# ---- block 1 ----
<file path="src/rtl/stim_sequencer.sv">
// stim_sequencer: table-driven stimulus player with per-step masked result check.
//
// Replays a programmable table of DIP/push-button vectors into the processor
// Wrapper. Each vector is held for a per-step dwell count. At the end of the
// dwell, the Wrapper result is sampled and checked against a masked
// expectation. Pass/fail status and a saturating mismatch count are exposed.
//
// Optional feature macro: STIM_SEQ_LOOP_EN
//   defined   -> after the final step, restart at step 0 automatically; a START
//                pulse while running ends the loop after the next completed pass.
//   undefined -> single-shot; START while busy is ignored.
//
// Ports
//   CLK       in   clock, rising edge
//   RESET     in   asynchronous active-low reset
//   LD_EN     in   table write strobe (ignored while BUSY)
//   LD_ADDR   in   table entry index
//   LD_DIP    in   entry DIP vector
//   LD_PB     in   entry push-button vector
//   LD_DWELL  in   entry dwell in cycles (0 behaves as 1)
//   LD_EXP    in   entry expected result
//   LD_MASK   in   entry compare mask (1 = bit checked)
//   LAST      in   index of final step, latched on START
//   START     in   begin a run (honoured only when idle)
//   RESULT    in   observed Wrapper result
//   DIP       out  registered DIP stimulus
//   PB        out  registered push-button stimulus
//   BUSY      out  run in progress
//   DONE      out  one-cycle pulse after the final check
//   PASS      out  last run had no mismatches
//   MISMATCH  out  one-cycle pulse on a failed check
//   FAIL_CNT  out  saturating mismatch count of the current/last run
//   STEP_IDX  out  step currently applied
module stim_sequencer #(
  parameter int unsigned N_DIPs  = 16,
  parameter int unsigned N_PBs   = 3,
  parameter int unsigned N_STEPS = 8,
  parameter int unsigned DWELL_W = 16,
  parameter int unsigned RES_W   = 32,
  localparam int unsigned AW     = $clog2(N_STEPS),
  localparam int unsigned FCW    = AW + 1
) (
  input  logic               CLK,
  input  logic               RESET,
  input  logic               LD_EN,
  input  logic [AW-1:0]      LD_ADDR,
  input  logic [N_DIPs-1:0]  LD_DIP,
  input  logic [N_PBs-1:0]   LD_PB,
  input  logic [DWELL_W-1:0] LD_DWELL,
  input  logic [RES_W-1:0]   LD_EXP,
  input  logic [RES_W-1:0]   LD_MASK,
  input  logic [AW-1:0]      LAST,
  input  logic               START,
  input  logic [RES_W-1:0]   RESULT,
  output logic [N_DIPs-1:0]  DIP,
  output logic [N_PBs-1:0]   PB,
  output logic               BUSY,
  output logic               DONE,
  output logic               PASS,
  output logic               MISMATCH,
  output logic [FCW-1:0]     FAIL_CNT,
  output logic [AW-1:0]      STEP_IDX
);

  // One table entry
  typedef struct packed {
    logic [N_DIPs-1:0]  dip;
    logic [N_PBs-1:0]   pb;
    logic [DWELL_W-1:0] dwell;
    logic [RES_W-1:0]   exp_val;
    logic [RES_W-1:0]   mask;
  } entry_t;

  localparam logic [2:0] S_IDLE  = 3'd0;
  localparam logic [2:0] S_APPLY = 3'd1;
  localparam logic [2:0] S_DWELL = 3'd2;
  localparam logic [2:0] S_CHECK = 3'd3;
  localparam logic [2:0] S_FIN   = 3'd4;

  entry_t             tbl [N_STEPS];
  entry_t             cur;

  logic [2:0]         state_q,  state_d;
  logic [N_DIPs-1:0]  dip_q,    dip_d;
  logic [N_PBs-1:0]   pb_q,     pb_d;
  logic               busy_q,   busy_d;
  logic               done_q,   done_d;
  logic               pass_q,   pass_d;
  logic               mis_q,    mis_d;
  logic [FCW-1:0]     fail_q,   fail_d;
  logic [AW-1:0]      step_q,   step_d;
  logic [AW-1:0]      last_q,   last_d;
  logic [DWELL_W-1:0] cnt_q,    cnt_d;
`ifdef STIM_SEQ_LOOP_EN
  logic               stop_q,   stop_d;
`endif

  // Table write port; contents deliberately survive reset
  always_ff @(posedge CLK) begin
    if (LD_EN && !busy_q) begin
      tbl[LD_ADDR] <= '{dip: LD_DIP, pb: LD_PB, dwell: LD_DWELL,
                        exp_val: LD_EXP, mask: LD_MASK};
    end
  end

  assign cur = tbl[step_q];

  // State and output registers
  always_ff @(posedge CLK or negedge RESET) begin
    if (!RESET) begin
      state_q <= S_IDLE;
      dip_q   <= '0;
      pb_q    <= '0;
      busy_q  <= 1'b0;
      done_q  <= 1'b0;
      pass_q  <= 1'b0;
      mis_q   <= 1'b0;
      fail_q  <= '0;
      step_q  <= '0;
      last_q  <= '0;
      cnt_q   <= '0;
`ifdef STIM_SEQ_LOOP_EN
      stop_q  <= 1'b0;
`endif
    end else begin
      state_q <= state_d;
      dip_q   <= dip_d;
      pb_q    <= pb_d;
      busy_q  <= busy_d;
      done_q  <= done_d;
      pass_q  <= pass_d;
      mis_q   <= mis_d;
      fail_q  <= fail_d;
      step_q  <= step_d;
      last_q  <= last_d;
      cnt_q   <= cnt_d;
`ifdef STIM_SEQ_LOOP_EN
      stop_q  <= stop_d;
`endif
    end
  end

  // Next-state and next-output logic
  always_comb begin
    state_d = state_q;
    dip_d   = dip_q;
    pb_d    = pb_q;
    busy_d  = busy_q;
    done_d  = 1'b0;
    pass_d  = pass_q;
    mis_d   = 1'b0;
    fail_d  = fail_q;
    step_d  = step_q;
    last_d  = last_q;
    cnt_d   = cnt_q;
`ifdef STIM_SEQ_LOOP_EN
    stop_d  = stop_q;
`endif

    case (state_q)
      S_IDLE: begin
        // The DONE cycle is already idle; a START there is dropped
        if (START && !done_q) begin
          state_d = S_APPLY;
          busy_d  = 1'b1;
          last_d  = LAST;
          step_d  = '0;
          fail_d  = '0;
          pass_d  = 1'b0;
`ifdef STIM_SEQ_LOOP_EN
          stop_d  = 1'b0;
`endif
        end
      end

      S_APPLY: begin
        dip_d   = cur.dip;
        pb_d    = cur.pb;
        cnt_d   = (cur.dwell == '0) ? DWELL_W'(1) : cur.dwell;
        state_d = S_DWELL;
      end

      S_DWELL: begin
        // Counter loaded with d gives exactly d cycles here
        if (cnt_q <= DWELL_W'(1)) begin
          state_d = S_CHECK;
        end else begin
          cnt_d = cnt_q - DWELL_W'(1);
        end
      end

      S_CHECK: begin
        if ((RESULT & cur.mask) != (cur.exp_val & cur.mask)) begin
          mis_d = 1'b1;
          if (fail_q != '1) begin
            fail_d = fail_q + FCW'(1);
          end
        end
        if (step_q == last_q) begin
          state_d = S_FIN;
        end else begin
          step_d  = step_q + AW'(1);
          state_d = S_APPLY;
        end
      end

      S_FIN: begin
        done_d = 1'b1;
        pass_d = (fail_q == '0);
`ifdef STIM_SEQ_LOOP_EN
        if (stop_q) begin
          state_d = S_IDLE;
          busy_d  = 1'b0;
          stop_d  = 1'b0;
        end else begin
          state_d = S_APPLY;
          step_d  = '0;
          fail_d  = '0;
        end
`else
        state_d = S_IDLE;
        busy_d  = 1'b0;
`endif
      end

      default: begin
        state_d = S_IDLE;
        busy_d  = 1'b0;
      end
    endcase

`ifdef STIM_SEQ_LOOP_EN
    // A START while looping requests exit at the next completed pass
    if (START && busy_q && !done_q && (state_q != S_FIN)) begin
      stop_d = 1'b1;
    end
`endif
  end

  assign DIP      = dip_q;
  assign PB       = pb_q;
  assign BUSY     = busy_q;
  assign DONE     = done_q;
  assign PASS     = pass_q;
  assign MISMATCH = mis_q;
  assign FAIL_CNT = fail_q;
  assign STEP_IDX = step_q;

endmodule

</file>
<file path="config.mk">
export PLATFORM = sky130hd
export DESIGN_NAME = stim_sequencer
export DESIGN_NICKNAME = d
export VERILOG_FILES = /design/src/rtl/stim_sequencer.sv
export SDC_FILE = /design/constraint.sdc
export NUM_CORES = 1
export LEC_CHECK = 0
export ABC_AREA = 1
export CORE_MARGIN = 2
export CORE_UTILIZATION = 28
export CTS_CLUSTER_SIZE = 14
export DETAILED_ROUTE_END_ITERATION = 12
export HOLD_SLACK_MARGIN = 0.08
export PLACE_DENSITY = 0.54
export SLEW_MARGIN = 20
export SYNTH_ARGS = -nofsm -noshare
export SYNTH_HDL_FRONTEND = slang
export SYNTH_SLANG_ARGS = --single-unit
export TNS_END_PERCENT = 5
</file>
<file path="constraint.sdc">
create_clock -name CLK -period 11.6 [get_ports CLK]
set_input_delay 1.74 -clock CLK [delete_from_list [all_inputs] [get_ports CLK]]
set_output_delay 1.74 -clock CLK [all_outputs]
set_load 0.02 [all_outputs]
</file>
# ---- block 2 ----
<file path="src/rtl/div_ctrl.sv">
// Run-time controller for the counter-based clock divider: start/stop on period
// boundaries and glitch-free ratio updates. Define DIV_CTRL_WRAP_CNT_EN to add the wrap_cnt output.
module div_ctrl #(
   parameter int          CNT_W    = 16,
   parameter int unsigned DEF_TERM = 56187
) (
   input  logic             clk,
   input  logic             rst_n,
   input  logic             en,
   input  logic             cfg_valid,
   input  logic [CNT_W-1:0] cfg_div,
   output logic             cfg_ready,
   output logic             clk_div,
   output logic             tick,
   output logic             busy
`ifdef DIV_CTRL_WRAP_CNT_EN
   ,
   output logic [15:0]      wrap_cnt
`endif
);

   typedef enum logic [1:0] {IDLE, RUN, DRAIN} state_t;

   localparam logic [CNT_W-1:0] TERM_RST = CNT_W'(DEF_TERM);
   localparam logic [CNT_W:0]   INC_RST  = {1'b0, TERM_RST} + (CNT_W+1)'(1);

   state_t           state;
   state_t           state_nxt;
   logic [CNT_W-1:0] counter;
   logic [CNT_W-1:0] counter_nxt;
   logic [CNT_W-1:0] term;
   logic [CNT_W-1:0] term_nxt;
   logic [CNT_W-1:0] half;
   logic [CNT_W-1:0] half_nxt;
   logic [CNT_W-1:0] pend;
   logic [CNT_W-1:0] pend_nxt;
   logic             pend_v;
   logic             pend_v_nxt;
   logic [CNT_W-1:0] cfg_val;
   logic [CNT_W:0]   term_inc;
   logic             wrap;
   logic             xfer;
   logic             clk_div_nxt;

   assign cfg_ready = !pend_v;
   assign busy      = (state != IDLE);
   assign xfer      = cfg_valid && !pend_v;
   assign wrap      = (state != IDLE) && (counter == term);
   // A zero ratio would stall the divider, so the shortest legal period is 2.
   assign cfg_val   = (cfg_div == '0) ? CNT_W'(1) : cfg_div;

   always_comb begin
      state_nxt   = state;
      counter_nxt = '0;
      case (state)
         IDLE: begin
            if (en) state_nxt = RUN;
         end
         RUN, DRAIN: begin
            counter_nxt = wrap ? '0 : counter + CNT_W'(1);
            if (wrap && !en) state_nxt = IDLE;
            else if (en)     state_nxt = RUN;
            else             state_nxt = DRAIN;
         end
         default: state_nxt = IDLE;
      endcase
   end

   // Ratio changes only land while stopped or on a wrap edge, so no period is ever cut short.
   always_comb begin
      term_nxt   = term;
      pend_nxt   = pend;
      pend_v_nxt = pend_v;
      if (xfer) begin
         if (state == IDLE || wrap) begin
            term_nxt = cfg_val;
         end else begin
            pend_nxt   = cfg_val;
            pend_v_nxt = 1'b1;
         end
      end else if (pend_v && wrap) begin
         term_nxt   = pend;
         pend_v_nxt = 1'b0;
      end
      term_inc    = {1'b0, term_nxt} + (CNT_W+1)'(1);
      half_nxt    = term_inc[CNT_W:1];
      clk_div_nxt = (counter_nxt >= half_nxt);
   end

   always_ff @(posedge clk or negedge rst_n) begin
      if (!rst_n) begin
         state   <= IDLE;
         counter <= '0;
         term    <= TERM_RST;
         half    <= INC_RST[CNT_W:1];
         pend    <= '0;
         pend_v  <= 1'b0;
         tick    <= 1'b0;
         clk_div <= 1'b0;
      end else begin
         state   <= state_nxt;
         counter <= counter_nxt;
         term    <= term_nxt;
         half    <= half_nxt;
         pend    <= pend_nxt;
         pend_v  <= pend_v_nxt;
         tick    <= wrap;
         clk_div <= clk_div_nxt;
      end
   end

`ifdef DIV_CTRL_WRAP_CNT_EN
   always_ff @(posedge clk or negedge rst_n) begin
      if (!rst_n) begin
         wrap_cnt <= '0;
      end else if (state == IDLE && en) begin
         wrap_cnt <= '0;
      end else if (wrap && wrap_cnt != 16'hFFFF) begin
         wrap_cnt <= wrap_cnt + 16'd1;
      end
   end
`endif

endmodule

</file>
<file path="config.mk">
export PLATFORM = sky130hd
export DESIGN_NAME = div_ctrl
export DESIGN_NICKNAME = d
export VERILOG_FILES = /design/src/rtl/div_ctrl.sv
export SDC_FILE = /design/constraint.sdc
export NUM_CORES = 1
export LEC_CHECK = 0
export CORE_MARGIN = 1.5
export CORE_UTILIZATION = 35
export DETAILED_ROUTE_END_ITERATION = 8
export SYNTH_ARGS = -nofsm -noshare
export SYNTH_HDL_FRONTEND = slang
export SYNTH_SLANG_ARGS = --single-unit
</file>
<file path="constraint.sdc">
create_clock -name clk -period 5.3 [get_ports clk]
set_input_delay 0.53 -clock clk [delete_from_list [all_inputs] [get_ports clk]]
set_output_delay 0.53 -clock clk [all_outputs]
set_load 0.1 [all_outputs]
</file>
**Block 2: selected gate families**

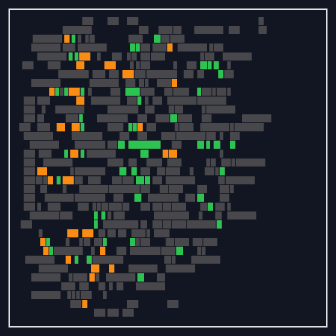
Key: green = nand cells [cells 51, most used nand2_1]; orange = aoi and oai cells [cells 29, most used o21ai_0]
count of non-filler cells in the finished layout: 444
share of cell area taken by multi-input logic gates: 45.07%
commonest non-fill, non-tap cell in the layout: dfrtp_1

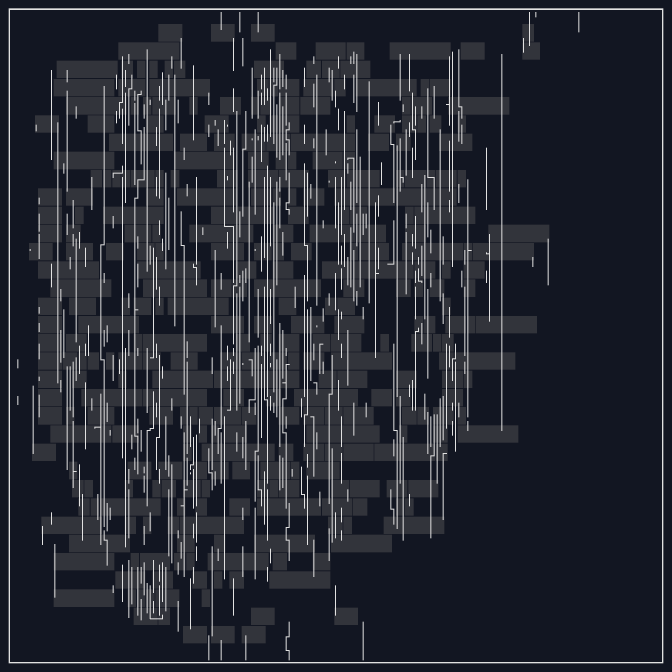
**Above:** block 2 (signal wires on met2).
Cells faint in the background.
The layer carries 3100 um of wire. 304 nets have wire on it. The longest straight run is 56.1 um.
met2 global-route usage: 24.21%
total number of vias: 2239
routed wire length: 6.763 mm

==> reports/qor.json, block 2 <==
{
  "cp.depth": 15,
  "run_status": "finished clean",
  "avgSynthCellArea_um2": 10.06,
  "gr-usage-all-layers_pct": 15.10,
  "yosys-stat-area_um2": 3109,
  "finalClockSkew_ns": 0.005461,
  "powerDensity_nw_per_um2": 285.1,
  "post_drt_wl_per_cell_um": 15.23,
  "layout.cells.most_common_list": "41 x dfrtp_1, 31 x xnor2_1, 26 x inv_1, 26 x nor2_1, 25 x nand2_1",
  "hold_slack_ns": 0.3280,
  "cp_delay_by_family_top": "AND-OR/OR-AND gates",
  "busiest_layer": "met2",
  "grt_first_pass_wirelength_mm": 11.51,
  "grt_overflow_total": 0,
  "layout-area-overhead-vs-synth_pct": 15.81,
  "post-synth-top-count-cell": "dfrtp_1",
  "timing.final.crit_share_pct": 87.85,
  "ctsResizeCount": 0
}
block 2: layout make-up:
type	instances	area, um^2
flip-flops and latches	53	1341
multi-input cells	220	1623
repair buffers	29	270.3
fillers	886	5077
well taps	108	135.1
clock inverters	3	65.06
clock buffers	5	68.82
inverters	26	97.59
block 2: power by group through the flow:
stage                     combinational, mW  clock (mW)  sequential [mW]
after CTS                             0.267       0.333            0.438
after detailed placement              0.267           0            0.445
final                                 0.262       0.327            0.438
after floorplan                       0.199           0            0.440
after global placement                0.264           0            0.444
after global routing                  0.296       0.351            0.441
block 2: cell families after synthesis:
group / count (synthesis) / share of synthesized area, %
flip-flops: 53 / 43.14
buffers and inverters: 36 / 4.668
adder cells (fa/ha/maj): 20 / 8.048
AND/OR/NAND/NOR: 101 / 17.22
AND-OR/OR-AND: 44 / 10.58
multiplexers: 11 / 3.944
XOR/XNOR: 44 / 12.39
block 2: registers in the layout, indices dropped and copies added (netlist names):
register,cells
state,2
pend_v,1
clk_div,1
tick,1
term,16
counter,16
pend,16
block 2: routing by layer:
metal,vias up,share of wire (%)
met5,-,0
met2,37,46
met1,1059,50
li1,1137,-
met3,6,2.6
met4,0,1.2
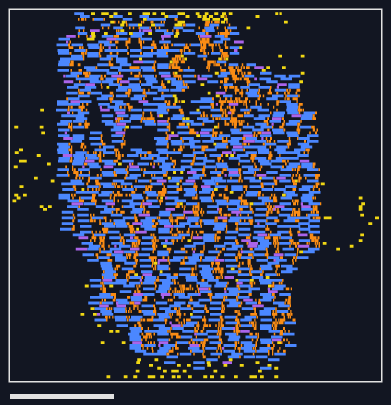
**Above:** block 1 (placed cells, one colour a class).
Bar = 100 um.
Key: purple = clock drivers and dummy loads [cells 150]; orange = combinational and other logic [cells 1984]; blue = sequential cells [cells 844]; yellow = remaining buffers and delay cells [cells 204]
Final Util: 32.86%
register share of the cell area: 61.93%
FP Rows: 129
core outline area: 123300 um^2
final instance area: 40520 um^2

==> reports/qor.json, block 1 <==
{
  "layoutNonFillerInstCount": 4822,
  "wl_met2_mm": 45.36,
  "postRouteWirelength_mm": 89.39,
  "enable_flop_cells": 792,
  "clk_root_buffer_cell": "clkbuf_16",
  "floorplan.nets": 3121,
  "most_instantiated_cells_after_synthesis": "792 x edfxtp_1, 615 x nand2_1, 436 x nor2_1, 251 x o21ai_0, 224 x inv_1",
  "cp_data_required_time_ns": 11.84,
  "ctsHtreeMaxLevel": 3,
  "worst_setup_path_category": "input pin to flop",
  "wirelength_met1_mm": 38.08,
  "die_x_um": 355.7,
  "finalClockSkew_ns": 0.02639,
  "final_hold_viol_count": 0,
  "openroad_warning_count": 32,
  "cp_delay_by_family_top": "buffers and inverters",
  "synth.yosys.warnings": 0,
  "numSynthFlops": 844,
  "run_status": "finished clean",
  "worst_path_most_repeated_cell": "buf_4",
  "max-vdd-ir-drop_mv": 0.1577,
  "flop_area_um2": 25090,
  "cp.arrival_ns": 4.77,
  "post_synth_main_area_contributors": "edfxtp_1 69%, nand2_1 6.7%, nor2_1 4.7%",
  "cts-root-to-sink-buffers": 3,
  "max-cap-violations": 0,
  "avgSynthCellArea_um2": 11.64,
  "post-synth-top-count-cell": "edfxtp_1",
  "route.antenna.remaining_nets": 0
}
## block 1: logic make-up (layout without fill, tap and decap cells)
kind of cell	after synthesis	after routing	synth area share, %
AOI/OAI and AO/OA	472	472	7.700
xor gates and xnor gates	9	9	0.2275
adders and majority gates	5	5	0.1806
buffers and inverters	373	580	4.872
DFF	844	844	72.41
other	0	3	0
and+or+nand+nor	1272	1272	14.61
## block 1: cell type report
cell class	instances	area share (%)
antenna	3	0.01853
clock buffer	106	5.549
clock inverter	44	0.9110
inverter	226	2.143
multi-input combinational	1758	19.58
sequential	844	61.93
tap	1637	5.055
timing repair buffer	204	4.817
## block 1: worst paths after layout
kind	start	endpoint	slack [ns]	cells after the start
setup / recovery	LD_EN	tbl[3][16]$_DFFE_PP_	7.07	7
hold / removal	DIP[7]$_DFFE_PN0P_	DIP[7]$_DFFE_PN0P_	0.48	2
setup reg to reg	STEP_IDX[1]$_DFFE_PN0P_	FAIL_CNT[2]$_DFFE_PN0P_	7.71	16
hold reg to reg	DIP[7]$_DFFE_PN0P_	DIP[7]$_DFFE_PN0P_	0.48	2
max in group asynchronous	RESET	STEP_IDX[1]$_DFFE_PN0P_	9.81	2
min in group asynchronous	RESET	PASS$_DFFE_PN0P_	1.24	2

## Gallery

Routed clock nets over the placement.
shot_01.png
Bar = 20 um.
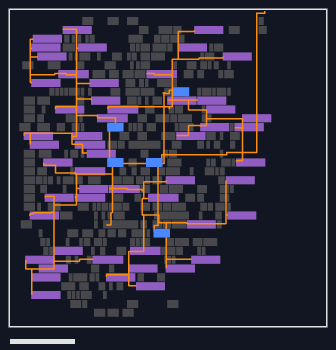
shot_02.png
Bar = 100 um.
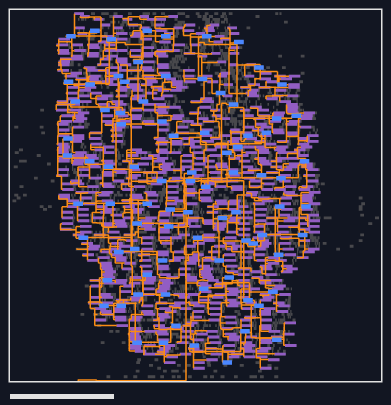
block 1: shot_02.png
block 2: shot_01.png

Key to shot_01.png:
Key: orange = clock wires [length 700 um]; blue = clock drivers [count 5]; purple = flip-flops [count 53]
There are 6 routed clock nets.


# ---- block 3 ----
**Block 3: placed cells, one colour a class**

Bar = 50 um.
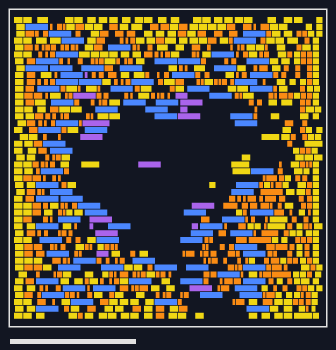

### config.mk
export PLATFORM = sky130hd
export DESIGN_NAME = mem_arbiter_flat
export DESIGN_NICKNAME = d
export VERILOG_FILES = /design/src/rtl/mem_arbiter_if.sv /design/src/rtl/mem_arbiter.sv /design/src/flat_wrapper.sv
export SDC_FILE = /design/constraint.sdc
export NUM_CORES = 1
export LEC_CHECK = 0
export CAP_MARGIN = 20
export CORE_UTILIZATION = 34
export CTS_CLUSTER_DIAMETER = 120
export DETAILED_ROUTE_END_ITERATION = 10
export PLACE_DENSITY = 0.88
export SLEW_MARGIN = 20
export SYNTH_ARGS = -nofsm -noshare
export SYNTH_HDL_FRONTEND = slang
export SYNTH_SLANG_ARGS = --single-unit
export TNS_END_PERCENT = 1
### constraint.sdc
create_clock -name clk_i -period 2.61 [get_ports clk_i]
set_clock_uncertainty 0.05 [all_clocks]
set_input_delay 0.261 -clock clk_i [delete_from_list [all_inputs] [get_ports clk_i]]
set_output_delay 0.261 -clock clk_i [all_outputs]
set_load 0.03 [all_outputs]
### src/rtl/mem_arbiter_if.sv
// Two-requester memory arbiter bus: requester ports plus the shared memory port.
// The slave view is the arbiter itself; the master view is its surroundings.
interface mem_arbiter_if;
    logic        m0_req_i;
    logic        m0_we_i;
    logic [3:0]  m0_be_i;
    logic [31:0] m0_addr_i;
    logic [31:0] m0_wdata_i;
    logic        m0_gnt_o;
    logic        m0_rvalid_o;
    logic [31:0] m0_rdata_o;
    logic        m0_err_o;

    logic        m1_req_i;
    logic        m1_we_i;
    logic [3:0]  m1_be_i;
    logic [31:0] m1_addr_i;
    logic [31:0] m1_wdata_i;
    logic        m1_gnt_o;
    logic        m1_rvalid_o;
    logic [31:0] m1_rdata_o;
    logic        m1_err_o;

    logic        mem_req_o;
    logic        mem_we_o;
    logic [3:0]  mem_be_o;
    logic [31:0] mem_addr_o;
    logic [31:0] mem_wdata_o;
    logic        mem_gnt_i;
    logic        mem_rvalid_i;
    logic [31:0] mem_rdata_i;

    modport slave (
        input  m0_req_i, m0_we_i, m0_be_i, m0_addr_i, m0_wdata_i,
        output m0_gnt_o, m0_rvalid_o, m0_rdata_o, m0_err_o,
        input  m1_req_i, m1_we_i, m1_be_i, m1_addr_i, m1_wdata_i,
        output m1_gnt_o, m1_rvalid_o, m1_rdata_o, m1_err_o,
        output mem_req_o, mem_we_o, mem_be_o, mem_addr_o, mem_wdata_o,
        input  mem_gnt_i, mem_rvalid_i, mem_rdata_i
    );

    modport master (
        output m0_req_i, m0_we_i, m0_be_i, m0_addr_i, m0_wdata_i,
        input  m0_gnt_o, m0_rvalid_o, m0_rdata_o, m0_err_o,
        output m1_req_i, m1_we_i, m1_be_i, m1_addr_i, m1_wdata_i,
        input  m1_gnt_o, m1_rvalid_o, m1_rdata_o, m1_err_o,
        input  mem_req_o, mem_we_o, mem_be_o, mem_addr_o, mem_wdata_o,
        output mem_gnt_i, mem_rvalid_i, mem_rdata_i
    );
endinterface

### src/rtl/mem_arbiter.sv
// Round-robin arbiter giving two requesters one outstanding access at a time
// to a shared memory port, with a response timeout.
module mem_arbiter #(
    parameter int unsigned MAX_WAIT = 255
) (
    input logic          clk_i,
    input logic          arst_i,
    mem_arbiter_if.slave bus
);
    typedef enum logic [1:0] {IDLE, REQ, RESP} state_t;

    localparam logic [15:0] LIMIT = 16'(MAX_WAIT - 1);

    state_t      state_q, state_d;
    logic        owner_q;
    logic        last_q, last_d;
    logic        we_q;
    logic [3:0]  be_q;
    logic [31:0] addr_q;
    logic [31:0] wdata_q;
    logic [15:0] cnt_q;

    logic any_req;
    logic win;
    logic timeout;
    logic gnt;
    logic rvalid;
    logic err;

    assign any_req = bus.m0_req_i | bus.m1_req_i;
    // On a tie the requester not served last wins
    assign win = (bus.m0_req_i & bus.m1_req_i) ? ~last_q : bus.m1_req_i;
    assign timeout = (cnt_q == LIMIT);

    always_comb begin
        state_d         = state_q;
        last_d          = last_q;
        gnt             = 1'b0;
        rvalid          = 1'b0;
        err             = 1'b0;
        bus.mem_req_o   = 1'b0;
        bus.mem_we_o    = 1'b0;
        bus.mem_be_o    = 4'd0;
        bus.mem_addr_o  = 32'd0;
        bus.mem_wdata_o = 32'd0;
        unique case (state_q)
            IDLE: begin
                if (any_req) state_d = REQ;
            end
            REQ: begin
                bus.mem_req_o   = 1'b1;
                bus.mem_we_o    = we_q;
                bus.mem_be_o    = be_q;
                bus.mem_addr_o  = addr_q;
                bus.mem_wdata_o = wdata_q;
                if (timeout) begin
                    err     = 1'b1;
                    last_d  = owner_q;
                    state_d = IDLE;
                end else if (bus.mem_gnt_i) begin
                    gnt     = 1'b1;
                    state_d = RESP;
                end
            end
            RESP: begin
                // A response landing on the timeout cycle still completes
                if (bus.mem_rvalid_i) begin
                    rvalid  = 1'b1;
                    last_d  = owner_q;
                    state_d = IDLE;
                end else if (timeout) begin
                    err     = 1'b1;
                    last_d  = owner_q;
                    state_d = IDLE;
                end
            end
            default: state_d = IDLE;
        endcase
    end

    always_comb begin
        bus.m0_gnt_o    = gnt & ~owner_q;
        bus.m1_gnt_o    = gnt & owner_q;
        bus.m0_rvalid_o = rvalid & ~owner_q;
        bus.m1_rvalid_o = rvalid & owner_q;
        bus.m0_err_o    = err & ~owner_q;
        bus.m1_err_o    = err & owner_q;
        bus.m0_rdata_o  = bus.m0_rvalid_o ? bus.mem_rdata_i : 32'd0;
        bus.m1_rdata_o  = bus.m1_rvalid_o ? bus.mem_rdata_i : 32'd0;
    end

    always_ff @(posedge clk_i or posedge arst_i) begin
        if (arst_i) begin
            state_q <= IDLE;
            owner_q <= 1'b0;
            last_q  <= 1'b1;
            we_q    <= 1'b0;
            be_q    <= 4'd0;
            addr_q  <= 32'd0;
            wdata_q <= 32'd0;
            cnt_q   <= 16'd0;
        end else begin
            state_q <= state_d;
            last_q  <= last_d;
            if (state_q == IDLE) begin
                if (any_req) begin
                    owner_q <= win;
                    we_q    <= win ? bus.m1_we_i    : bus.m0_we_i;
                    be_q    <= win ? bus.m1_be_i    : bus.m0_be_i;
                    addr_q  <= win ? bus.m1_addr_i  : bus.m0_addr_i;
                    wdata_q <= win ? bus.m1_wdata_i : bus.m0_wdata_i;
                    cnt_q   <= 16'd0;
                end
            end else begin
                cnt_q <= cnt_q + 16'd1;
            end
        end
    end
endmodule

### src/flat_wrapper.sv
// flat-port wrapper written by rule: the top's interface ports become plain ports
module mem_arbiter_flat 
#(
    parameter int unsigned MAX_WAIT = 255
)
  (clk_i, arst_i, bus_m0_req_i, bus_m0_we_i, bus_m0_be_i, bus_m0_addr_i, bus_m0_wdata_i, bus_m0_gnt_o, bus_m0_rvalid_o, bus_m0_rdata_o, bus_m0_err_o, bus_m1_req_i, bus_m1_we_i, bus_m1_be_i, bus_m1_addr_i, bus_m1_wdata_i, bus_m1_gnt_o, bus_m1_rvalid_o, bus_m1_rdata_o, bus_m1_err_o, bus_mem_req_o, bus_mem_we_o, bus_mem_be_o, bus_mem_addr_o, bus_mem_wdata_o, bus_mem_gnt_i, bus_mem_rvalid_i, bus_mem_rdata_i);
  mem_arbiter_if bus_i ();
  input logic clk_i;
  input logic arst_i;
  input wire logic [$bits(bus_i.m0_req_i)-1:0] bus_m0_req_i;
  input wire logic [$bits(bus_i.m0_we_i)-1:0] bus_m0_we_i;
  input wire logic [$bits(bus_i.m0_be_i)-1:0] bus_m0_be_i;
  input wire logic [$bits(bus_i.m0_addr_i)-1:0] bus_m0_addr_i;
  input wire logic [$bits(bus_i.m0_wdata_i)-1:0] bus_m0_wdata_i;
  output wire logic [$bits(bus_i.m0_gnt_o)-1:0] bus_m0_gnt_o;
  output wire logic [$bits(bus_i.m0_rvalid_o)-1:0] bus_m0_rvalid_o;
  output wire logic [$bits(bus_i.m0_rdata_o)-1:0] bus_m0_rdata_o;
  output wire logic [$bits(bus_i.m0_err_o)-1:0] bus_m0_err_o;
  input wire logic [$bits(bus_i.m1_req_i)-1:0] bus_m1_req_i;
  input wire logic [$bits(bus_i.m1_we_i)-1:0] bus_m1_we_i;
  input wire logic [$bits(bus_i.m1_be_i)-1:0] bus_m1_be_i;
  input wire logic [$bits(bus_i.m1_addr_i)-1:0] bus_m1_addr_i;
  input wire logic [$bits(bus_i.m1_wdata_i)-1:0] bus_m1_wdata_i;
  output wire logic [$bits(bus_i.m1_gnt_o)-1:0] bus_m1_gnt_o;
  output wire logic [$bits(bus_i.m1_rvalid_o)-1:0] bus_m1_rvalid_o;
  output wire logic [$bits(bus_i.m1_rdata_o)-1:0] bus_m1_rdata_o;
  output wire logic [$bits(bus_i.m1_err_o)-1:0] bus_m1_err_o;
  output wire logic [$bits(bus_i.mem_req_o)-1:0] bus_mem_req_o;
  output wire logic [$bits(bus_i.mem_we_o)-1:0] bus_mem_we_o;
  output wire logic [$bits(bus_i.mem_be_o)-1:0] bus_mem_be_o;
  output wire logic [$bits(bus_i.mem_addr_o)-1:0] bus_mem_addr_o;
  output wire logic [$bits(bus_i.mem_wdata_o)-1:0] bus_mem_wdata_o;
  input wire logic [$bits(bus_i.mem_gnt_i)-1:0] bus_mem_gnt_i;
  input wire logic [$bits(bus_i.mem_rvalid_i)-1:0] bus_mem_rvalid_i;
  input wire logic [$bits(bus_i.mem_rdata_i)-1:0] bus_mem_rdata_i;
  assign bus_i.m0_req_i = bus_m0_req_i;
  assign bus_i.m0_we_i = bus_m0_we_i;
  assign bus_i.m0_be_i = bus_m0_be_i;
  assign bus_i.m0_addr_i = bus_m0_addr_i;
  assign bus_i.m0_wdata_i = bus_m0_wdata_i;
  assign bus_m0_gnt_o = bus_i.m0_gnt_o;
  assign bus_m0_rvalid_o = bus_i.m0_rvalid_o;
  assign bus_m0_rdata_o = bus_i.m0_rdata_o;
  assign bus_m0_err_o = bus_i.m0_err_o;
  assign bus_i.m1_req_i = bus_m1_req_i;
  assign bus_i.m1_we_i = bus_m1_we_i;
  assign bus_i.m1_be_i = bus_m1_be_i;
  assign bus_i.m1_addr_i = bus_m1_addr_i;
  assign bus_i.m1_wdata_i = bus_m1_wdata_i;
  assign bus_m1_gnt_o = bus_i.m1_gnt_o;
  assign bus_m1_rvalid_o = bus_i.m1_rvalid_o;
  assign bus_m1_rdata_o = bus_i.m1_rdata_o;
  assign bus_m1_err_o = bus_i.m1_err_o;
  assign bus_mem_req_o = bus_i.mem_req_o;
  assign bus_mem_we_o = bus_i.mem_we_o;
  assign bus_mem_be_o = bus_i.mem_be_o;
  assign bus_mem_addr_o = bus_i.mem_addr_o;
  assign bus_mem_wdata_o = bus_i.mem_wdata_o;
  assign bus_i.mem_gnt_i = bus_mem_gnt_i;
  assign bus_i.mem_rvalid_i = bus_mem_rvalid_i;
  assign bus_i.mem_rdata_i = bus_mem_rdata_i;
  mem_arbiter #(.MAX_WAIT(MAX_WAIT)) u_core (.clk_i(clk_i), .arst_i(arst_i), .bus(bus_i));
endmodule
# ---- block 4 ----
$ cat src/rtl/reg_serializer_if.sv
// Load/serial bus for reg_serializer: parallel load handshake on one side,
// framed serial bit stream plus status on the other.
interface reg_serializer_if #(
   parameter int WIDTH = 4
) ();
   logic [WIDTH-1:0] data_in;
   logic             load_valid;
   logic             load_ready;
   logic             shift_en;
   logic             ser_out;
   logic             ser_valid;
   logic             ser_first;
   logic             ser_last;
   logic             busy;
   logic             done;

   modport master (
      output data_in, load_valid, shift_en,
      input  load_ready, ser_out, ser_valid, ser_first, ser_last, busy, done
   );

   modport slave (
      input  data_in, load_valid, shift_en,
      output load_ready, ser_out, ser_valid, ser_first, ser_last, busy, done
   );
endinterface

$ cat src/rtl/reg_serializer.sv
// Parallel-in, serial-out transmitter: accepts one word per valid/ready load,
// shifts it out one bit per shift_en edge with first/last framing and a done pulse.
module reg_serializer #(
   parameter int WIDTH     = 4,
   parameter bit MSB_FIRST = 1'b1
) (
   input logic             clk,
   input logic             rst,
   reg_serializer_if.slave bus
);
   localparam int CW = $clog2(WIDTH);

   localparam logic [0:0] IDLE  = 1'b0;
   localparam logic [0:0] SHIFT = 1'b1;

   localparam logic [CW-1:0] LAST = CW'(WIDTH - 1);

   logic [0:0]       state, state_nxt;
   logic [WIDTH-1:0] shreg, shreg_nxt;
   logic [CW-1:0]    cnt, cnt_nxt;
   logic             done_nxt;
   logic             out_bit_nxt;
   logic             shifting_nxt;

   always_comb begin
      // NOTE: every signal gets a default first so no path can infer a latch.
      state_nxt = state;
      shreg_nxt = shreg;
      cnt_nxt   = cnt;
      done_nxt  = 1'b0;
      case (state)
         IDLE: begin
            if (bus.load_valid) begin
               shreg_nxt = bus.data_in;
               cnt_nxt   = '0;
               state_nxt = SHIFT;
            end
         end
         SHIFT: begin
            if (bus.shift_en) begin
               if (cnt == LAST) begin
                  state_nxt = IDLE;
                  shreg_nxt = '0;
                  cnt_nxt   = '0;
                  done_nxt  = 1'b1;
               end else begin
                  // Move the next bit toward the output end; vacated bits fill with 0.
                  shreg_nxt = MSB_FIRST ? {shreg[WIDTH-2:0], 1'b0}
                                        : {1'b0, shreg[WIDTH-1:1]};
                  cnt_nxt   = cnt + CW'(1);
               end
            end
         end
         default: state_nxt = IDLE;
      endcase
      shifting_nxt = (state_nxt == SHIFT);
      out_bit_nxt  = MSB_FIRST ? shreg_nxt[WIDTH-1] : shreg_nxt[0];
   end

   // Outputs are registered from the next-state values so they line up with state.
   always_ff @(posedge clk or posedge rst) begin
      if (rst) begin
         state          <= IDLE;
         shreg          <= '0;
         cnt            <= '0;
         bus.ser_out    <= 1'b0;
         bus.ser_valid  <= 1'b0;
         bus.ser_first  <= 1'b0;
         bus.ser_last   <= 1'b0;
         bus.busy       <= 1'b0;
         bus.done       <= 1'b0;
         bus.load_ready <= 1'b1;
      end else begin
         // NOTE: non-blocking so every flop samples pre-edge values.
         state          <= state_nxt;
         shreg          <= shreg_nxt;
         cnt            <= cnt_nxt;
         bus.ser_out    <= shifting_nxt & out_bit_nxt;
         bus.ser_valid  <= shifting_nxt;
         bus.ser_first  <= shifting_nxt & (cnt_nxt == '0);
         bus.ser_last   <= shifting_nxt & (cnt_nxt == LAST);
         bus.busy       <= shifting_nxt;
         bus.done       <= done_nxt;
         bus.load_ready <= ~shifting_nxt;
      end
   end
endmodule

$ cat src/flat_wrapper.sv
// flat-port wrapper written by rule: the top's interface ports become plain ports
module reg_serializer_flat 
#(
   parameter int WIDTH     = 4,
   parameter bit MSB_FIRST = 1'b1
)
  (clk, rst, bus_data_in, bus_load_valid, bus_shift_en, bus_load_ready, bus_ser_out, bus_ser_valid, bus_ser_first, bus_ser_last, bus_busy, bus_done);
  reg_serializer_if #(.WIDTH(WIDTH)) bus_i ();
  input logic clk;
  input logic rst;
  input wire logic [$bits(bus_i.data_in)-1:0] bus_data_in;
  input wire logic [$bits(bus_i.load_valid)-1:0] bus_load_valid;
  input wire logic [$bits(bus_i.shift_en)-1:0] bus_shift_en;
  output wire logic [$bits(bus_i.load_ready)-1:0] bus_load_ready;
  output wire logic [$bits(bus_i.ser_out)-1:0] bus_ser_out;
  output wire logic [$bits(bus_i.ser_valid)-1:0] bus_ser_valid;
  output wire logic [$bits(bus_i.ser_first)-1:0] bus_ser_first;
  output wire logic [$bits(bus_i.ser_last)-1:0] bus_ser_last;
  output wire logic [$bits(bus_i.busy)-1:0] bus_busy;
  output wire logic [$bits(bus_i.done)-1:0] bus_done;
  assign bus_i.data_in = bus_data_in;
  assign bus_i.load_valid = bus_load_valid;
  assign bus_i.shift_en = bus_shift_en;
  assign bus_load_ready = bus_i.load_ready;
  assign bus_ser_out = bus_i.ser_out;
  assign bus_ser_valid = bus_i.ser_valid;
  assign bus_ser_first = bus_i.ser_first;
  assign bus_ser_last = bus_i.ser_last;
  assign bus_busy = bus_i.busy;
  assign bus_done = bus_i.done;
  reg_serializer #(.WIDTH(WIDTH), .MSB_FIRST(MSB_FIRST)) u_core (.clk(clk), .rst(rst), .bus(bus_i));
endmodule
$ cat config.mk
export PLATFORM = sky130hd
export DESIGN_NAME = reg_serializer_flat
export DESIGN_NICKNAME = d
export VERILOG_FILES = /design/src/rtl/reg_serializer_if.sv /design/src/rtl/reg_serializer.sv /design/src/flat_wrapper.sv
export SDC_FILE = /design/constraint.sdc
export NUM_CORES = 1
export LEC_CHECK = 0
export ABC_AREA = 1
export ABC_CLOCK_PERIOD_IN_PS = 1400
export CORE_MARGIN = 4
export CORE_UTILIZATION = 35
export DETAILED_ROUTE_END_ITERATION = 8
export GPL_TIMING_DRIVEN = 0
export HOLD_SLACK_MARGIN = 0.1
export PLACE_DENSITY = 0.6
export SETUP_SLACK_MARGIN = 0.02
export SYNTH_ARGS = -nofsm -noshare
export SYNTH_HDL_FRONTEND = slang
export SYNTH_SLANG_ARGS = --single-unit
export TNS_END_PERCENT = 5
$ cat constraint.sdc
create_clock -name clk -period 1.4 [get_ports clk]
set_clock_uncertainty 0.2 [all_clocks]
set_input_delay 0.28 -clock clk [delete_from_list [all_inputs] [get_ports clk]]
set_output_delay 0.28 -clock clk [all_outputs]
set_load 0.02 [all_outputs]
# ---- block 5 ----
## src/rtl/imsic_setipnum_arbiter.sv

```systemverilog
// Serialises per-interrupt-file setipnum writes onto one shared pending-bit update port.
// Each file owns a small FIFO; a round-robin arbiter feeds a single output register
// that speaks valid/ready to the pending-bit logic.
module imsic_setipnum_arbiter #(
    parameter int NR_SRC_LEN    = 32,
    parameter int NR_SRC        = 64,
    parameter int NR_INTP_FILES = 2,
    parameter int FIFO_DEPTH    = 4,
    localparam int FILE_W       = (NR_INTP_FILES > 1) ? $clog2(NR_INTP_FILES) : 1
) (
    input  logic                                  i_clk,
    input  logic                                  ni_rst,
    input  logic [NR_INTP_FILES*NR_SRC_LEN-1:0]   i_setipnum,
    input  logic [NR_INTP_FILES-1:0]              i_setipnum_we,
    output logic [NR_INTP_FILES-1:0]              o_drop,
    output logic [NR_INTP_FILES-1:0]              o_full,
    output logic                                  o_valid,
    input  logic                                  i_ready,
    output logic [FILE_W-1:0]                     o_file,
    output logic [NR_SRC_LEN-1:0]                 o_id,
    output logic                                  o_busy
);

    localparam int AW = $clog2(FIFO_DEPTH);
    localparam int PW = AW + 1;
    localparam logic [NR_SRC_LEN-1:0] SRC_LIM   = NR_SRC_LEN'(NR_SRC);
    localparam logic [FILE_W-1:0]     LAST_FILE = FILE_W'(NR_INTP_FILES - 1);

    logic [NR_SRC_LEN-1:0]    mem_q  [NR_INTP_FILES][FIFO_DEPTH];
    logic [PW-1:0]            wptr_q [NR_INTP_FILES];
    logic [PW-1:0]            wptr_d [NR_INTP_FILES];
    logic [PW-1:0]            rptr_q [NR_INTP_FILES];
    logic [PW-1:0]            rptr_d [NR_INTP_FILES];
    logic [NR_INTP_FILES-1:0] empty, full, pop_f, push_f;
    logic [NR_INTP_FILES-1:0] drop_q, drop_d;
    logic                     valid_q, valid_d;
    logic [FILE_W-1:0]        file_q, file_d;
    logic [NR_SRC_LEN-1:0]    id_q, id_d;
    logic [FILE_W-1:0]        rr_q, rr_d;
    logic [FILE_W-1:0]        grant;
    logic [NR_SRC_LEN-1:0]    head;
    logic                     any_ne, load, pop;

    // FIFO occupancy flags from the extra-MSB pointer scheme
    always_comb begin
        empty = '0;
        full  = '0;
        for (int f = 0; f < NR_INTP_FILES; f++) begin
            empty[f] = (wptr_q[f] == rptr_q[f]);
            full[f]  = (wptr_q[f][PW-1] != rptr_q[f][PW-1]) &&
                       (wptr_q[f][AW-1:0] == rptr_q[f][AW-1:0]);
        end
    end

    assign any_ne = |(~empty);

    // Round-robin search: first non-empty FIFO at or after the RR pointer, wrapping
    always_comb begin
        int  idx;
        logic found;
        idx   = 0;
        found = 1'b0;
        grant = '0;
        for (int i = 0; i < NR_INTP_FILES; i++) begin
            idx = int'(rr_q) + i;
            if (idx >= NR_INTP_FILES) idx = idx - NR_INTP_FILES;
            if (!found && !empty[idx]) begin
                grant = FILE_W'(idx);
                found = 1'b1;
            end
        end
    end

    assign head = mem_q[grant][rptr_q[grant][AW-1:0]];

    // Output register loads whenever it is empty or being drained this cycle
    always_comb begin
        load    = !valid_q || i_ready;
        pop     = load && any_ne;
        valid_d = valid_q;
        file_d  = file_q;
        id_d    = id_q;
        rr_d    = rr_q;
        pop_f   = '0;
        for (int f = 0; f < NR_INTP_FILES; f++) begin
            pop_f[f] = pop && (grant == FILE_W'(f));
        end
        if (pop) begin
            valid_d = 1'b1;
            file_d  = grant;
            id_d    = head;
            rr_d    = (grant == LAST_FILE) ? '0 : grant + FILE_W'(1);
        end else if (valid_q && i_ready) begin
            valid_d = 1'b0;
        end
    end

    // Push acceptance: legal id and room, where a same-cycle pop frees a full FIFO
    always_comb begin
        logic [NR_SRC_LEN-1:0] id_f;
        id_f   = '0;
        push_f = '0;
        drop_d = '0;
        for (int f = 0; f < NR_INTP_FILES; f++) begin
            id_f      = i_setipnum[f*NR_SRC_LEN +: NR_SRC_LEN];
            push_f[f] = i_setipnum_we[f] && (id_f != '0) && (id_f < SRC_LIM) &&
                        (!full[f] || pop_f[f]);
            drop_d[f] = i_setipnum_we[f] && !push_f[f];
            wptr_d[f] = wptr_q[f] + PW'(push_f[f]);
            rptr_d[f] = rptr_q[f] + PW'(pop_f[f]);
        end
    end

    // Control state: pointers, output register, RR pointer and drop pulses
    always_ff @(posedge i_clk or negedge ni_rst) begin
        if (!ni_rst) begin
            for (int f = 0; f < NR_INTP_FILES; f++) begin
                wptr_q[f] <= '0;
                rptr_q[f] <= '0;
            end
            valid_q <= 1'b0;
            file_q  <= '0;
            id_q    <= '0;
            rr_q    <= '0;
            drop_q  <= '0;
        end else begin
            for (int f = 0; f < NR_INTP_FILES; f++) begin
                wptr_q[f] <= wptr_d[f];
                rptr_q[f] <= rptr_d[f];
            end
            valid_q <= valid_d;
            file_q  <= file_d;
            id_q    <= id_d;
            rr_q    <= rr_d;
            drop_q  <= drop_d;
        end
    end

    // FIFO storage; contents are only meaningful between the pointers, so no reset
    always_ff @(posedge i_clk) begin
        for (int f = 0; f < NR_INTP_FILES; f++) begin
            if (push_f[f]) begin
                mem_q[f][wptr_q[f][AW-1:0]] <= i_setipnum[f*NR_SRC_LEN +: NR_SRC_LEN];
            end
        end
    end

    assign o_valid = valid_q;
    assign o_file  = file_q;
    assign o_id    = id_q;
    assign o_drop  = drop_q;
    assign o_full  = full;
    assign o_busy  = valid_q | any_ne;

endmodule

```

## config.mk

```make
export PLATFORM = sky130hd
export DESIGN_NAME = imsic_setipnum_arbiter
export DESIGN_NICKNAME = d
export VERILOG_FILES = /design/src/rtl/imsic_setipnum_arbiter.sv
export SDC_FILE = /design/constraint.sdc
export NUM_CORES = 1
export LEC_CHECK = 0
export CORE_MARGIN = 8
export CORE_UTILIZATION = 45
export CTS_CLUSTER_SIZE = 28
export DETAILED_ROUTE_END_ITERATION = 16
export GPL_TIMING_DRIVEN = 0
export PLACE_DENSITY = 0.63
export SLEW_MARGIN = 5
export SYNTH_ARGS = -nofsm -noshare
export SYNTH_HDL_FRONTEND = slang
export SYNTH_SLANG_ARGS = --single-unit
```

## constraint.sdc

```tcl
create_clock -name i_clk -period 4.75 [get_ports i_clk]
set_input_delay 0.95 -clock i_clk [delete_from_list [all_inputs] [get_ports i_clk]]
set_output_delay 0.95 -clock i_clk [all_outputs]
set_load 0.03 [all_outputs]
```

**Block 5: placed cells, one colour a class**

Bar = 50 um.
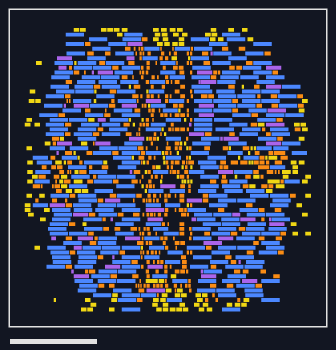
Key: blue = sequential cells [cells 305]; purple = clock drivers and dummy loads [cells 61]; orange = combinational and other logic [cells 435]; yellow = remaining buffers and delay cells [cells 184]
register share of the cell area: 58.28%
final instance area: 15290 um^2
FP Rows: 60
core outline area: 26880 um^2

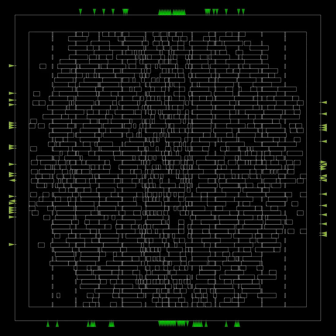
**Above:** block 5 (cell outlines without signal wires).
registers: 305
Final Util: 56.91%
count of non-filler cells in the finished layout: 1326
Fillers: 2141

==> reports/qor.json, block 5 <==
{
  "run_status": "finished clean",
  "synth.yosys.warnings": 0,
  "timing.final.crit_share_pct": 88.27,
  "final_hold_viol_count": 0,
  "worstPathCellList": "buf_2 -> xnor2_1 -> and3b_1 -> clkbuf_2 -> clkbuf_1 -> clkbuf_1 -> nand3b_1 -> clkdlybuf4s50_1",
  "hp-class": "input pin to async pin",
  "grt_setup_unrepaired": "no",
  "postRouteWirelength_mm": 30.94,
  "post_synth_inst_count": 794,
  "most_instantiated_cells_after_synthesis": "256 x edfxtp_1, 69 x nor2_1, 65 x mux2i_1, 63 x mux2_2, 62 x a31oi_1",
  "post_synth_main_area_contributors": "edfxtp_1 62%, dfrtp_1 10%, mux2_2 5.8%",
  "r2r_setup_slack_ns": 1.34,
  "crit_path_end": "o_busy",
  "parity_gate_share_of_the_synthesized_area_counting_xor_and_xnor_cells_pct": 0.7114,
  "synth-cells-yosys": 794,
  "first_global_vias": 7603,
  "pre_cts_slack_ns": 0.6568,
  "wl_met2_mm": 14.34,
  "ctsHoldBuffers": 0,
  "drtIter0Drc": 743,
  "compound_gate_fraction_of_synth_area_pct": 6.352,
  "cts-root-to-sink-buffers": 3,
  "r2r-start": "wptr_q[3]$_DFF_PN0_",
  "gp_congestion": 0.8559,
  "totalNegativeSetupSlack_ns": 0,
  "floorplan.initialDensity_pct": 45.81,
  "wirelength_met1_mm": 14.18,
  "highest_layer": "met4",
  "top_area_contributor_share_pct": 62.44,
  "max-vdd-ir-drop_mv": 0.2428,
  "ctsResizeCount": 0,
  "critical_path_buffers_and_inverters": 5,
  "yosys.area_share.adder_pct": 0.8130,
  "worst-slew-pin-transition_ns": 0.9166,
  "ctsHtreeMaxLevel": 2,
  "max_slew_margin_pct": 38.56,
  "clk_pin_slew_ns": 0.06
}
block 5: power breakdown:
part           switching [mW]  total, mW  internal (mW)
Clock                    1.01       2.72           1.70
Sequential              0.156       3.24           3.09
Combinational            1.79       2.92           1.13
block 5: cells in the final DEF (no fill, tap or decap), drive strengths merged, types with 2 or more instances in the layout:
cell           count
a31oi             63
clkinv             8
buf               38
inv                8
nor3              10
nor2              69
and2               2
nor3b              2
nand3              3
ha                 8
or3                2
bufinv             5
xor2               5
o21ai             33
clkbuf            86
xnor2              5
nand4              2
nor4b             33
nor4              11
a21oi             32
dfrtp             49
mux2i             65
or4                2
mux2              63
clkdlybuf4s50    106
nor2b              2
and3               2
edfxtp           256
nand2              4
o22ai              2
block 5: cell type report:
cell class | count | area [um^2] | area share (%)
flip-flops and latches | 305 | 8914 | 58.28
multi-input cells | 429 | 3208 | 20.98
repair buffers | 130 | 1339 | 8.753
clock buffers | 46 | 967.2 | 6.324
well taps | 341 | 426.7 | 2.790
plain buffers | 54 | 212.7 | 1.391
clock inverters | 15 | 205.2 | 1.342
inverters | 6 | 22.52 | 0.1473
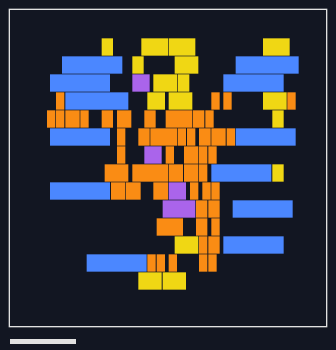
**Above:** block 4 (placed cells, one colour a class).
Bar = 10 um.
Key: blue = sequential cells [cells 12]; orange = combinational and other logic [cells 50]; purple = clock drivers and dummy loads [cells 4]; yellow = remaining buffers and delay cells [cells 16]
FP Rows: 14
core outline area: 1506 um^2
Final Util: 50.25%
register share of the cell area: 40.00%

==> reports/qor.json, block 4 <==
{
  "clock_network_area_share_pct": 4.793,
  "grt_setup_unrepaired": "yes",
  "cts_tree": "done",
  "worst_skew_pair.late_latency_ns": 0.27,
  "non_clock_buffer_area_fraction_pct": 18.02,
  "design_power_total_mw": 1.575,
  "grt_start_max_net_pins": 13,
  "hold_slack_ns": 0.1162,
  "drive_gt1_share_pct": 39.02,
  "ctsResizeCount": 30,
  "worst_setup_path_start_kind": "flop",
  "yosys-stat-area_um2": 553.0,
  "synth.comb.largest_family": "simple AND/OR/NAND/NOR gates",
  "crit_path_max_incr_delay_ns": 0.42,
  "layout-area-overhead-vs-synth_pct": 36.88,
  "power.leakage_nw": 0.4132,
  "final_cell_area_um2": 757.0,
  "tritoncts.num_buffers": 3,
  "cts-root-to-sink-buffers": 2,
  "cpMaxStageDelayCell": "dfrtp_2",
  "ctsHoldBuffers": 0,
  "worst_setup_path_category": "flop to output port",
  "clk_pin_slew_ns": 0.08,
  "antenna_found_initial": 0,
  "antenna-diode-count": 0,
  "nNonClkBuffers": 16,
  "synthFlopType": "dfrtp_1",
  "layoutNonFillerInstCount": 98,
  "max_slew_margin_pct": 68.91,
  "drcViolationCount": 0,
  "run_status": "finished clean",
  "worstPathCellList": "buf_6 -> buf_6",
  "cp_delay_by_family_top": "flip-flops",
  "max-vdd-ir-drop_mv": 0.9169,
  "n_all_inverters": 12,
  "openroad_warning_count": 28,
  "met3_wirelength_um": 39,
  "top_area_contributor_share_pct": 49.77,
  "avgSynthCellArea_um2": 8.778,
  "die_x_um": 47.75,
  "totalNegativeSetupSlack_ns": 0,
  "synth-cells-yosys": 63
}
block 4: power by group:
part / leakage, nW / internal (mW) / total [mW] / switching (mW)
Combinational: 0.242 / 0.301 / 0.733 / 0.432
Clock: 0.0210 / 0.158 / 0.271 / 0.114
Sequential: 0.150 / 0.497 / 0.571 / 0.0749
Total: 0.413 / 0.956 / 1.58 / 0.620
block 4: worst register-to-register path, delay by kind of cell, from the launching register on:
family	cells	cell delay, ns
buf+inv	2	0.22
flops	1	0.42
simple gates	5	0.36
block 4: final timing paths:
kind / slack, ns / end / startpoint
setup / recovery: 0.003 / bus_ser_valid / u_core.bus.ser_valid$_DFF_PP0_
hold / removal: 0.12 / u_core.bus.done$_DFF_PP0_ / rst
setup reg to reg: 0.09 / u_core.bus.ser_out$_DFF_PP0_ / u_core.bus.ser_valid$_DFF_PP0_
hold reg to reg: 0.30 / u_core.shreg[0]$_DFFE_PP0P_ / u_core.shreg[0]$_DFFE_PP0P_
max in group asynchronous: 0.54 / u_core.bus.ser_valid$_DFF_PP0_ / rst
min in group clk: 0.30 / u_core.shreg[0]$_DFFE_PP0P_ / u_core.shreg[0]$_DFFE_PP0P_
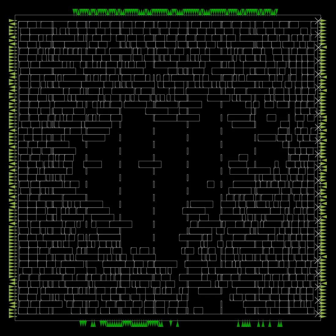
**Above:** block 3 (cell outlines without signal wires).
register share of the cell area: 25.04%
count of non-filler cells in the finished layout: 1062
Fillers: 1273
tapcells inserted: 184
Final Util: 60.77%

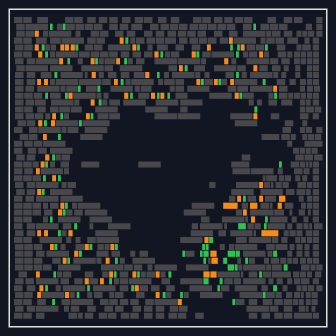
**Above:** block 3 (selected gate families).
Key: orange = aoi and oai cells [cells 84, most used o21ai_0, where all over the die]; green = nand cells [cells 96, most used nand2_1, where all over the die]
commonest non-fill, non-tap cell in the layout: clkdlybuf4s50_1
share of cell area taken by multi-input logic gates: 31.19%

Notes on 'placed cells, one colour a class' of block 3 above:
Key: blue = sequential cells [cells 89]; purple = clock drivers and dummy loads [cells 16]; orange = combinational and other logic [cells 434]; yellow = remaining buffers and delay cells [cells 339]
core outline area: 14640 um^2
final instance area: 8899 um^2
FP Rows: 44

==> reports/qor.json, block 3 <==
{
  "number_of_nets_in_the_layout": 1054,
  "hp-class": "input pin to async pin",
  "logic_area_um2": 2775,
  "synthesized_area_fraction_occupied_by_and_or_nand_nor_cells_pct": 26.68,
  "max-vdd-ir-drop_mv": 0.4191,
  "r2r_end": "u_core.state_q[0]$_DFFE_PP0P_",
  "die_x_um": 125.0,
  "buffer_ports.inserted": 315,
  "cp_max_fo": 3,
  "highest_layer": "met4",
  "post_drt_via_cell_ratio": 4.865,
  "clkbuf_count": 12,
  "cp_data_required_time_ns": 2.30,
  "met3_wirelength_mm": 1.267,
  "clock_network_area_share_pct": 3.459,
  "globalRouteMet1Util_pct": 22.89,
  "worst_slack_ns": -0.04440,
  "area_dominant_class": "non-clock buffers",
  "power_switching_mw": 3.332,
  "cts-root-to-sink-buffers": 2,
  "synth.yosys.seq_area_share_pct": 43.31,
  "max-cap-violations": 0,
  "enable_flop_cells": 0,
  "clock_net_power_mw": 1.32,
  "clk_root_buffer_cell": "clkbuf_16",
  "finalSetupViolations": 3,
  "ctsHtreeMaxLevel": 3,
  "critical_path_buffers_and_inverters": 3,
  "violations": "DRC, setup timing",
  "cp.depth": 8,
  "n_all_inverters": 6,
  "worstPathCellList": "inv_2 -> ha_4 -> or4b_4 -> nor4_4 -> buf_4 -> o211ai_1 -> nor2_1 -> buf_4",
  "worstSetupEndpointType": "output port",
  "biggest_regs": "u_core.addr_q x32, u_core.wdata_q x32, u_core.cnt_q x16",
  "slew_viol_final": 0,
  "drcViolationCount": 46,
  "run_status": "finished, violations left",
  "cell_type_with_the_largest_total_area_after_synthesis": "dfrtp_1",
  "flop-count": 89
}
-- block 3: worst max path at each step --
| stage | end | slack [ns] |
|---|---|---|
| finish | bus_m0_err_o | -0.04 |
| CTS | bus_m0_err_o | -0.07 |
| floorplan | bus_m0_err_o | 0.31 |
| detailed placement | bus_m1_gnt_o | -0.09 |
| global placement | bus_m1_gnt_o | -0.07 |
| global route | bus_m0_err_o | -0.15 |
-- block 3: cells in the mapped netlist (3+ instances only) --
cell type  instances
dfrtp_1           88
nand2_1           85
mux2i_1           78
o21ai_0           73
and2_1            71
and3_1            68
clkbuf_1          40
nor2_1            10
buf_2              7
inv_1              6
nand3_1            6
ha_1               5
o211ai_1           3
-- block 3: logic make-up (layout without fill, tap and decap cells) --
logic type,count (synthesis),count (layout)
buffers and inverters,53,361
adder cells (fa/ha/maj),5,5
AND/OR/NAND/NOR,255,255
flip-flops,89,89
multiplexers,79,79
AND-OR/OR-AND,87,87
XOR/XNOR,2,2
-- block 3: repair_timing --
item,CTS,global route
resized,14,32
hold buffers,0,0
setup endpoints to repair,59,32
setup buffers,0,2
pin swaps,0,3

# ---- block 6 ----
**Block 6: placed cells, one colour a class**

Bar = 20 um.
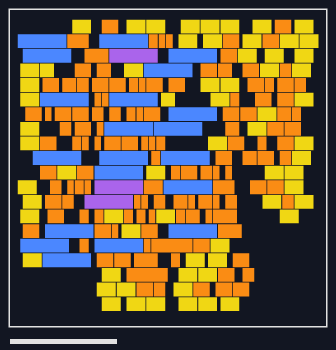

## config.mk

```make
export PLATFORM = sky130hd
export DESIGN_NAME = fwd_hazard_unit_flat
export DESIGN_NICKNAME = d
export VERILOG_FILES = /design/src/rtl/fwd_hazard_unit_if.sv /design/src/rtl/fwd_hazard_unit.sv /design/src/flat_wrapper.sv
export SDC_FILE = /design/constraint.sdc
export NUM_CORES = 1
export LEC_CHECK = 0
export ABC_CLOCK_PERIOD_IN_PS = 5420
export CORE_MARGIN = 1
export CORE_UTILIZATION = 45
export CTS_BUF_LIST = sky130_fd_sc_hd__clkbuf_16
export DETAILED_ROUTE_END_ITERATION = 10
export HOLD_SLACK_MARGIN = 0.1
export PLACE_DENSITY = 0.95
export SKIP_CTS_REPAIR_TIMING = 1
export SLEW_MARGIN = 20
export SYNTH_ARGS = -nofsm -noshare
export SYNTH_HDL_FRONTEND = slang
export SYNTH_SLANG_ARGS = --single-unit
```

## constraint.sdc

```tcl
create_clock -name clk -period 5.42 [get_ports clk]
set_input_delay 1.084 -clock clk [delete_from_list [all_inputs] [get_ports clk]]
set_output_delay 1.084 -clock clk [all_outputs]
set_load 0.05 [all_outputs]
```

## src/rtl/fwd_hazard_unit_if.sv

```systemverilog
// Pipeline-side bundle for fwd_hazard_unit: ID/EX/MEM/WB register
// fields in, forwarding selects, stall and stall statistics out.
interface fwd_hazard_unit_if #(
  parameter int REG_AW = 5,
  parameter int STAT_W = 16
);
  logic [REG_AW-1:0] IdRs;
  logic [REG_AW-1:0] IdRt;
  logic              IdUsesRt;
  logic              ExMemRead;
  logic              ExWb;
  logic [REG_AW-1:0] ExRd;
  logic [REG_AW-1:0] ExRs;
  logic [REG_AW-1:0] ExRt;
  logic              MemWb;
  logic [REG_AW-1:0] MemRd;
  logic              WbWb;
  logic [REG_AW-1:0] WbRd;
  logic              flush;
  logic [1:0]        selA;
  logic [1:0]        selB;
  logic              stall;
  logic [STAT_W-1:0] stallCnt;

  modport master (
    output IdRs, IdRt, IdUsesRt,
    output ExMemRead, ExWb, ExRd, ExRs, ExRt,
    output MemWb, MemRd, WbWb, WbRd, flush,
    input  selA, selB, stall, stallCnt
  );

  modport slave (
    input  IdRs, IdRt, IdUsesRt,
    input  ExMemRead, ExWb, ExRd, ExRs, ExRt,
    input  MemWb, MemRd, WbWb, WbRd, flush,
    output selA, selB, stall, stallCnt
  );
endinterface

```

## src/rtl/fwd_hazard_unit.sv

```systemverilog
// EX operand forwarding plus load-use stall controller with
// configurable load latency, flush abort and saturating stall counter.
// Ports: clk, rst (async, active-low), bus (fwd_hazard_unit_if.slave).
module fwd_hazard_unit #(
  parameter int REG_AW  = 5,
  parameter int MEM_LAT = 1,
  parameter int STAT_W  = 16
) (
  input  logic clk,
  input  logic rst,
  fwd_hazard_unit_if.slave bus
);

  typedef enum logic {
    IDLE,
    STALL
  } state_t;

  localparam bit HAS_LAT = (MEM_LAT > 0);
  localparam int LOADV = HAS_LAT ? MEM_LAT - 1 : 0;
  localparam logic [2:0] CNT_LOAD = 3'(LOADV);
  localparam logic [STAT_W-1:0] ONE = STAT_W'(1);

  state_t      state;
  state_t      stateNxt;
  logic [2:0]  cnt;
  logic [2:0]  cntNxt;
  logic        stallRaw;
  logic        hazard;
  logic [STAT_W-1:0] statQ;

  logic memA;
  logic memB;
  logic wbA;
  logic wbB;

  assign memA = bus.MemWb && (bus.MemRd != '0)
              && (bus.MemRd == bus.ExRs);
  assign memB = bus.MemWb && (bus.MemRd != '0)
              && (bus.MemRd == bus.ExRt);
  assign wbA  = bus.WbWb && (bus.WbRd != '0)
              && (bus.WbRd == bus.ExRs);
  assign wbB  = bus.WbWb && (bus.WbRd != '0)
              && (bus.WbRd == bus.ExRt);

  // MEM holds the younger result, so it wins over WB.
  always_comb begin
    bus.selA = 2'b00;
    priority case (1'b1)
      memA:    bus.selA = 2'b01;
      wbA:     bus.selA = 2'b10;
      default: bus.selA = 2'b00;
    endcase
  end

  always_comb begin
    bus.selB = 2'b00;
    priority case (1'b1)
      memB:    bus.selB = 2'b01;
      wbB:     bus.selB = 2'b10;
      default: bus.selB = 2'b00;
    endcase
  end

  assign hazard = bus.ExMemRead && bus.ExWb
                && (bus.ExRd != '0)
                && ((bus.ExRd == bus.IdRs)
                 || (bus.IdUsesRt && (bus.ExRd == bus.IdRt)));

  always_ff @(posedge clk or negedge rst) begin
    if (!rst) begin
      state <= IDLE;
      cnt   <= 3'd0;
    end else begin
      state <= stateNxt;
      cnt   <= cntNxt;
    end
  end

  // First stall cycle is raised in IDLE; STALL covers the
  // remaining MEM_LAT cycles, counted down through cnt.
  always_comb begin
    stateNxt = state;
    cntNxt   = cnt;
    stallRaw = 1'b0;
    if (bus.flush) begin
      stateNxt = IDLE;
      cntNxt   = 3'd0;
    end else begin
      unique case (state)
        IDLE: begin
          if (hazard) begin
            stallRaw = 1'b1;
            if (HAS_LAT) begin
              stateNxt = STALL;
              cntNxt   = CNT_LOAD;
            end
          end
        end
        STALL: begin
          stallRaw = 1'b1;
          if (cnt == 3'd0) begin
            stateNxt = IDLE;
          end else begin
            cntNxt = cnt - 3'd1;
          end
        end
        default: begin
          stateNxt = IDLE;
          cntNxt   = 3'd0;
        end
      endcase
    end
  end

  // Reset must drop stall at once, even with a hazard on the inputs.
  assign bus.stall = stallRaw & rst;

  always_ff @(posedge clk or negedge rst) begin
    if (!rst) begin
      statQ <= '0;
    end else if (stallRaw && (statQ != '1)) begin
      statQ <= statQ + ONE;
    end
  end

  assign bus.stallCnt = statQ;

endmodule

```

## src/flat_wrapper.sv

```systemverilog
// flat-port wrapper written by rule: the top's interface ports become plain ports
module fwd_hazard_unit_flat 
#(
  parameter int REG_AW  = 5,
  parameter int MEM_LAT = 1,
  parameter int STAT_W  = 16
)
  (clk, rst, bus_IdRs, bus_IdRt, bus_IdUsesRt, bus_ExMemRead, bus_ExWb, bus_ExRd, bus_ExRs, bus_ExRt, bus_MemWb, bus_MemRd, bus_WbWb, bus_WbRd, bus_flush, bus_selA, bus_selB, bus_stall, bus_stallCnt);
  fwd_hazard_unit_if #(.REG_AW(REG_AW), .STAT_W(STAT_W)) bus_i ();
  input  logic clk;
  input  logic rst;
  input wire logic [$bits(bus_i.IdRs)-1:0] bus_IdRs;
  input wire logic [$bits(bus_i.IdRt)-1:0] bus_IdRt;
  input wire logic [$bits(bus_i.IdUsesRt)-1:0] bus_IdUsesRt;
  input wire logic [$bits(bus_i.ExMemRead)-1:0] bus_ExMemRead;
  input wire logic [$bits(bus_i.ExWb)-1:0] bus_ExWb;
  input wire logic [$bits(bus_i.ExRd)-1:0] bus_ExRd;
  input wire logic [$bits(bus_i.ExRs)-1:0] bus_ExRs;
  input wire logic [$bits(bus_i.ExRt)-1:0] bus_ExRt;
  input wire logic [$bits(bus_i.MemWb)-1:0] bus_MemWb;
  input wire logic [$bits(bus_i.MemRd)-1:0] bus_MemRd;
  input wire logic [$bits(bus_i.WbWb)-1:0] bus_WbWb;
  input wire logic [$bits(bus_i.WbRd)-1:0] bus_WbRd;
  input wire logic [$bits(bus_i.flush)-1:0] bus_flush;
  output wire logic [$bits(bus_i.selA)-1:0] bus_selA;
  output wire logic [$bits(bus_i.selB)-1:0] bus_selB;
  output wire logic [$bits(bus_i.stall)-1:0] bus_stall;
  output wire logic [$bits(bus_i.stallCnt)-1:0] bus_stallCnt;
  assign bus_i.IdRs = bus_IdRs;
  assign bus_i.IdRt = bus_IdRt;
  assign bus_i.IdUsesRt = bus_IdUsesRt;
  assign bus_i.ExMemRead = bus_ExMemRead;
  assign bus_i.ExWb = bus_ExWb;
  assign bus_i.ExRd = bus_ExRd;
  assign bus_i.ExRs = bus_ExRs;
  assign bus_i.ExRt = bus_ExRt;
  assign bus_i.MemWb = bus_MemWb;
  assign bus_i.MemRd = bus_MemRd;
  assign bus_i.WbWb = bus_WbWb;
  assign bus_i.WbRd = bus_WbRd;
  assign bus_i.flush = bus_flush;
  assign bus_selA = bus_i.selA;
  assign bus_selB = bus_i.selB;
  assign bus_stall = bus_i.stall;
  assign bus_stallCnt = bus_i.stallCnt;
  fwd_hazard_unit #(.REG_AW(REG_AW), .MEM_LAT(MEM_LAT), .STAT_W(STAT_W)) u_core (.clk(clk), .rst(rst), .bus(bus_i));
endmodule
```

# ---- block 7 ----
==> config.mk <==
export PLATFORM = sky130hd
export DESIGN_NAME = cpu_run_ctrl_flat
export DESIGN_NICKNAME = d
export VERILOG_FILES = /design/src/rtl/cpu_run_ctrl_if.sv /design/src/rtl/cpu_run_ctrl.sv /design/src/flat_wrapper.sv
export SDC_FILE = /design/constraint.sdc
export NUM_CORES = 1
export LEC_CHECK = 0
export ABC_CLOCK_PERIOD_IN_PS = 2300
export CORE_ASPECT_RATIO = 1.4
export CORE_MARGIN = 3
export CORE_UTILIZATION = 40
export CTS_BUF_LIST = sky130_fd_sc_hd__clkbuf_8 sky130_fd_sc_hd__clkbuf_16
export DETAILED_ROUTE_END_ITERATION = 8
export GPL_TIMING_DRIVEN = 0
export PLACE_DENSITY_LB_ADDON = 0.25
export SKIP_CTS_REPAIR_TIMING = 1
export SLEW_MARGIN = 25
export SYNTH_ARGS = -nofsm -noshare
export SYNTH_HDL_FRONTEND = slang
export SYNTH_SLANG_ARGS = --single-unit
==> constraint.sdc <==
create_clock -name clk -period 2.3 [get_ports clk]
set_input_delay 0.46 -clock clk [delete_from_list [all_inputs] [get_ports clk]]
set_output_delay 0.46 -clock clk [all_outputs]
set_load 0.02 [all_outputs]
==> src/rtl/cpu_run_ctrl_if.sv <==
// rtl/cpu_run_ctrl_if.sv - load/run/check controller bus: start, program load, expected table, CPU and RAM port, status
interface cpu_run_ctrl_if #(
  parameter int DATA_W     = 16,
  parameter int ADDR_W     = 8,
  parameter int MAX_CYCLES = 500,
  parameter int NUM_CHECKS = 2
);
  localparam int CNT_W = $clog2(MAX_CYCLES + 1);
  localparam int IDX_W = (NUM_CHECKS > 1) ? $clog2(NUM_CHECKS) : 1;

  logic              start;
  logic              ld_valid;
  logic              ld_ready;
  logic [ADDR_W-1:0] ld_addr;
  logic [DATA_W-1:0] ld_data;
  logic              ld_last;
  logic              chk_wr;
  logic [IDX_W-1:0]  chk_idx;
  logic [ADDR_W-1:0] chk_addr;
  logic [DATA_W-1:0] chk_exp;
  logic              cpu_reset;
  logic              cpu_halt;
  logic              mem_own;
  logic              mem_we;
  logic [ADDR_W-1:0] mem_addr;
  logic [DATA_W-1:0] mem_wdata;
  logic [DATA_W-1:0] mem_rdata;
  logic              busy;
  logic              done;
  logic              pass;
  logic              timeout;
  logic [CNT_W-1:0]  cycle_count;
  logic [IDX_W:0]    fail_count;
  logic [IDX_W-1:0]  fail_idx;

  // Driver side: load source, CPU and RAM environment
  modport master (
    output start, ld_valid, ld_addr, ld_data, ld_last,
    output chk_wr, chk_idx, chk_addr, chk_exp,
    output cpu_halt, mem_rdata,
    input  ld_ready, cpu_reset, mem_own, mem_we, mem_addr, mem_wdata,
    input  busy, done, pass, timeout, cycle_count, fail_count, fail_idx
  );

  // Controller side
  modport slave (
    input  start, ld_valid, ld_addr, ld_data, ld_last,
    input  chk_wr, chk_idx, chk_addr, chk_exp,
    input  cpu_halt, mem_rdata,
    output ld_ready, cpu_reset, mem_own, mem_we, mem_addr, mem_wdata,
    output busy, done, pass, timeout, cycle_count, fail_count, fail_idx
  );
endinterface

==> src/rtl/cpu_run_ctrl.sv <==
// rtl/cpu_run_ctrl.sv - program load / run / self-check controller for the cpu; MEM_CLEAR_EN adds RAM zero-fill before load
module cpu_run_ctrl #(
  parameter int DATA_W     = 16,
  parameter int ADDR_W     = 8,
  parameter int MAX_CYCLES = 500,
  parameter int NUM_CHECKS = 2
) (
  input logic           clk,
  input logic           reset,
  cpu_run_ctrl_if.slave ctrl_if
);
  localparam int CNT_W = $clog2(MAX_CYCLES + 1);
  localparam int IDX_W = (NUM_CHECKS > 1) ? $clog2(NUM_CHECKS) : 1;

  typedef enum logic [2:0] {
    S_IDLE, S_CLEAR, S_LOAD, S_RUN, S_CHECK, S_DONE
  } state_t;

`ifdef MEM_CLEAR_EN
  localparam state_t START_STATE = S_CLEAR;
`else
  localparam state_t START_STATE = S_LOAD;
`endif

  state_t            state_q, state_d;
  logic [CNT_W-1:0]  cyc_q, cyc_d;
  logic              timeout_q, timeout_d;
  logic [IDX_W:0]    fail_cnt_q, fail_cnt_d;
  logic [IDX_W-1:0]  fail_idx_q, fail_idx_d;
  logic [IDX_W-1:0]  idx_q, idx_d;
  logic              phase_q, phase_d;  // 0: present address, 1: compare read data
`ifdef MEM_CLEAR_EN
  logic [ADDR_W-1:0] clr_addr_q, clr_addr_d;
`endif

  logic [ADDR_W-1:0] tbl_addr_q [NUM_CHECKS];
  logic [DATA_W-1:0] tbl_exp_q  [NUM_CHECKS];

  // Expected-result table; frozen while it is being consumed
  always_ff @(posedge clk or negedge reset) begin
    if (!reset) begin
      for (int i = 0; i < NUM_CHECKS; i++) begin
        tbl_addr_q[i] <= '0;
        tbl_exp_q[i]  <= '0;
      end
    end else if (ctrl_if.chk_wr && (state_q != S_CHECK) &&
                 (int'(ctrl_if.chk_idx) < NUM_CHECKS)) begin
      tbl_addr_q[ctrl_if.chk_idx] <= ctrl_if.chk_addr;
      tbl_exp_q[ctrl_if.chk_idx]  <= ctrl_if.chk_exp;
    end
  end

  // State and sequence registers
  always_ff @(posedge clk or negedge reset) begin
    if (!reset) begin
      state_q    <= S_IDLE;
      cyc_q      <= '0;
      timeout_q  <= 1'b0;
      fail_cnt_q <= '0;
      fail_idx_q <= '0;
      idx_q      <= '0;
      phase_q    <= 1'b0;
`ifdef MEM_CLEAR_EN
      clr_addr_q <= '0;
`endif
    end else begin
      state_q    <= state_d;
      cyc_q      <= cyc_d;
      timeout_q  <= timeout_d;
      fail_cnt_q <= fail_cnt_d;
      fail_idx_q <= fail_idx_d;
      idx_q      <= idx_d;
      phase_q    <= phase_d;
`ifdef MEM_CLEAR_EN
      clr_addr_q <= clr_addr_d;
`endif
    end
  end

  // Next-state logic and RAM/CPU port control
  always_comb begin
    state_d    = state_q;
    cyc_d      = cyc_q;
    timeout_d  = timeout_q;
    fail_cnt_d = fail_cnt_q;
    fail_idx_d = fail_idx_q;
    idx_d      = idx_q;
    phase_d    = phase_q;
`ifdef MEM_CLEAR_EN
    clr_addr_d = clr_addr_q;
`endif
    ctrl_if.ld_ready  = 1'b0;
    ctrl_if.cpu_reset = 1'b1;
    ctrl_if.mem_own   = 1'b1;
    ctrl_if.mem_we    = 1'b0;
    ctrl_if.mem_addr  = '0;
    ctrl_if.mem_wdata = '0;

    case (state_q)
      S_IDLE, S_DONE: begin
        if (ctrl_if.start) begin
          state_d    = START_STATE;
          cyc_d      = '0;
          timeout_d  = 1'b0;
          fail_cnt_d = '0;
          fail_idx_d = '0;
          idx_d      = '0;
          phase_d    = 1'b0;
`ifdef MEM_CLEAR_EN
          clr_addr_d = '0;
`endif
        end
      end
      S_CLEAR: begin
`ifdef MEM_CLEAR_EN
        ctrl_if.mem_we   = 1'b1;
        ctrl_if.mem_addr = clr_addr_q;
        clr_addr_d       = clr_addr_q + 1'b1;
        if (clr_addr_q == '1) state_d = S_LOAD;
`else
        state_d = S_LOAD;
`endif
      end
      S_LOAD: begin
        ctrl_if.ld_ready  = 1'b1;
        ctrl_if.mem_we    = ctrl_if.ld_valid;
        ctrl_if.mem_addr  = ctrl_if.ld_addr;
        ctrl_if.mem_wdata = ctrl_if.ld_data;
        if (ctrl_if.ld_valid && ctrl_if.ld_last) state_d = S_RUN;
      end
      S_RUN: begin
        ctrl_if.cpu_reset = 1'b0;
        ctrl_if.mem_own   = 1'b0;
        // Count this clock; the limit is never exceeded so the counter saturates.
        if (cyc_q != CNT_W'(MAX_CYCLES)) cyc_d = cyc_q + 1'b1;
        if (ctrl_if.cpu_halt) begin
          state_d = S_CHECK;
        end else if (cyc_q == CNT_W'(MAX_CYCLES - 1)) begin
          timeout_d = 1'b1;
          state_d   = S_CHECK;
        end
      end
      S_CHECK: begin
        // Address held over both cycles so the sync read lines up in the second.
        ctrl_if.mem_addr = tbl_addr_q[idx_q];
        if (!phase_q) begin
          phase_d = 1'b1;
        end else begin
          phase_d = 1'b0;
          if (ctrl_if.mem_rdata != tbl_exp_q[idx_q]) begin
            fail_cnt_d = fail_cnt_q + 1'b1;
            if (fail_cnt_q == '0) fail_idx_d = idx_q;
          end
          if (idx_q == IDX_W'(NUM_CHECKS - 1)) begin
            idx_d   = '0;
            state_d = S_DONE;
          end else begin
            idx_d = idx_q + 1'b1;
          end
        end
      end
      default: state_d = S_IDLE;
    endcase
  end

  assign ctrl_if.busy        = (state_q == S_CLEAR) || (state_q == S_LOAD) ||
                               (state_q == S_RUN)   || (state_q == S_CHECK);
  assign ctrl_if.done        = (state_q == S_DONE);
  assign ctrl_if.pass        = (state_q == S_DONE) && (fail_cnt_q == '0) && !timeout_q;
  assign ctrl_if.timeout     = timeout_q;
  assign ctrl_if.cycle_count = cyc_q;
  assign ctrl_if.fail_count  = fail_cnt_q;
  assign ctrl_if.fail_idx    = fail_idx_q;
endmodule

==> src/flat_wrapper.sv <==
// flat-port wrapper written by rule: the top's interface ports become plain ports
module cpu_run_ctrl_flat 
#(
  parameter int DATA_W     = 16,
  parameter int ADDR_W     = 8,
  parameter int MAX_CYCLES = 500,
  parameter int NUM_CHECKS = 2
)
  (clk, reset, ctrl_if_start, ctrl_if_ld_valid, ctrl_if_ld_addr, ctrl_if_ld_data, ctrl_if_ld_last, ctrl_if_chk_wr, ctrl_if_chk_idx, ctrl_if_chk_addr, ctrl_if_chk_exp, ctrl_if_cpu_halt, ctrl_if_mem_rdata, ctrl_if_ld_ready, ctrl_if_cpu_reset, ctrl_if_mem_own, ctrl_if_mem_we, ctrl_if_mem_addr, ctrl_if_mem_wdata, ctrl_if_busy, ctrl_if_done, ctrl_if_pass, ctrl_if_timeout, ctrl_if_cycle_count, ctrl_if_fail_count, ctrl_if_fail_idx);
  cpu_run_ctrl_if #(.DATA_W(DATA_W), .ADDR_W(ADDR_W), .MAX_CYCLES(MAX_CYCLES), .NUM_CHECKS(NUM_CHECKS)) ctrl_if_i ();
  input logic clk;
  input logic reset;
  input wire logic [$bits(ctrl_if_i.start)-1:0] ctrl_if_start;
  input wire logic [$bits(ctrl_if_i.ld_valid)-1:0] ctrl_if_ld_valid;
  input wire logic [$bits(ctrl_if_i.ld_addr)-1:0] ctrl_if_ld_addr;
  input wire logic [$bits(ctrl_if_i.ld_data)-1:0] ctrl_if_ld_data;
  input wire logic [$bits(ctrl_if_i.ld_last)-1:0] ctrl_if_ld_last;
  input wire logic [$bits(ctrl_if_i.chk_wr)-1:0] ctrl_if_chk_wr;
  input wire logic [$bits(ctrl_if_i.chk_idx)-1:0] ctrl_if_chk_idx;
  input wire logic [$bits(ctrl_if_i.chk_addr)-1:0] ctrl_if_chk_addr;
  input wire logic [$bits(ctrl_if_i.chk_exp)-1:0] ctrl_if_chk_exp;
  input wire logic [$bits(ctrl_if_i.cpu_halt)-1:0] ctrl_if_cpu_halt;
  input wire logic [$bits(ctrl_if_i.mem_rdata)-1:0] ctrl_if_mem_rdata;
  output wire logic [$bits(ctrl_if_i.ld_ready)-1:0] ctrl_if_ld_ready;
  output wire logic [$bits(ctrl_if_i.cpu_reset)-1:0] ctrl_if_cpu_reset;
  output wire logic [$bits(ctrl_if_i.mem_own)-1:0] ctrl_if_mem_own;
  output wire logic [$bits(ctrl_if_i.mem_we)-1:0] ctrl_if_mem_we;
  output wire logic [$bits(ctrl_if_i.mem_addr)-1:0] ctrl_if_mem_addr;
  output wire logic [$bits(ctrl_if_i.mem_wdata)-1:0] ctrl_if_mem_wdata;
  output wire logic [$bits(ctrl_if_i.busy)-1:0] ctrl_if_busy;
  output wire logic [$bits(ctrl_if_i.done)-1:0] ctrl_if_done;
  output wire logic [$bits(ctrl_if_i.pass)-1:0] ctrl_if_pass;
  output wire logic [$bits(ctrl_if_i.timeout)-1:0] ctrl_if_timeout;
  output wire logic [$bits(ctrl_if_i.cycle_count)-1:0] ctrl_if_cycle_count;
  output wire logic [$bits(ctrl_if_i.fail_count)-1:0] ctrl_if_fail_count;
  output wire logic [$bits(ctrl_if_i.fail_idx)-1:0] ctrl_if_fail_idx;
  assign ctrl_if_i.start = ctrl_if_start;
  assign ctrl_if_i.ld_valid = ctrl_if_ld_valid;
  assign ctrl_if_i.ld_addr = ctrl_if_ld_addr;
  assign ctrl_if_i.ld_data = ctrl_if_ld_data;
  assign ctrl_if_i.ld_last = ctrl_if_ld_last;
  assign ctrl_if_i.chk_wr = ctrl_if_chk_wr;
  assign ctrl_if_i.chk_idx = ctrl_if_chk_idx;
  assign ctrl_if_i.chk_addr = ctrl_if_chk_addr;
  assign ctrl_if_i.chk_exp = ctrl_if_chk_exp;
  assign ctrl_if_i.cpu_halt = ctrl_if_cpu_halt;
  assign ctrl_if_i.mem_rdata = ctrl_if_mem_rdata;
  assign ctrl_if_ld_ready = ctrl_if_i.ld_ready;
  assign ctrl_if_cpu_reset = ctrl_if_i.cpu_reset;
  assign ctrl_if_mem_own = ctrl_if_i.mem_own;
  assign ctrl_if_mem_we = ctrl_if_i.mem_we;
  assign ctrl_if_mem_addr = ctrl_if_i.mem_addr;
  assign ctrl_if_mem_wdata = ctrl_if_i.mem_wdata;
  assign ctrl_if_busy = ctrl_if_i.busy;
  assign ctrl_if_done = ctrl_if_i.done;
  assign ctrl_if_pass = ctrl_if_i.pass;
  assign ctrl_if_timeout = ctrl_if_i.timeout;
  assign ctrl_if_cycle_count = ctrl_if_i.cycle_count;
  assign ctrl_if_fail_count = ctrl_if_i.fail_count;
  assign ctrl_if_fail_idx = ctrl_if_i.fail_idx;
  cpu_run_ctrl #(.DATA_W(DATA_W), .ADDR_W(ADDR_W), .MAX_CYCLES(MAX_CYCLES), .NUM_CHECKS(NUM_CHECKS)) u_core (.clk(clk), .reset(reset), .ctrl_if(ctrl_if_i));
endmodule
**Block 6: selected gate families**

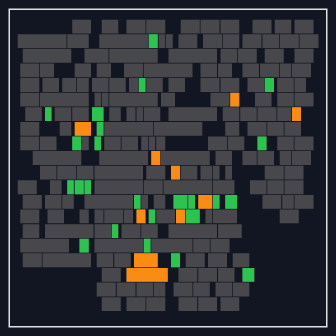
Key: green = nand cells [cells 24, most used nand2_1]; orange = aoi and oai cells [cells 10, most used a21oi_1]
count of non-filler cells in the finished layout: 260
share of cell area taken by multi-input logic gates: 41.06%
commonest non-fill, non-tap cell in the layout: clkdlybuf4s50_1

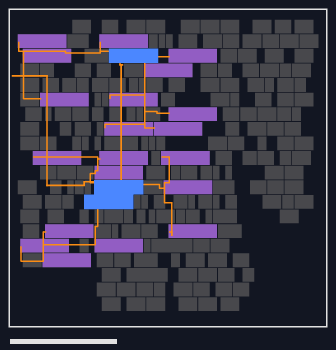
**Above:** block 6 (routed clock nets over the placement).
Bar = 20 um.
Key: blue = clock drivers [count 3]; purple = flip-flops [count 20]; orange = clock wires [length 243 um]
There are 4 routed clock nets.
Clock Latency Late Sink: 0.25 ns
power of the clock network: 0.148 mW
share of power burned in the clock network: 34.1%
clock skew: 0.001852 ns

Notes on 'placed cells, one colour a class' of block 6 above:
Key: blue = sequential cells [cells 20]; orange = combinational and other logic [cells 128]; yellow = remaining buffers and delay cells [cells 65]; purple = clock drivers [cells 3]
FP Rows: 20
final instance area: 2203 um^2
core outline area: 3053 um^2
register share of the cell area: 22.71%

==> reports/qor.json, block 6 <==
{
  "synthFlopType": "dfrtp_1",
  "clk_pin_slew_ns": 0.05,
  "io-pin-count": 64,
  "antenna-diode-count": 0,
  "mux_share_pct": 1.549,
  "post-synth-top-count-cell": "xor2_1",
  "cp.depth": 6,
  "chipHeight_um": 58.84,
  "worstSetupEndpointType": "output port",
  "worst_setup_path_start_kind": "input pin",
  "synth-cells-yosys": 151,
  "flop_area_um2": 500.5,
  "layout-area-overhead-vs-synth_pct": 51.55,
  "post_drt_via_cell_ratio": 5.092,
  "antenna_found_initial": 0,
  "yosys-stat-area_um2": 1454,
  "clock-sinks": 20,
  "r2r_end": "u_core.bus.stallCnt[1]$_DFFE_PN0P_",
  "synthesized_area_fraction_occupied_by_and_or_nand_nor_cells_pct": 22.72,
  "tritoncts.num_buffers": 3,
  "cts-root-to-sink-buffers": 2,
  "finalWorstPathRequiredPeriod_ns": 4.684,
  "timing.hold.worst_endpoint": "u_core.bus.stallCnt[15]$_DFFE_PN0P_",
  "max-vdd-ir-drop_mv": 0.1781,
  "ctsHtreeMaxLevel": 1,
  "clk_root_buffer_cell": "clkbuf_16",
  "run_status": "finished clean",
  "n_all_inverters": 6,
  "compound_gate_fraction_of_synth_area_pct": 8.262,
  "logic_gate_count": 122,
  "top_area_contributor_share_pct": 34.42,
  "max_slew_margin_pct": 65.05,
  "clock_network_area_share_pct": 3.407,
  "fmaxAchievable_ghz": 0.2135,
  "nNonClkBuffers": 65,
  "cp.arrival_ns": 3.60,
  "powerDensity_nw_per_um2": 197.4,
  "drcViolationCount": 0,
  "openroad_warning_count": 27,
  "drtPass1Iterations": 4,
  "design_power_total_mw": 0.4350
}
## block 6: power breakdown
part / internal (mW) / switching, mW / leakage, nW
logic: 0.0614 / 0.0608 / 0.607
registers: 0.157 / 0.00780 / 0.267
clock network: 0.0972 / 0.0511 / 0.0370
## block 6: stage by stage
step           instance area [um^2]  utilization [%]  setup slack [ns]
5_1_grt                        2203            72.17            0.6497
3_5_place_dp                   2128            69.71            0.7173
4_1_cts                        2203            72.17            0.7223
6_report                       2203            72.17            0.7364
3_3_place_gp                   2128            69.71            0.8339
2_1_floorplan                  1454                -            0.8952
## block 6: flip-flops by register name, indices dropped and copies added (netlist names)
signal,flops
u_core.state,1
u_core.bus.stallCnt,16
u_core.cnt,3
## block 6: worst reg2reg max path: cells and delay by family (launching register included)
family,cells,cell delay (ns)
AND/OR/NAND/NOR,5,0.92
flip-flops,1,0.40
multiplexers,1,0.31
adder cells (fa/ha/maj),1,0.19
## block 6: per-layer routing
metal,part of all wire [%],track usage [%]
met1,42,27.34
met2,49,39.94
met3,6.5,3.956
met4,2.6,11.22
met5,0,0
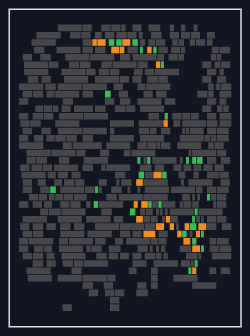
**Above:** block 7 (selected gate families).
Key: orange = aoi and oai cells [cells 24]; green = nand cells [cells 31, most used nand2_1]
count of non-filler cells in the finished layout: 547
share of cell area taken by multi-input logic gates: 34.00%
commonest non-fill, non-tap cell in the layout: clkdlybuf4s50_1

==> reports/qor.json, block 7 <==
{
  "yosys-stat-area_um2": 3505,
  "number_of_placed_instances_with_taps_included": 523,
  "synth.yosys.warnings": 0,
  "avgSynthCellArea_um2": 11.49,
  "place_hpwl_mm": 6.368,
  "synth-cells-yosys": 305,
  "openroad_warning_count": 28,
  "grt.met3_usage_pct": 5.011,
  "synth.yosys.seq_area_share_pct": 47.13,
  "syn-cell-area_um2": 3505,
  "chipHeight_um": 116.8,
  "parity_gate_share_of_the_synthesized_area_counting_xor_and_xnor_cells_pct": 5.248,
  "layout.cells.most_common_list": "84 x clkdlybuf4s50_1, 66 x dfrtp_1, 51 x mux2_2",
  "die_x_um": 85.11,
  "std_cell_rows": 39,
  "powerDensity_nw_per_um2": 1073,
  "grt_first_pass_wirelength_mm": 13.45,
  "grt_start_max_net_pins": 40,
  "worstPathCellList": "and2b_4 -> nor2b_4 -> buf_6 -> buf_6 -> buf_6 -> nand2_2 -> o21ai_1 -> buf_4",
  "grt_setup_unrepaired": "yes",
  "r2r-start": "u_core.idx_q$_DFFE_PN0P_",
  "io-pin-count": 116,
  "worst_slack_ns": 0.008405,
  "drtIter0Drc": 97,
  "yosys.area_share.adder_pct": 1.071,
  "run_status": "finished clean",
  "max-cap-violations": 0,
  "cp_data_required_time_ns": 1.84,
  "tritoncts.num_buffers": 9,
  "synthesized_area_fraction_occupied_by_and_or_nand_nor_cells_pct": 13.92
}
-- block 7: synthesized netlist by cell type, types with 2 or more instances --
cell type and number:
a211oi_1 2, a21oi_1 4, and2_1 19, buf_2 7
buf_4 2, clkbuf_1 4, dfrtp_1 66, ha_1 3
inv_1 5, mux2_2 51, mux2i_1 28, nand2_1 22
nand3_1 5, nand4_1 2, nor2_1 20, nor2b_1 2
nor3b_1 3, nor4_1 4, nor4b_1 2, nor4b_2 2
o21ai_0 11, xnor2_1 21
-- block 7: layer usage --
| layer | vias up | share of wire (%) |
|---|---|---|
| met5 | - | 0 |
| met4 | 0 | 1.4 |
| met3 | 9 | 6.7 |
| met2 | 92 | 53 |
| met1 | 1325 | 39 |
| li1 | 1343 | - |
-- block 7: cell type report --
class                   instances  area (um^2)
flip-flops and latches         66         1652
repair buffers                124         1212
clock buffers                  10        239.0
well taps                     102        127.6
inverters                       6        22.52
clock inverters                 6        71.32
multi-input cells             218         1779
plain buffers                  15        128.9
fillers                       695         3112
-- block 7: where the power goes --
part	switching (mW)	internal, mW
logic	1.28	1.34
clock network	0.519	0.879
registers	0.167	1.43
total	1.97	3.65

==> gallery <==
Signal wires on met2.
Cells faint in the background.
Plate I
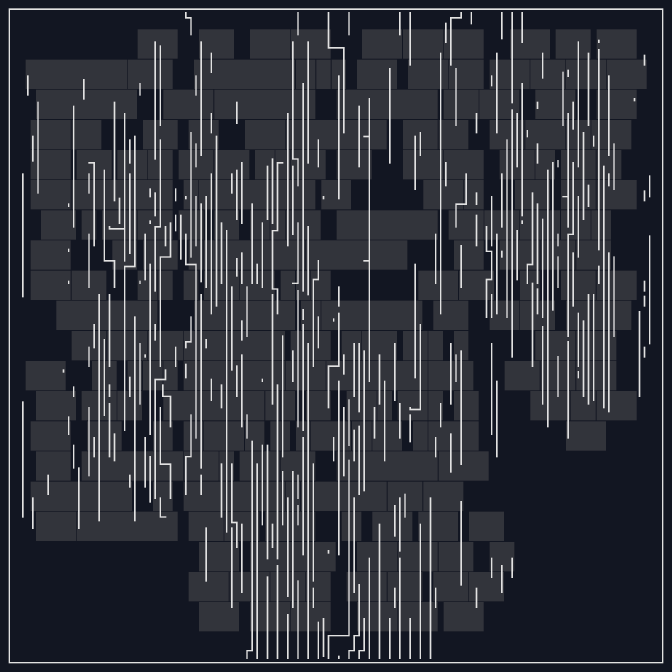
Plate II
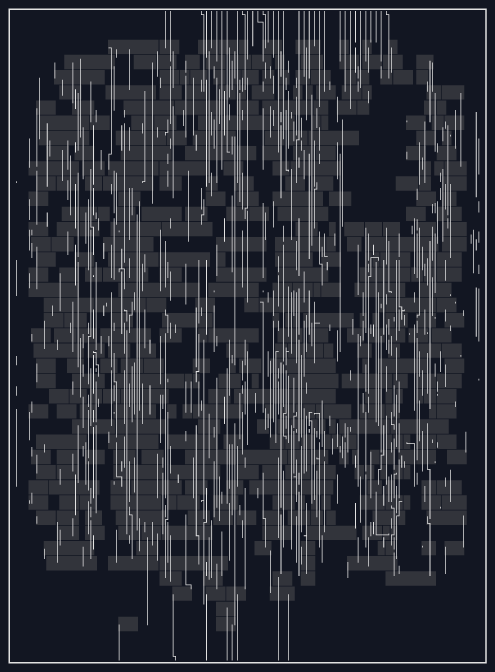
block 7 -> Plate II
block 6 -> Plate I


# ---- block 8 ----
==> src/rtl/serial_sub.sv <==
// Bit-serial subtractor: a-b computed LSB-first, one bit per clock with a registered borrow.
// The difference is streamed on sdiff and also presented as a parallel word with a final borrow.
module serial_sub #(
  parameter int WIDTH = 8
) (
  input  logic             clk,
  input  logic             rstn,
  input  logic             start,
  input  logic [WIDTH-1:0] a,
  input  logic [WIDTH-1:0] b,
  output logic             busy,
  output logic             sdiff,
  output logic             sdiff_vld,
  output logic [WIDTH-1:0] diff,
  output logic             bout,
  output logic             done
);

  // state | meaning
  // IDLE  | waiting for start
  // RUN   | one difference bit per cycle, cnt counts processed bits
  // DONE  | single-cycle completion, diff/bout just updated; start here reloads
  typedef enum logic [1:0] {
    IDLE = 2'd0,
    RUN  = 2'd1,
    DONE = 2'd2
  } state_t;

  localparam int CW = (WIDTH > 1) ? $clog2(WIDTH) : 1;

  state_t           state, state_nxt;
  logic [WIDTH-1:0] sh_a, sh_b;
  logic [WIDTH-2:0] res_q;
  logic [WIDTH-1:0] res_nxt;
  logic             br;
  logic [CW-1:0]    cnt;
  logic             accept;
  logic             last;
  logic             ai, bi, d, br_nxt;

  assign ai      = sh_a[0];
  assign bi      = sh_b[0];
  assign d       = ai ^ bi ^ br;
  assign br_nxt  = (~ai & bi) | (~(ai ^ bi) & br);
  assign last    = (cnt == CW'(WIDTH - 1));
  // The newest bit is not registered yet, so the full word is it plus the bits so far.
  assign res_nxt = {d, res_q};

  always_comb begin
    state_nxt = state;
    accept    = 1'b0;
    busy      = 1'b0;
    done      = 1'b0;
    case (state)
      IDLE: begin
        if (start) begin
          state_nxt = RUN;
          accept    = 1'b1;
        end
      end
      RUN: begin
        busy = 1'b1;
        if (last) state_nxt = DONE;
      end
      DONE: begin
        done = 1'b1;
        if (start) begin
          state_nxt = RUN;
          accept    = 1'b1;
        end else begin
          state_nxt = IDLE;
        end
      end
      default: state_nxt = IDLE;
    endcase
  end

  always_ff @(posedge clk or negedge rstn) begin
    if (!rstn) state <= IDLE;
    else       state <= state_nxt;
  end

  always_ff @(posedge clk or negedge rstn) begin
    if (!rstn) begin
      sh_a      <= '0;
      sh_b      <= '0;
      res_q     <= '0;
      br        <= 1'b0;
      cnt       <= '0;
      sdiff     <= 1'b0;
      sdiff_vld <= 1'b0;
      diff      <= '0;
      bout      <= 1'b0;
    end else begin
      sdiff_vld <= (state == RUN);
      sdiff     <= (state == RUN) & d;
      if (accept) begin
        sh_a  <= a;
        sh_b  <= b;
        br    <= 1'b0;
        cnt   <= '0;
      end else if (state == RUN) begin
        sh_a  <= sh_a >> 1;
        sh_b  <= sh_b >> 1;
        res_q <= res_nxt[WIDTH-1:1];
        br    <= br_nxt;
        cnt   <= cnt + CW'(1);
        if (last) begin
          diff <= res_nxt;
          bout <= br_nxt;
        end
      end
    end
  end

endmodule

==> config.mk <==
export PLATFORM = sky130hd
export DESIGN_NAME = serial_sub
export DESIGN_NICKNAME = d
export VERILOG_FILES = /design/src/rtl/serial_sub.sv
export SDC_FILE = /design/constraint.sdc
export NUM_CORES = 1
export LEC_CHECK = 0
export CAP_MARGIN = 10
export CORE_UTILIZATION = 46
export DETAILED_ROUTE_END_ITERATION = 10
export PLACE_DENSITY = 0.72
export SYNTH_ARGS = -nofsm -noshare
export SYNTH_HDL_FRONTEND = slang
export SYNTH_SLANG_ARGS = --single-unit
==> constraint.sdc <==
create_clock -name clk -period 1.42 [get_ports clk]
set_input_delay 0.213 -clock clk [delete_from_list [all_inputs] [get_ports clk]]
set_output_delay 0.213 -clock clk [all_outputs]
set_load 0.05 [all_outputs]
# ---- block 9 ----
**src/rtl/nps_pkg.sv**
```systemverilog
// Shared NPS constants: ROM geometry and the buffered-entry field layout.
// An entry is {mark, last, data}: mark = frame-end marker with no word, last = word closes the frame.
package nps_pkg;

    localparam int NPS_DATA_WIDTH = 24;
    localparam int NPS_ADR_WIDTH  = 9;

    localparam int LAST_BIT    = NPS_DATA_WIDTH;
    localparam int MARK_BIT    = NPS_DATA_WIDTH + 1;
    localparam int ENTRY_WIDTH = NPS_DATA_WIDTH + 2;

    // Returns {mark, last} for a write caused by a word and/or a frame-end edge.
    function automatic logic [1:0] entry_tag(input logic vi, input logic fi_rise);
        return {~vi & fi_rise, vi & fi_rise};
    endfunction

endpackage

```
**src/rtl/nps_rom_outbuf_if.sv**
```systemverilog
// Stream bus between NPS_rom, the output buffer and the downstream consumer.
// master = the environment (ROM side + consumer); slave = the buffer.
interface nps_rom_outbuf_if #(
    parameter int DATA_WIDTH = 24,
    parameter int DEPTH_LOG2 = 4
);
    logic                  vi;
    logic                  fi;
    logic [DATA_WIDTH-1:0] datai;
    logic                  rdy;
    logic                  vo;
    logic                  fo;
    logic [DATA_WIDTH-1:0] datao;
    logic [DEPTH_LOG2:0]   count;
    logic                  full;
    logic                  ovf;

    modport master (
        output vi, fi, datai, rdy,
        input  vo, fo, datao, count, full, ovf
    );

    modport slave (
        input  vi, fi, datai, rdy,
        output vo, fo, datao, count, full, ovf
    );
endinterface

```
**src/rtl/nps_rom_outbuf_fifo_mem.sv**
```systemverilog
// Register-array storage for the output buffer: synchronous write, asynchronous read.
// No reset on the array; the control logic never reads a slot it has not written.
module nps_fifo_mem #(
    parameter int DEPTH_LOG2 = 4,
    parameter int WIDTH      = 26
) (
    input  logic                  clk_i,
    input  logic                  we_i,
    input  logic [DEPTH_LOG2-1:0] waddr_i,
    input  logic [WIDTH-1:0]      wdata_i,
    input  logic [DEPTH_LOG2-1:0] raddr_i,
    output logic [WIDTH-1:0]      rdata_o
);
    localparam int DEPTH = 1 << DEPTH_LOG2;

    logic [WIDTH-1:0] mem_q [DEPTH];

    always_ff @(posedge clk_i) begin
        if (we_i) begin
            mem_q[waddr_i] <= wdata_i;
        end
    end

    assign rdata_o = mem_q[raddr_i];

endmodule

```
**src/rtl/nps_rom_outbuf.sv**
```systemverilog
// Buffers the NPS_rom word stream and its frame-end events in a FIFO and replays
// them through a show-ahead output register under a vo/rdy handshake.
module nps_rom_outbuf
    import nps_pkg::*;
#(
    parameter int DATA_WIDTH = NPS_DATA_WIDTH,
    parameter int DEPTH_LOG2 = 4
) (
    input  logic            clk,
    input  logic            reset_x,
    nps_rom_outbuf_if.slave bus
);
    localparam int DEPTH    = 1 << DEPTH_LOG2;
    localparam int CNT_W    = DEPTH_LOG2 + 1;
    localparam int ENTRY_W  = DATA_WIDTH + 2;
    localparam int LAST_POS = DATA_WIDTH + (LAST_BIT - NPS_DATA_WIDTH);
    localparam int MARK_POS = DATA_WIDTH + (MARK_BIT - NPS_DATA_WIDTH);

    logic [DEPTH_LOG2-1:0] wr_ptr_q, wr_ptr_d;
    logic [DEPTH_LOG2-1:0] rd_ptr_q, rd_ptr_d;
    logic [CNT_W-1:0]      count_q, count_d;
    logic                  fi_prev_q;
    logic                  ovf_q, ovf_d;
    logic                  vo_q, vo_d;
    logic                  fo_q, fo_d;
    logic [DATA_WIDTH-1:0] datao_q, datao_d;

    logic                  fi_rise;
    logic                  wr_req;
    logic                  fifo_empty;
    logic                  fifo_full;
    logic                  out_free;
    logic                  pop;
    logic                  push;
    logic [ENTRY_W-1:0]    wr_entry;
    logic [ENTRY_W-1:0]    rd_entry;

    assign fi_rise    = bus.fi & ~fi_prev_q;
    assign wr_req     = bus.vi | fi_rise;
    assign fifo_empty = (count_q == '0);
    assign fifo_full  = (count_q == CNT_W'(DEPTH));

    // The output slot is free when it holds nothing, a marker, or a word being taken now.
    assign out_free = ~vo_q | bus.rdy;
    assign pop      = ~fifo_empty & out_free;
    // A same-cycle pop frees a slot, so a write at full still lands.
    assign push     = wr_req & (~fifo_full | pop);

    always_comb begin
        wr_entry = '0;
        {wr_entry[MARK_POS], wr_entry[LAST_POS]} = entry_tag(bus.vi, fi_rise);
        if (bus.vi) begin
            wr_entry[DATA_WIDTH-1:0] = bus.datai;
        end
    end

    nps_fifo_mem #(
        .DEPTH_LOG2 (DEPTH_LOG2),
        .WIDTH      (ENTRY_W)
    ) u_mem (
        .clk_i   (clk),
        .we_i    (push),
        .waddr_i (wr_ptr_q),
        .wdata_i (wr_entry),
        .raddr_i (rd_ptr_q),
        .rdata_o (rd_entry)
    );

    always_comb begin
        wr_ptr_d = push ? wr_ptr_q + DEPTH_LOG2'(1) : wr_ptr_q;
        rd_ptr_d = pop  ? rd_ptr_q + DEPTH_LOG2'(1) : rd_ptr_q;
        case ({push, pop})
            2'b10:   count_d = count_q + CNT_W'(1);
            2'b01:   count_d = count_q - CNT_W'(1);
            default: count_d = count_q;
        endcase
        ovf_d = ovf_q | (wr_req & ~push);
    end

    // A marker shows as fo with vo low for one cycle and leaves datao untouched.
    always_comb begin
        vo_d    = vo_q;
        fo_d    = fo_q;
        datao_d = datao_q;
        if (pop) begin
            if (rd_entry[MARK_POS]) begin
                vo_d = 1'b0;
                fo_d = 1'b1;
            end else begin
                vo_d    = 1'b1;
                fo_d    = rd_entry[LAST_POS];
                datao_d = rd_entry[DATA_WIDTH-1:0];
            end
        end else if (out_free) begin
            vo_d = 1'b0;
            fo_d = 1'b0;
        end
    end

    always_ff @(posedge clk or posedge reset_x) begin
        if (reset_x) begin
            wr_ptr_q  <= '0;
            rd_ptr_q  <= '0;
            count_q   <= '0;
            fi_prev_q <= 1'b0;
            ovf_q     <= 1'b0;
            vo_q      <= 1'b0;
            fo_q      <= 1'b0;
            datao_q   <= '0;
        end else begin
            wr_ptr_q  <= wr_ptr_d;
            rd_ptr_q  <= rd_ptr_d;
            count_q   <= count_d;
            fi_prev_q <= bus.fi;
            ovf_q     <= ovf_d;
            vo_q      <= vo_d;
            fo_q      <= fo_d;
            datao_q   <= datao_d;
        end
    end

    assign bus.vo    = vo_q;
    assign bus.fo    = fo_q;
    assign bus.datao = datao_q;
    assign bus.count = count_q;
    assign bus.full  = fifo_full;
    assign bus.ovf   = ovf_q;

endmodule
```
**src/flat_wrapper.sv**
```systemverilog
// flat-port wrapper written by rule: the top's interface ports become plain ports
module nps_rom_outbuf_flat import nps_pkg::*;
#(
    parameter int DATA_WIDTH = NPS_DATA_WIDTH,
    parameter int DEPTH_LOG2 = 4
)
  (clk, reset_x, bus_vi, bus_fi, bus_datai, bus_rdy, bus_vo, bus_fo, bus_datao, bus_count, bus_full, bus_ovf);
  nps_rom_outbuf_if #(.DATA_WIDTH(DATA_WIDTH), .DEPTH_LOG2(DEPTH_LOG2)) bus_i ();
  input  logic clk;
  input  logic reset_x;
  input wire logic [$bits(bus_i.vi)-1:0] bus_vi;
  input wire logic [$bits(bus_i.fi)-1:0] bus_fi;
  input wire logic [$bits(bus_i.datai)-1:0] bus_datai;
  input wire logic [$bits(bus_i.rdy)-1:0] bus_rdy;
  output wire logic [$bits(bus_i.vo)-1:0] bus_vo;
  output wire logic [$bits(bus_i.fo)-1:0] bus_fo;
  output wire logic [$bits(bus_i.datao)-1:0] bus_datao;
  output wire logic [$bits(bus_i.count)-1:0] bus_count;
  output wire logic [$bits(bus_i.full)-1:0] bus_full;
  output wire logic [$bits(bus_i.ovf)-1:0] bus_ovf;
  assign bus_i.vi = bus_vi;
  assign bus_i.fi = bus_fi;
  assign bus_i.datai = bus_datai;
  assign bus_i.rdy = bus_rdy;
  assign bus_vo = bus_i.vo;
  assign bus_fo = bus_i.fo;
  assign bus_datao = bus_i.datao;
  assign bus_count = bus_i.count;
  assign bus_full = bus_i.full;
  assign bus_ovf = bus_i.ovf;
  nps_rom_outbuf #(.DATA_WIDTH(DATA_WIDTH), .DEPTH_LOG2(DEPTH_LOG2)) u_core (.clk(clk), .reset_x(reset_x), .bus(bus_i));
endmodule
```
**config.mk**
```make
export PLATFORM = sky130hd
export DESIGN_NAME = nps_rom_outbuf_flat
export DESIGN_NICKNAME = d
export VERILOG_FILES = /design/src/rtl/nps_pkg.sv /design/src/rtl/nps_rom_outbuf_if.sv /design/src/rtl/nps_rom_outbuf_fifo_mem.sv /design/src/rtl/nps_rom_outbuf.sv /design/src/flat_wrapper.sv
export SDC_FILE = /design/constraint.sdc
export NUM_CORES = 1
export LEC_CHECK = 0
export CORE_UTILIZATION = 29
export CTS_BUF_LIST = sky130_fd_sc_hd__clkbuf_8 sky130_fd_sc_hd__clkbuf_16
export CTS_CLUSTER_SIZE = 10
export DETAILED_ROUTE_END_ITERATION = 8
export PLACE_DENSITY = 0.56
export SLEW_MARGIN = 10
export SYNTH_ARGS = -nofsm -noshare
export SYNTH_HDL_FRONTEND = slang
export SYNTH_HIERARCHICAL = 1
export SYNTH_SLANG_ARGS = --single-unit
```
**constraint.sdc**
```tcl
create_clock -name clk -period 4.2 [get_ports clk]
set_clock_uncertainty 0.1 [all_clocks]
set_input_delay 0.84 -clock clk [delete_from_list [all_inputs] [get_ports clk]]
set_output_delay 0.84 -clock clk [all_outputs]
set_load 0.02 [all_outputs]
```

==> notes/layouts.md <==
Pictures saved along the way, in no particular order.

Placed cells, one colour a class.
picture 1
Bar = 20 um.
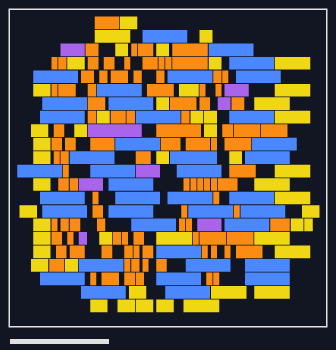
picture 2
Bar = 100 um.
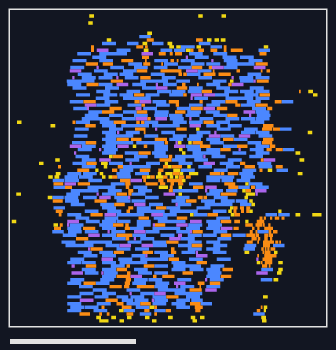
The one with the highest utilization is picture 1.
block 9: picture 2
block 8: picture 1

**Block 8: cell outlines without signal wires**

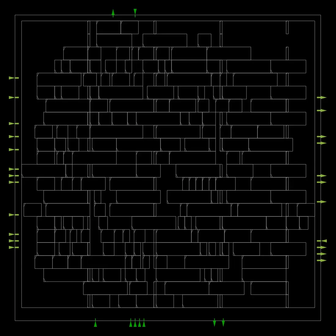
register share of the cell area: 40.41%
Final Util: 67.74%
Fillers: 272
tapcells inserted: 48
count of non-filler cells in the finished layout: 246

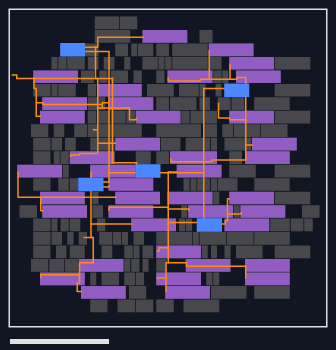
**Above:** block 8 (routed clock nets over the placement).
Bar = 20 um.
Key: orange = clock wires [length 467 um]; blue = clock drivers [count 5]; purple = flip-flops [count 40]
There are 6 routed clock nets. Position of the flops: all over the die.
clock skew: 0.002946 ns
share of power burned in the clock network: 14.6%
Clock Latency Late Sink: 0.29 ns
power of the clock network: 0.916 mW

==> reports/qor.json, block 8 <==
{
  "r2r_end": "res_q[6]$_DFFE_PN0P_",
  "pwr_top": "combinational cells",
  "ctsResizeCount": 5,
  "flop_area_um2": 1002,
  "buffer_ports.inserted": 31,
  "slew_viol_final": 0,
  "r2r_setup_slack_ns": 0.03,
  "comb_power_mw": 3.23,
  "final_hold_viol_count": 0,
  "cp_delay_by_family_top": "flip-flops",
  "syn-cell-area_um2": 1757,
  "route.antenna.remaining_nets": 0,
  "cp_max_fo": 7,
  "comb_power_share_pct": 51.6,
  "reg2reg_depth": 4,
  "worst_setup_path_start_kind": "flop",
  "critical_path_buffers_and_inverters": 2,
  "run_status": "finished clean",
  "power_switching_share_pct": 38.77,
  "design_power_total_mw": 6.260,
  "finalWorstPathRequiredPeriod_ns": 1.392,
  "floorplan.nets": 171,
  "post_drt_via_cell_ratio": 5.305,
  "power.leakage_nw": 1.139
}
block 8: cell families after synthesis:
kind of cell / count (synthesis) / synth area share [%]
flip-flops: 40 / 56.98
buffers and inverters: 13 / 5.341
multiplexers: 12 / 9.045
AND/OR/NAND/NOR: 55 / 16.31
AND-OR/OR-AND: 26 / 9.758
adder cells (fa/ha/maj): 3 / 2.564
block 8: metal layers:
layer  GRT usage (%)  routed length (um)  share of wire (%)  up-vias
met5               0                   0                  0        -
met1           22.14                1506                 41      643
met3           6.964                 190                5.1        5
met4           8.807                  44                1.2        0
met2           36.30                1972                 53       39
li1                -                   -                  -      618
block 8: how the worst min path moves through the flow:
stage,startpoint,to,slack [ns],cells after the start
final,rstn,diff[1]$_DFFE_PN0P_,0.50,3
after global routing,b[7],sh_b[7]$_DFFE_PN0P_,0.51,2
after CTS,rstn,diff[3]$_DFFE_PN0P_,0.51,3
after detailed placement,rstn,diff[3]$_DFFE_PN0P_,0.29,2
after global placement,rstn,diff[1]$_DFFE_PN0P_,0.29,2
after floorplan,rstn,bout$_DFFE_PN0P_,-0.08,0
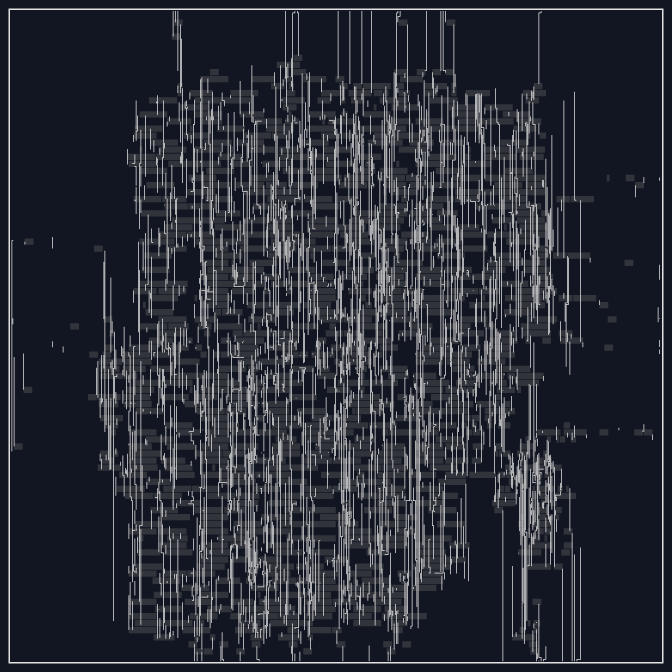
**Above:** block 9 (signal wires on met2).
Cells faint in the background.
The longest straight run is 97.2 um. 873 nets have wire on it. The layer carries 19400 um of wire. The layer holds 47% of the routed length.
total number of vias: 8531
met2 global-route usage: 20.90%
routed wire length: 41.57 mm

==> reports/qor.json, block 9 <==
{
  "wirelength_met1_mm": 19.08,
  "run_status": "finished clean",
  "worst_slack_ns": 0.6286,
  "sh_seq_area_pct": 63.49,
  "die_x_um": 251.0,
  "tritoncts.num_buffers": 52,
  "clk_pin_slew_ns": 0.05,
  "area_dominant_class": "sequential cells",
  "yosys.area_share.adder_pct": 0.4593,
  "chipHeight_um": 251.0,
  "worstSetupStartpoint": "u_core/bus.count[1]$_DFFE_PP0P_",
  "grt_first_pass_wirelength_mm": 61.15,
  "dieArea_um2": 63000,
  "synth.yosys.seq_area_share_pct": 75.18,
  "hp-class": "flop to flop",
  "top_area_contributor_share_pct": 69.48,
  "post_drt_via_cell_ratio": 4.790,
  "design_power_total_mw": 14.90,
  "power_report.internal_total_mw": 10.20,
  "finalWorstPathRequiredPeriod_ns": 3.571,
  "final_hold_viol_count": 0,
  "cp.arrival_ns": 2.63,
  "pwr_top": "sequential cells",
  "num_tap_cells": 782,
  "comb_power_share_pct": 32.5,
  "mux_share_pct": 16.05,
  "max-cap-violations": 0,
  "synthesized_area_fraction_occupied_by_and_or_nand_nor_cells_pct": 2.902,
  "timing.hold.worst_path_depth": 1,
  "comb_area_share_pct": 19.94,
  "fmaxAchievable_ghz": 0.2800,
  "buffer_ports.inserted": 61,
  "logic_gate_count": 327,
  "std_cell_rows": 90,
  "place_hpwl_mm": 26.16,
  "power_switching_mw": 4.699,
  "cts-root-to-sink-buffers": 3,
  "r2r_end": "u_core/bus.datao[21]$_DFFE_PP0P_",
  "clock-sinks": 457,
  "compound_gate_fraction_of_synth_area_pct": 3.132,
  "ctsHtreeMaxLevel": 2,
  "cp_max_fo": 7
}
-- block 9: through the flow --
step                      area, um^2  instances  util [%]
after floorplan                17980        833         -
after global placement         19790       1683     32.55
after detailed placement       19790       1683     32.55
after CTS                      21300       1781     35.04
after global routing           21300       1781     35.04
final                          21300       1781     35.04
-- block 9: flip-flops by register name, indices dropped and copies added, names as in the netlist --
| register | flops |
|---|---|
| u_core/bus.count | 5 |
| u_core/bus.datao | 24 |
| u_core/bus.fo | 1 |
| u_core/bus.ovf | 1 |
| u_core/bus.vo | 1 |
| u_core/fi_prev_q | 1 |
| u_core/rd_ptr_q | 4 |
| u_core/u_mem/mem_q | 416 |
| u_core/wr_ptr_q | 4 |
-- block 9: cells in the final DEF, fill, tap and decap left out, drive strengths merged, types with 4 or more instances in the layout --
| master | count |
|---|---|
| clkdlybuf4s50 | 60 |
| xnor2 | 7 |
| clkbuf | 53 |
| edfxtp | 416 |
| nand2b | 5 |
| mux4 | 104 |
| nand2 | 31 |
| nor3 | 5 |
| o21ai | 5 |
| buf | 51 |
| and2 | 26 |
| nor2b | 4 |
| dfrtp | 41 |
| ha | 5 |
| mux2 | 27 |
| nor2 | 22 |
| a22oi | 52 |
| inv | 48 |
| a21oi | 5 |

# ---- block 10 ----
**Block 10: cell outlines without signal wires**

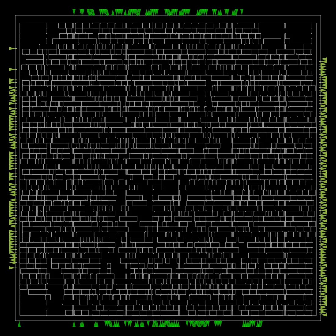
File: config.mk
export PLATFORM = sky130hd
export DESIGN_NAME = nz_sched_ctrl
export DESIGN_NICKNAME = d
export VERILOG_FILES = /design/src/rtl/nz_sched_ctrl.sv
export SDC_FILE = /design/constraint.sdc
export NUM_CORES = 1
export LEC_CHECK = 0
export CAP_MARGIN = 20
export CORE_MARGIN = 2
export CORE_UTILIZATION = 52
export CTS_BUF_LIST = sky130_fd_sc_hd__clkbuf_4
export CTS_CLUSTER_SIZE = 30
export DETAILED_ROUTE_END_ITERATION = 8
export PLACE_DENSITY = 0.79
export SLEW_MARGIN = 0
export SYNTH_ARGS = -nofsm -noshare
export SYNTH_HDL_FRONTEND = slang
export SYNTH_SLANG_ARGS = --single-unit
File: constraint.sdc
create_clock -name clk -period 12 [get_ports clk]
set_clock_uncertainty 0.15 [all_clocks]
set_input_delay 2.4 -clock clk [delete_from_list [all_inputs] [get_ports clk]]
set_output_delay 2.4 -clock clk [all_outputs]
set_load 0.02 [all_outputs]
File: src/rtl/nz_sched_ctrl.sv
// nz_sched_ctrl
// Sequencer for the 6-way non-zero address generator feeding a PE row.
// Takes one sparsity bitmap per feature sub-vector, hands it to the
// generator, and keeps re-feeding the generator's residual bitmap until
// every set bit has been extracted. Each pass becomes one output beat.
//
// Ports
//   clk, reset       clock; asynchronous active-high reset
//   in_valid/ready   bitmap handshake (ready only in IDLE)
//   in_bitmap        sparsity bitmap
//   flush            synchronous abort of the current vector
//   gen_data_bus     registered bitmap driven to the generator
//   gen_addr_bus     generator addresses, MSB field = first extracted
//   gen_data_out     generator residual bitmap
//   gen_done         generator residual-empty flag (not used for sequencing)
//   out_valid/ready  beat handshake
//   out_addr_bus     beat addresses, unqualified fields forced to 0
//   out_lane_valid   lane k qualifies address field k
//   out_last         final beat of the vector
//   beat_count       beats emitted for the current vector
//   busy             state is not IDLE
//
// state | meaning
// IDLE  | waiting for a bitmap
// ISSUE | generator samples gen_data_bus; lane count and last flag decided
// WAIT  | generator outputs valid; beat captured
// OUT   | beat presented until out_ready
module nz_sched_ctrl #(
   parameter int DIM        = 6,
   parameter int SPAD_WIDTH = 64,
   parameter int ADDR_WIDTH = 6,
   parameter int CNT_WIDTH  = 7
) (
   input  logic                       clk,
   input  logic                       reset,
   input  logic                       in_valid,
   output logic                       in_ready,
   input  logic [SPAD_WIDTH-1:0]      in_bitmap,
   input  logic                       flush,
   output logic [SPAD_WIDTH-1:0]      gen_data_bus,
   input  logic [ADDR_WIDTH*DIM-1:0]  gen_addr_bus,
   input  logic [SPAD_WIDTH-1:0]      gen_data_out,
   input  logic                       gen_done,
   output logic                       out_valid,
   input  logic                       out_ready,
   output logic [ADDR_WIDTH*DIM-1:0]  out_addr_bus,
   output logic [DIM-1:0]             out_lane_valid,
   output logic                       out_last,
   output logic [CNT_WIDTH-1:0]       beat_count,
   output logic                       busy
);

   typedef enum logic [1:0] {S_IDLE, S_ISSUE, S_WAIT, S_OUT} state_t;

   state_t                      r_state;
   state_t                      w_state_nxt;
   logic [SPAD_WIDTH-1:0]       r_remaining;
   logic [SPAD_WIDTH-1:0]       r_next_remaining;
   logic [SPAD_WIDTH-1:0]       r_gen_data;
   logic [CNT_WIDTH-1:0]        r_n;
   logic                        r_last;
   logic [CNT_WIDTH-1:0]        r_beat_count;
   logic [ADDR_WIDTH*DIM-1:0]   r_addr;
   logic [DIM-1:0]              r_lane_valid;
   logic                        r_out_last;

   logic [CNT_WIDTH-1:0]        w_popcount;
   logic [CNT_WIDTH-1:0]        w_n;
   logic                        w_last;
   logic [DIM-1:0]              w_lane_mask;
   logic [ADDR_WIDTH*DIM-1:0]   w_addr_masked;
   logic                        w_accept;
   logic                        w_abort;
   logic                        w_unused;

   // Residual-empty is redundant with the popcount-based last decision.
   assign w_unused = gen_done;

   assign w_accept = (r_state == S_IDLE) && in_valid && !flush;
   assign w_abort  = (r_state != S_IDLE) && flush;

   always_comb begin
      w_popcount = '0;
      for (int i = 0; i < SPAD_WIDTH; i++) begin
         w_popcount = w_popcount + CNT_WIDTH'(r_remaining[i]);
      end
      w_last = (w_popcount <= CNT_WIDTH'(DIM));
      w_n    = w_last ? w_popcount : CNT_WIDTH'(DIM);
   end

   // Lanes fill from the MSB field down, matching the generator's order.
   always_comb begin
      w_lane_mask   = '0;
      w_addr_masked = '0;
      for (int k = 0; k < DIM; k++) begin
         w_lane_mask[k] = (CNT_WIDTH'(k) >= (CNT_WIDTH'(DIM) - r_n));
         if (w_lane_mask[k]) begin
            w_addr_masked[k*ADDR_WIDTH +: ADDR_WIDTH] = gen_addr_bus[k*ADDR_WIDTH +: ADDR_WIDTH];
         end
      end
   end

   always_ff @(posedge clk or posedge reset) begin
      if (reset) begin
         r_state <= S_IDLE;
      end else begin
         r_state <= w_state_nxt;
      end
   end

   always_comb begin
      w_state_nxt = r_state;
      in_ready    = 1'b0;
      out_valid   = 1'b0;
      busy        = 1'b1;
      case (r_state)
         S_IDLE: begin
            in_ready = 1'b1;
            busy     = 1'b0;
            if (w_accept) begin
               w_state_nxt = S_ISSUE;
            end
         end
         S_ISSUE: w_state_nxt = S_WAIT;
         S_WAIT:  w_state_nxt = S_OUT;
         S_OUT: begin
            out_valid = 1'b1;
            if (out_ready) begin
               w_state_nxt = r_out_last ? S_IDLE : S_ISSUE;
            end
         end
         default: w_state_nxt = S_IDLE;
      endcase
      if (w_abort) begin
         w_state_nxt = S_IDLE;
      end
   end

   always_ff @(posedge clk or posedge reset) begin
      if (reset) begin
         r_remaining      <= '0;
         r_next_remaining <= '0;
         r_gen_data       <= '0;
         r_n              <= '0;
         r_last           <= 1'b0;
         r_beat_count     <= '0;
         r_addr           <= '0;
         r_lane_valid     <= '0;
         r_out_last       <= 1'b0;
      end else if (w_abort) begin
         r_gen_data   <= '0;
         r_beat_count <= '0;
         r_addr       <= '0;
         r_lane_valid <= '0;
         r_out_last   <= 1'b0;
      end else begin
         case (r_state)
            S_IDLE: begin
               if (w_accept) begin
                  r_remaining  <= in_bitmap;
                  r_gen_data   <= in_bitmap;
                  r_beat_count <= '0;
               end
            end
            S_ISSUE: begin
               r_n    <= w_n;
               r_last <= w_last;
            end
            S_WAIT: begin
               r_addr           <= w_addr_masked;
               r_lane_valid     <= w_lane_mask;
               r_out_last       <= r_last;
               r_beat_count     <= r_beat_count + 1'b1;
               r_next_remaining <= gen_data_out;
            end
            S_OUT: begin
               if (out_ready) begin
                  if (r_out_last) begin
                     r_gen_data <= '0;
                  end else begin
                     r_remaining <= r_next_remaining;
                     r_gen_data  <= r_next_remaining;
                  end
               end
            end
            default: ;
         endcase
      end
   end

   assign gen_data_bus   = r_gen_data;
   assign out_addr_bus   = r_addr;
   assign out_lane_valid = r_lane_valid;
   assign out_last       = r_out_last;
   assign beat_count     = r_beat_count;

endmodule

==> reports/qor.json <==
{
  "timing.final.crit_share_pct": 52.61,
  "drtIter0Drc": 557,
  "number_of_placed_instances_with_taps_included": 1704,
  "logic_area_um2": 5603,
  "numSynthFlops": 252,
  "nNonClkBuffers": 294,
  "avgSynthCellArea_um2": 10.77,
  "hp-class": "flop to flop",
  "pre_cts_slack_ns": 5.683,
  "timing.hold.worst_endpoint": "gen_data_bus[23]$_DFFE_PP0P_",
  "cpMaxStageDelayCell": "fa_1",
  "compound_gate_fraction_of_synth_area_pct": 16.79,
  "layout-area-overhead-vs-synth_pct": 31.62,
  "worst_path_most_repeated_cell": "fa_1",
  "buffer_ports.inserted": 285,
  "final_cell_area_um2": 16460,
  "run_status": "finished clean",
  "gr-usage-all-layers_pct": 25.05,
  "first_global_vias": 10250,
  "logic_gate_count": 743,
  "yosys.area_share.adder_pct": 10.95,
  "std_cell_rows": 56,
  "finalWorstPathRequiredPeriod_ns": 6.313,
  "ys_async_sr_fraction_pct": 100.0,
  "post_drt_via_cell_ratio": 5.379,
  "top_area_contributor_share_pct": 50.43,
  "cts-root-to-sink-buffers": 3
}
## Picture notes: 'cell outlines without signal wires' of block 10
core outline area: 23540 um^2
registers: 252

## Yosys cell counts, types with 2 or more instances
cell / count
buf_2: 25
a21o_1: 14
fa_1: 54
nand2_1: 82
inv_2: 2
nor3b_1: 3
buf_1: 11
dfrtp_1: 252
a31oi_1: 2
mux2_1: 60
o31ai_1: 65
nor3_4: 6
o21ai_1: 8
xnor2_1: 2
nor2b_1: 66
nor3_1: 5
mux2i_1: 2
nor4b_1: 2
or2_1: 2
and2_1: 5
ha_1: 23
mux2_2: 5
a21oi_1: 203
a22o_1: 38
nand2b_1: 2
nor2_1: 72
inv_1: 94
o21ai_0: 2
nand3_1: 7
clkbuf_1: 34
## registers in the layout, summed over array words and instances (netlist names)
| signal | count |
|---|---|
| beat_count | 7 |
| gen_data_bus | 64 |
| r_state | 2 |
| r_remaining | 64 |
| r_next_remaining | 64 |
| out_last | 1 |
| out_addr_bus | 36 |
| r_last | 1 |
| out_lane_valid | 6 |
| r_n | 7 |


==> gallery <==
Placed cells, one colour a class.
panel A
Bar = 50 um.
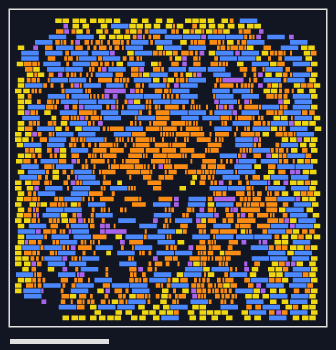
panel B
Bar = 20 um.
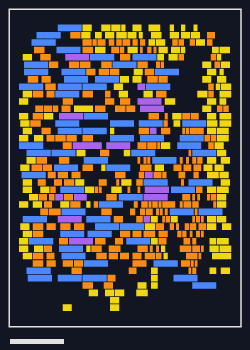
panel C
Bar = 20 um.
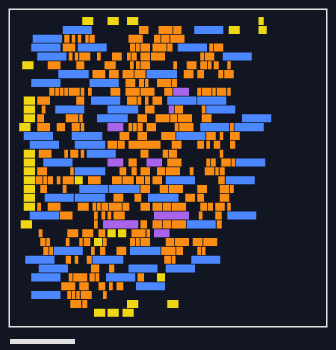
- panel A = block 10
- panel B = block 7
- panel C = block 2


## Gallery

Selected gate families.
image #1
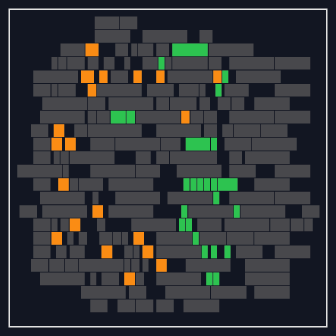
image #2
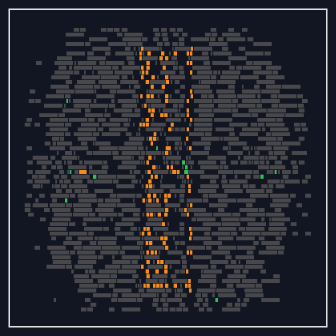
image #3
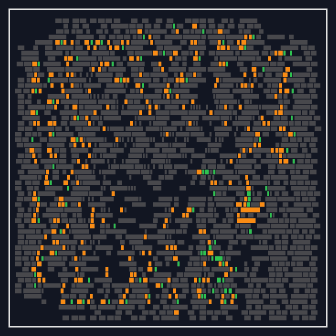
image #4
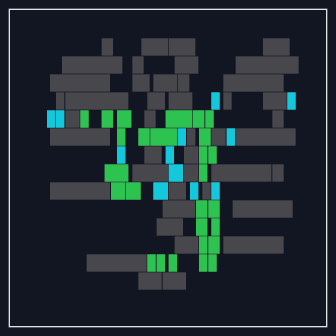
For block 5, see image #2.
For block 10, see image #3.
For block 4, see image #4.
For block 8, see image #1.
- fewest cells: image #4

Key to image #4:
Key: green = nand cells [cells 27, most used nand2_1]; cyan = inv cells [cells 12, most used inv_1]

Power is estimated from default activity; no workload was simulated.
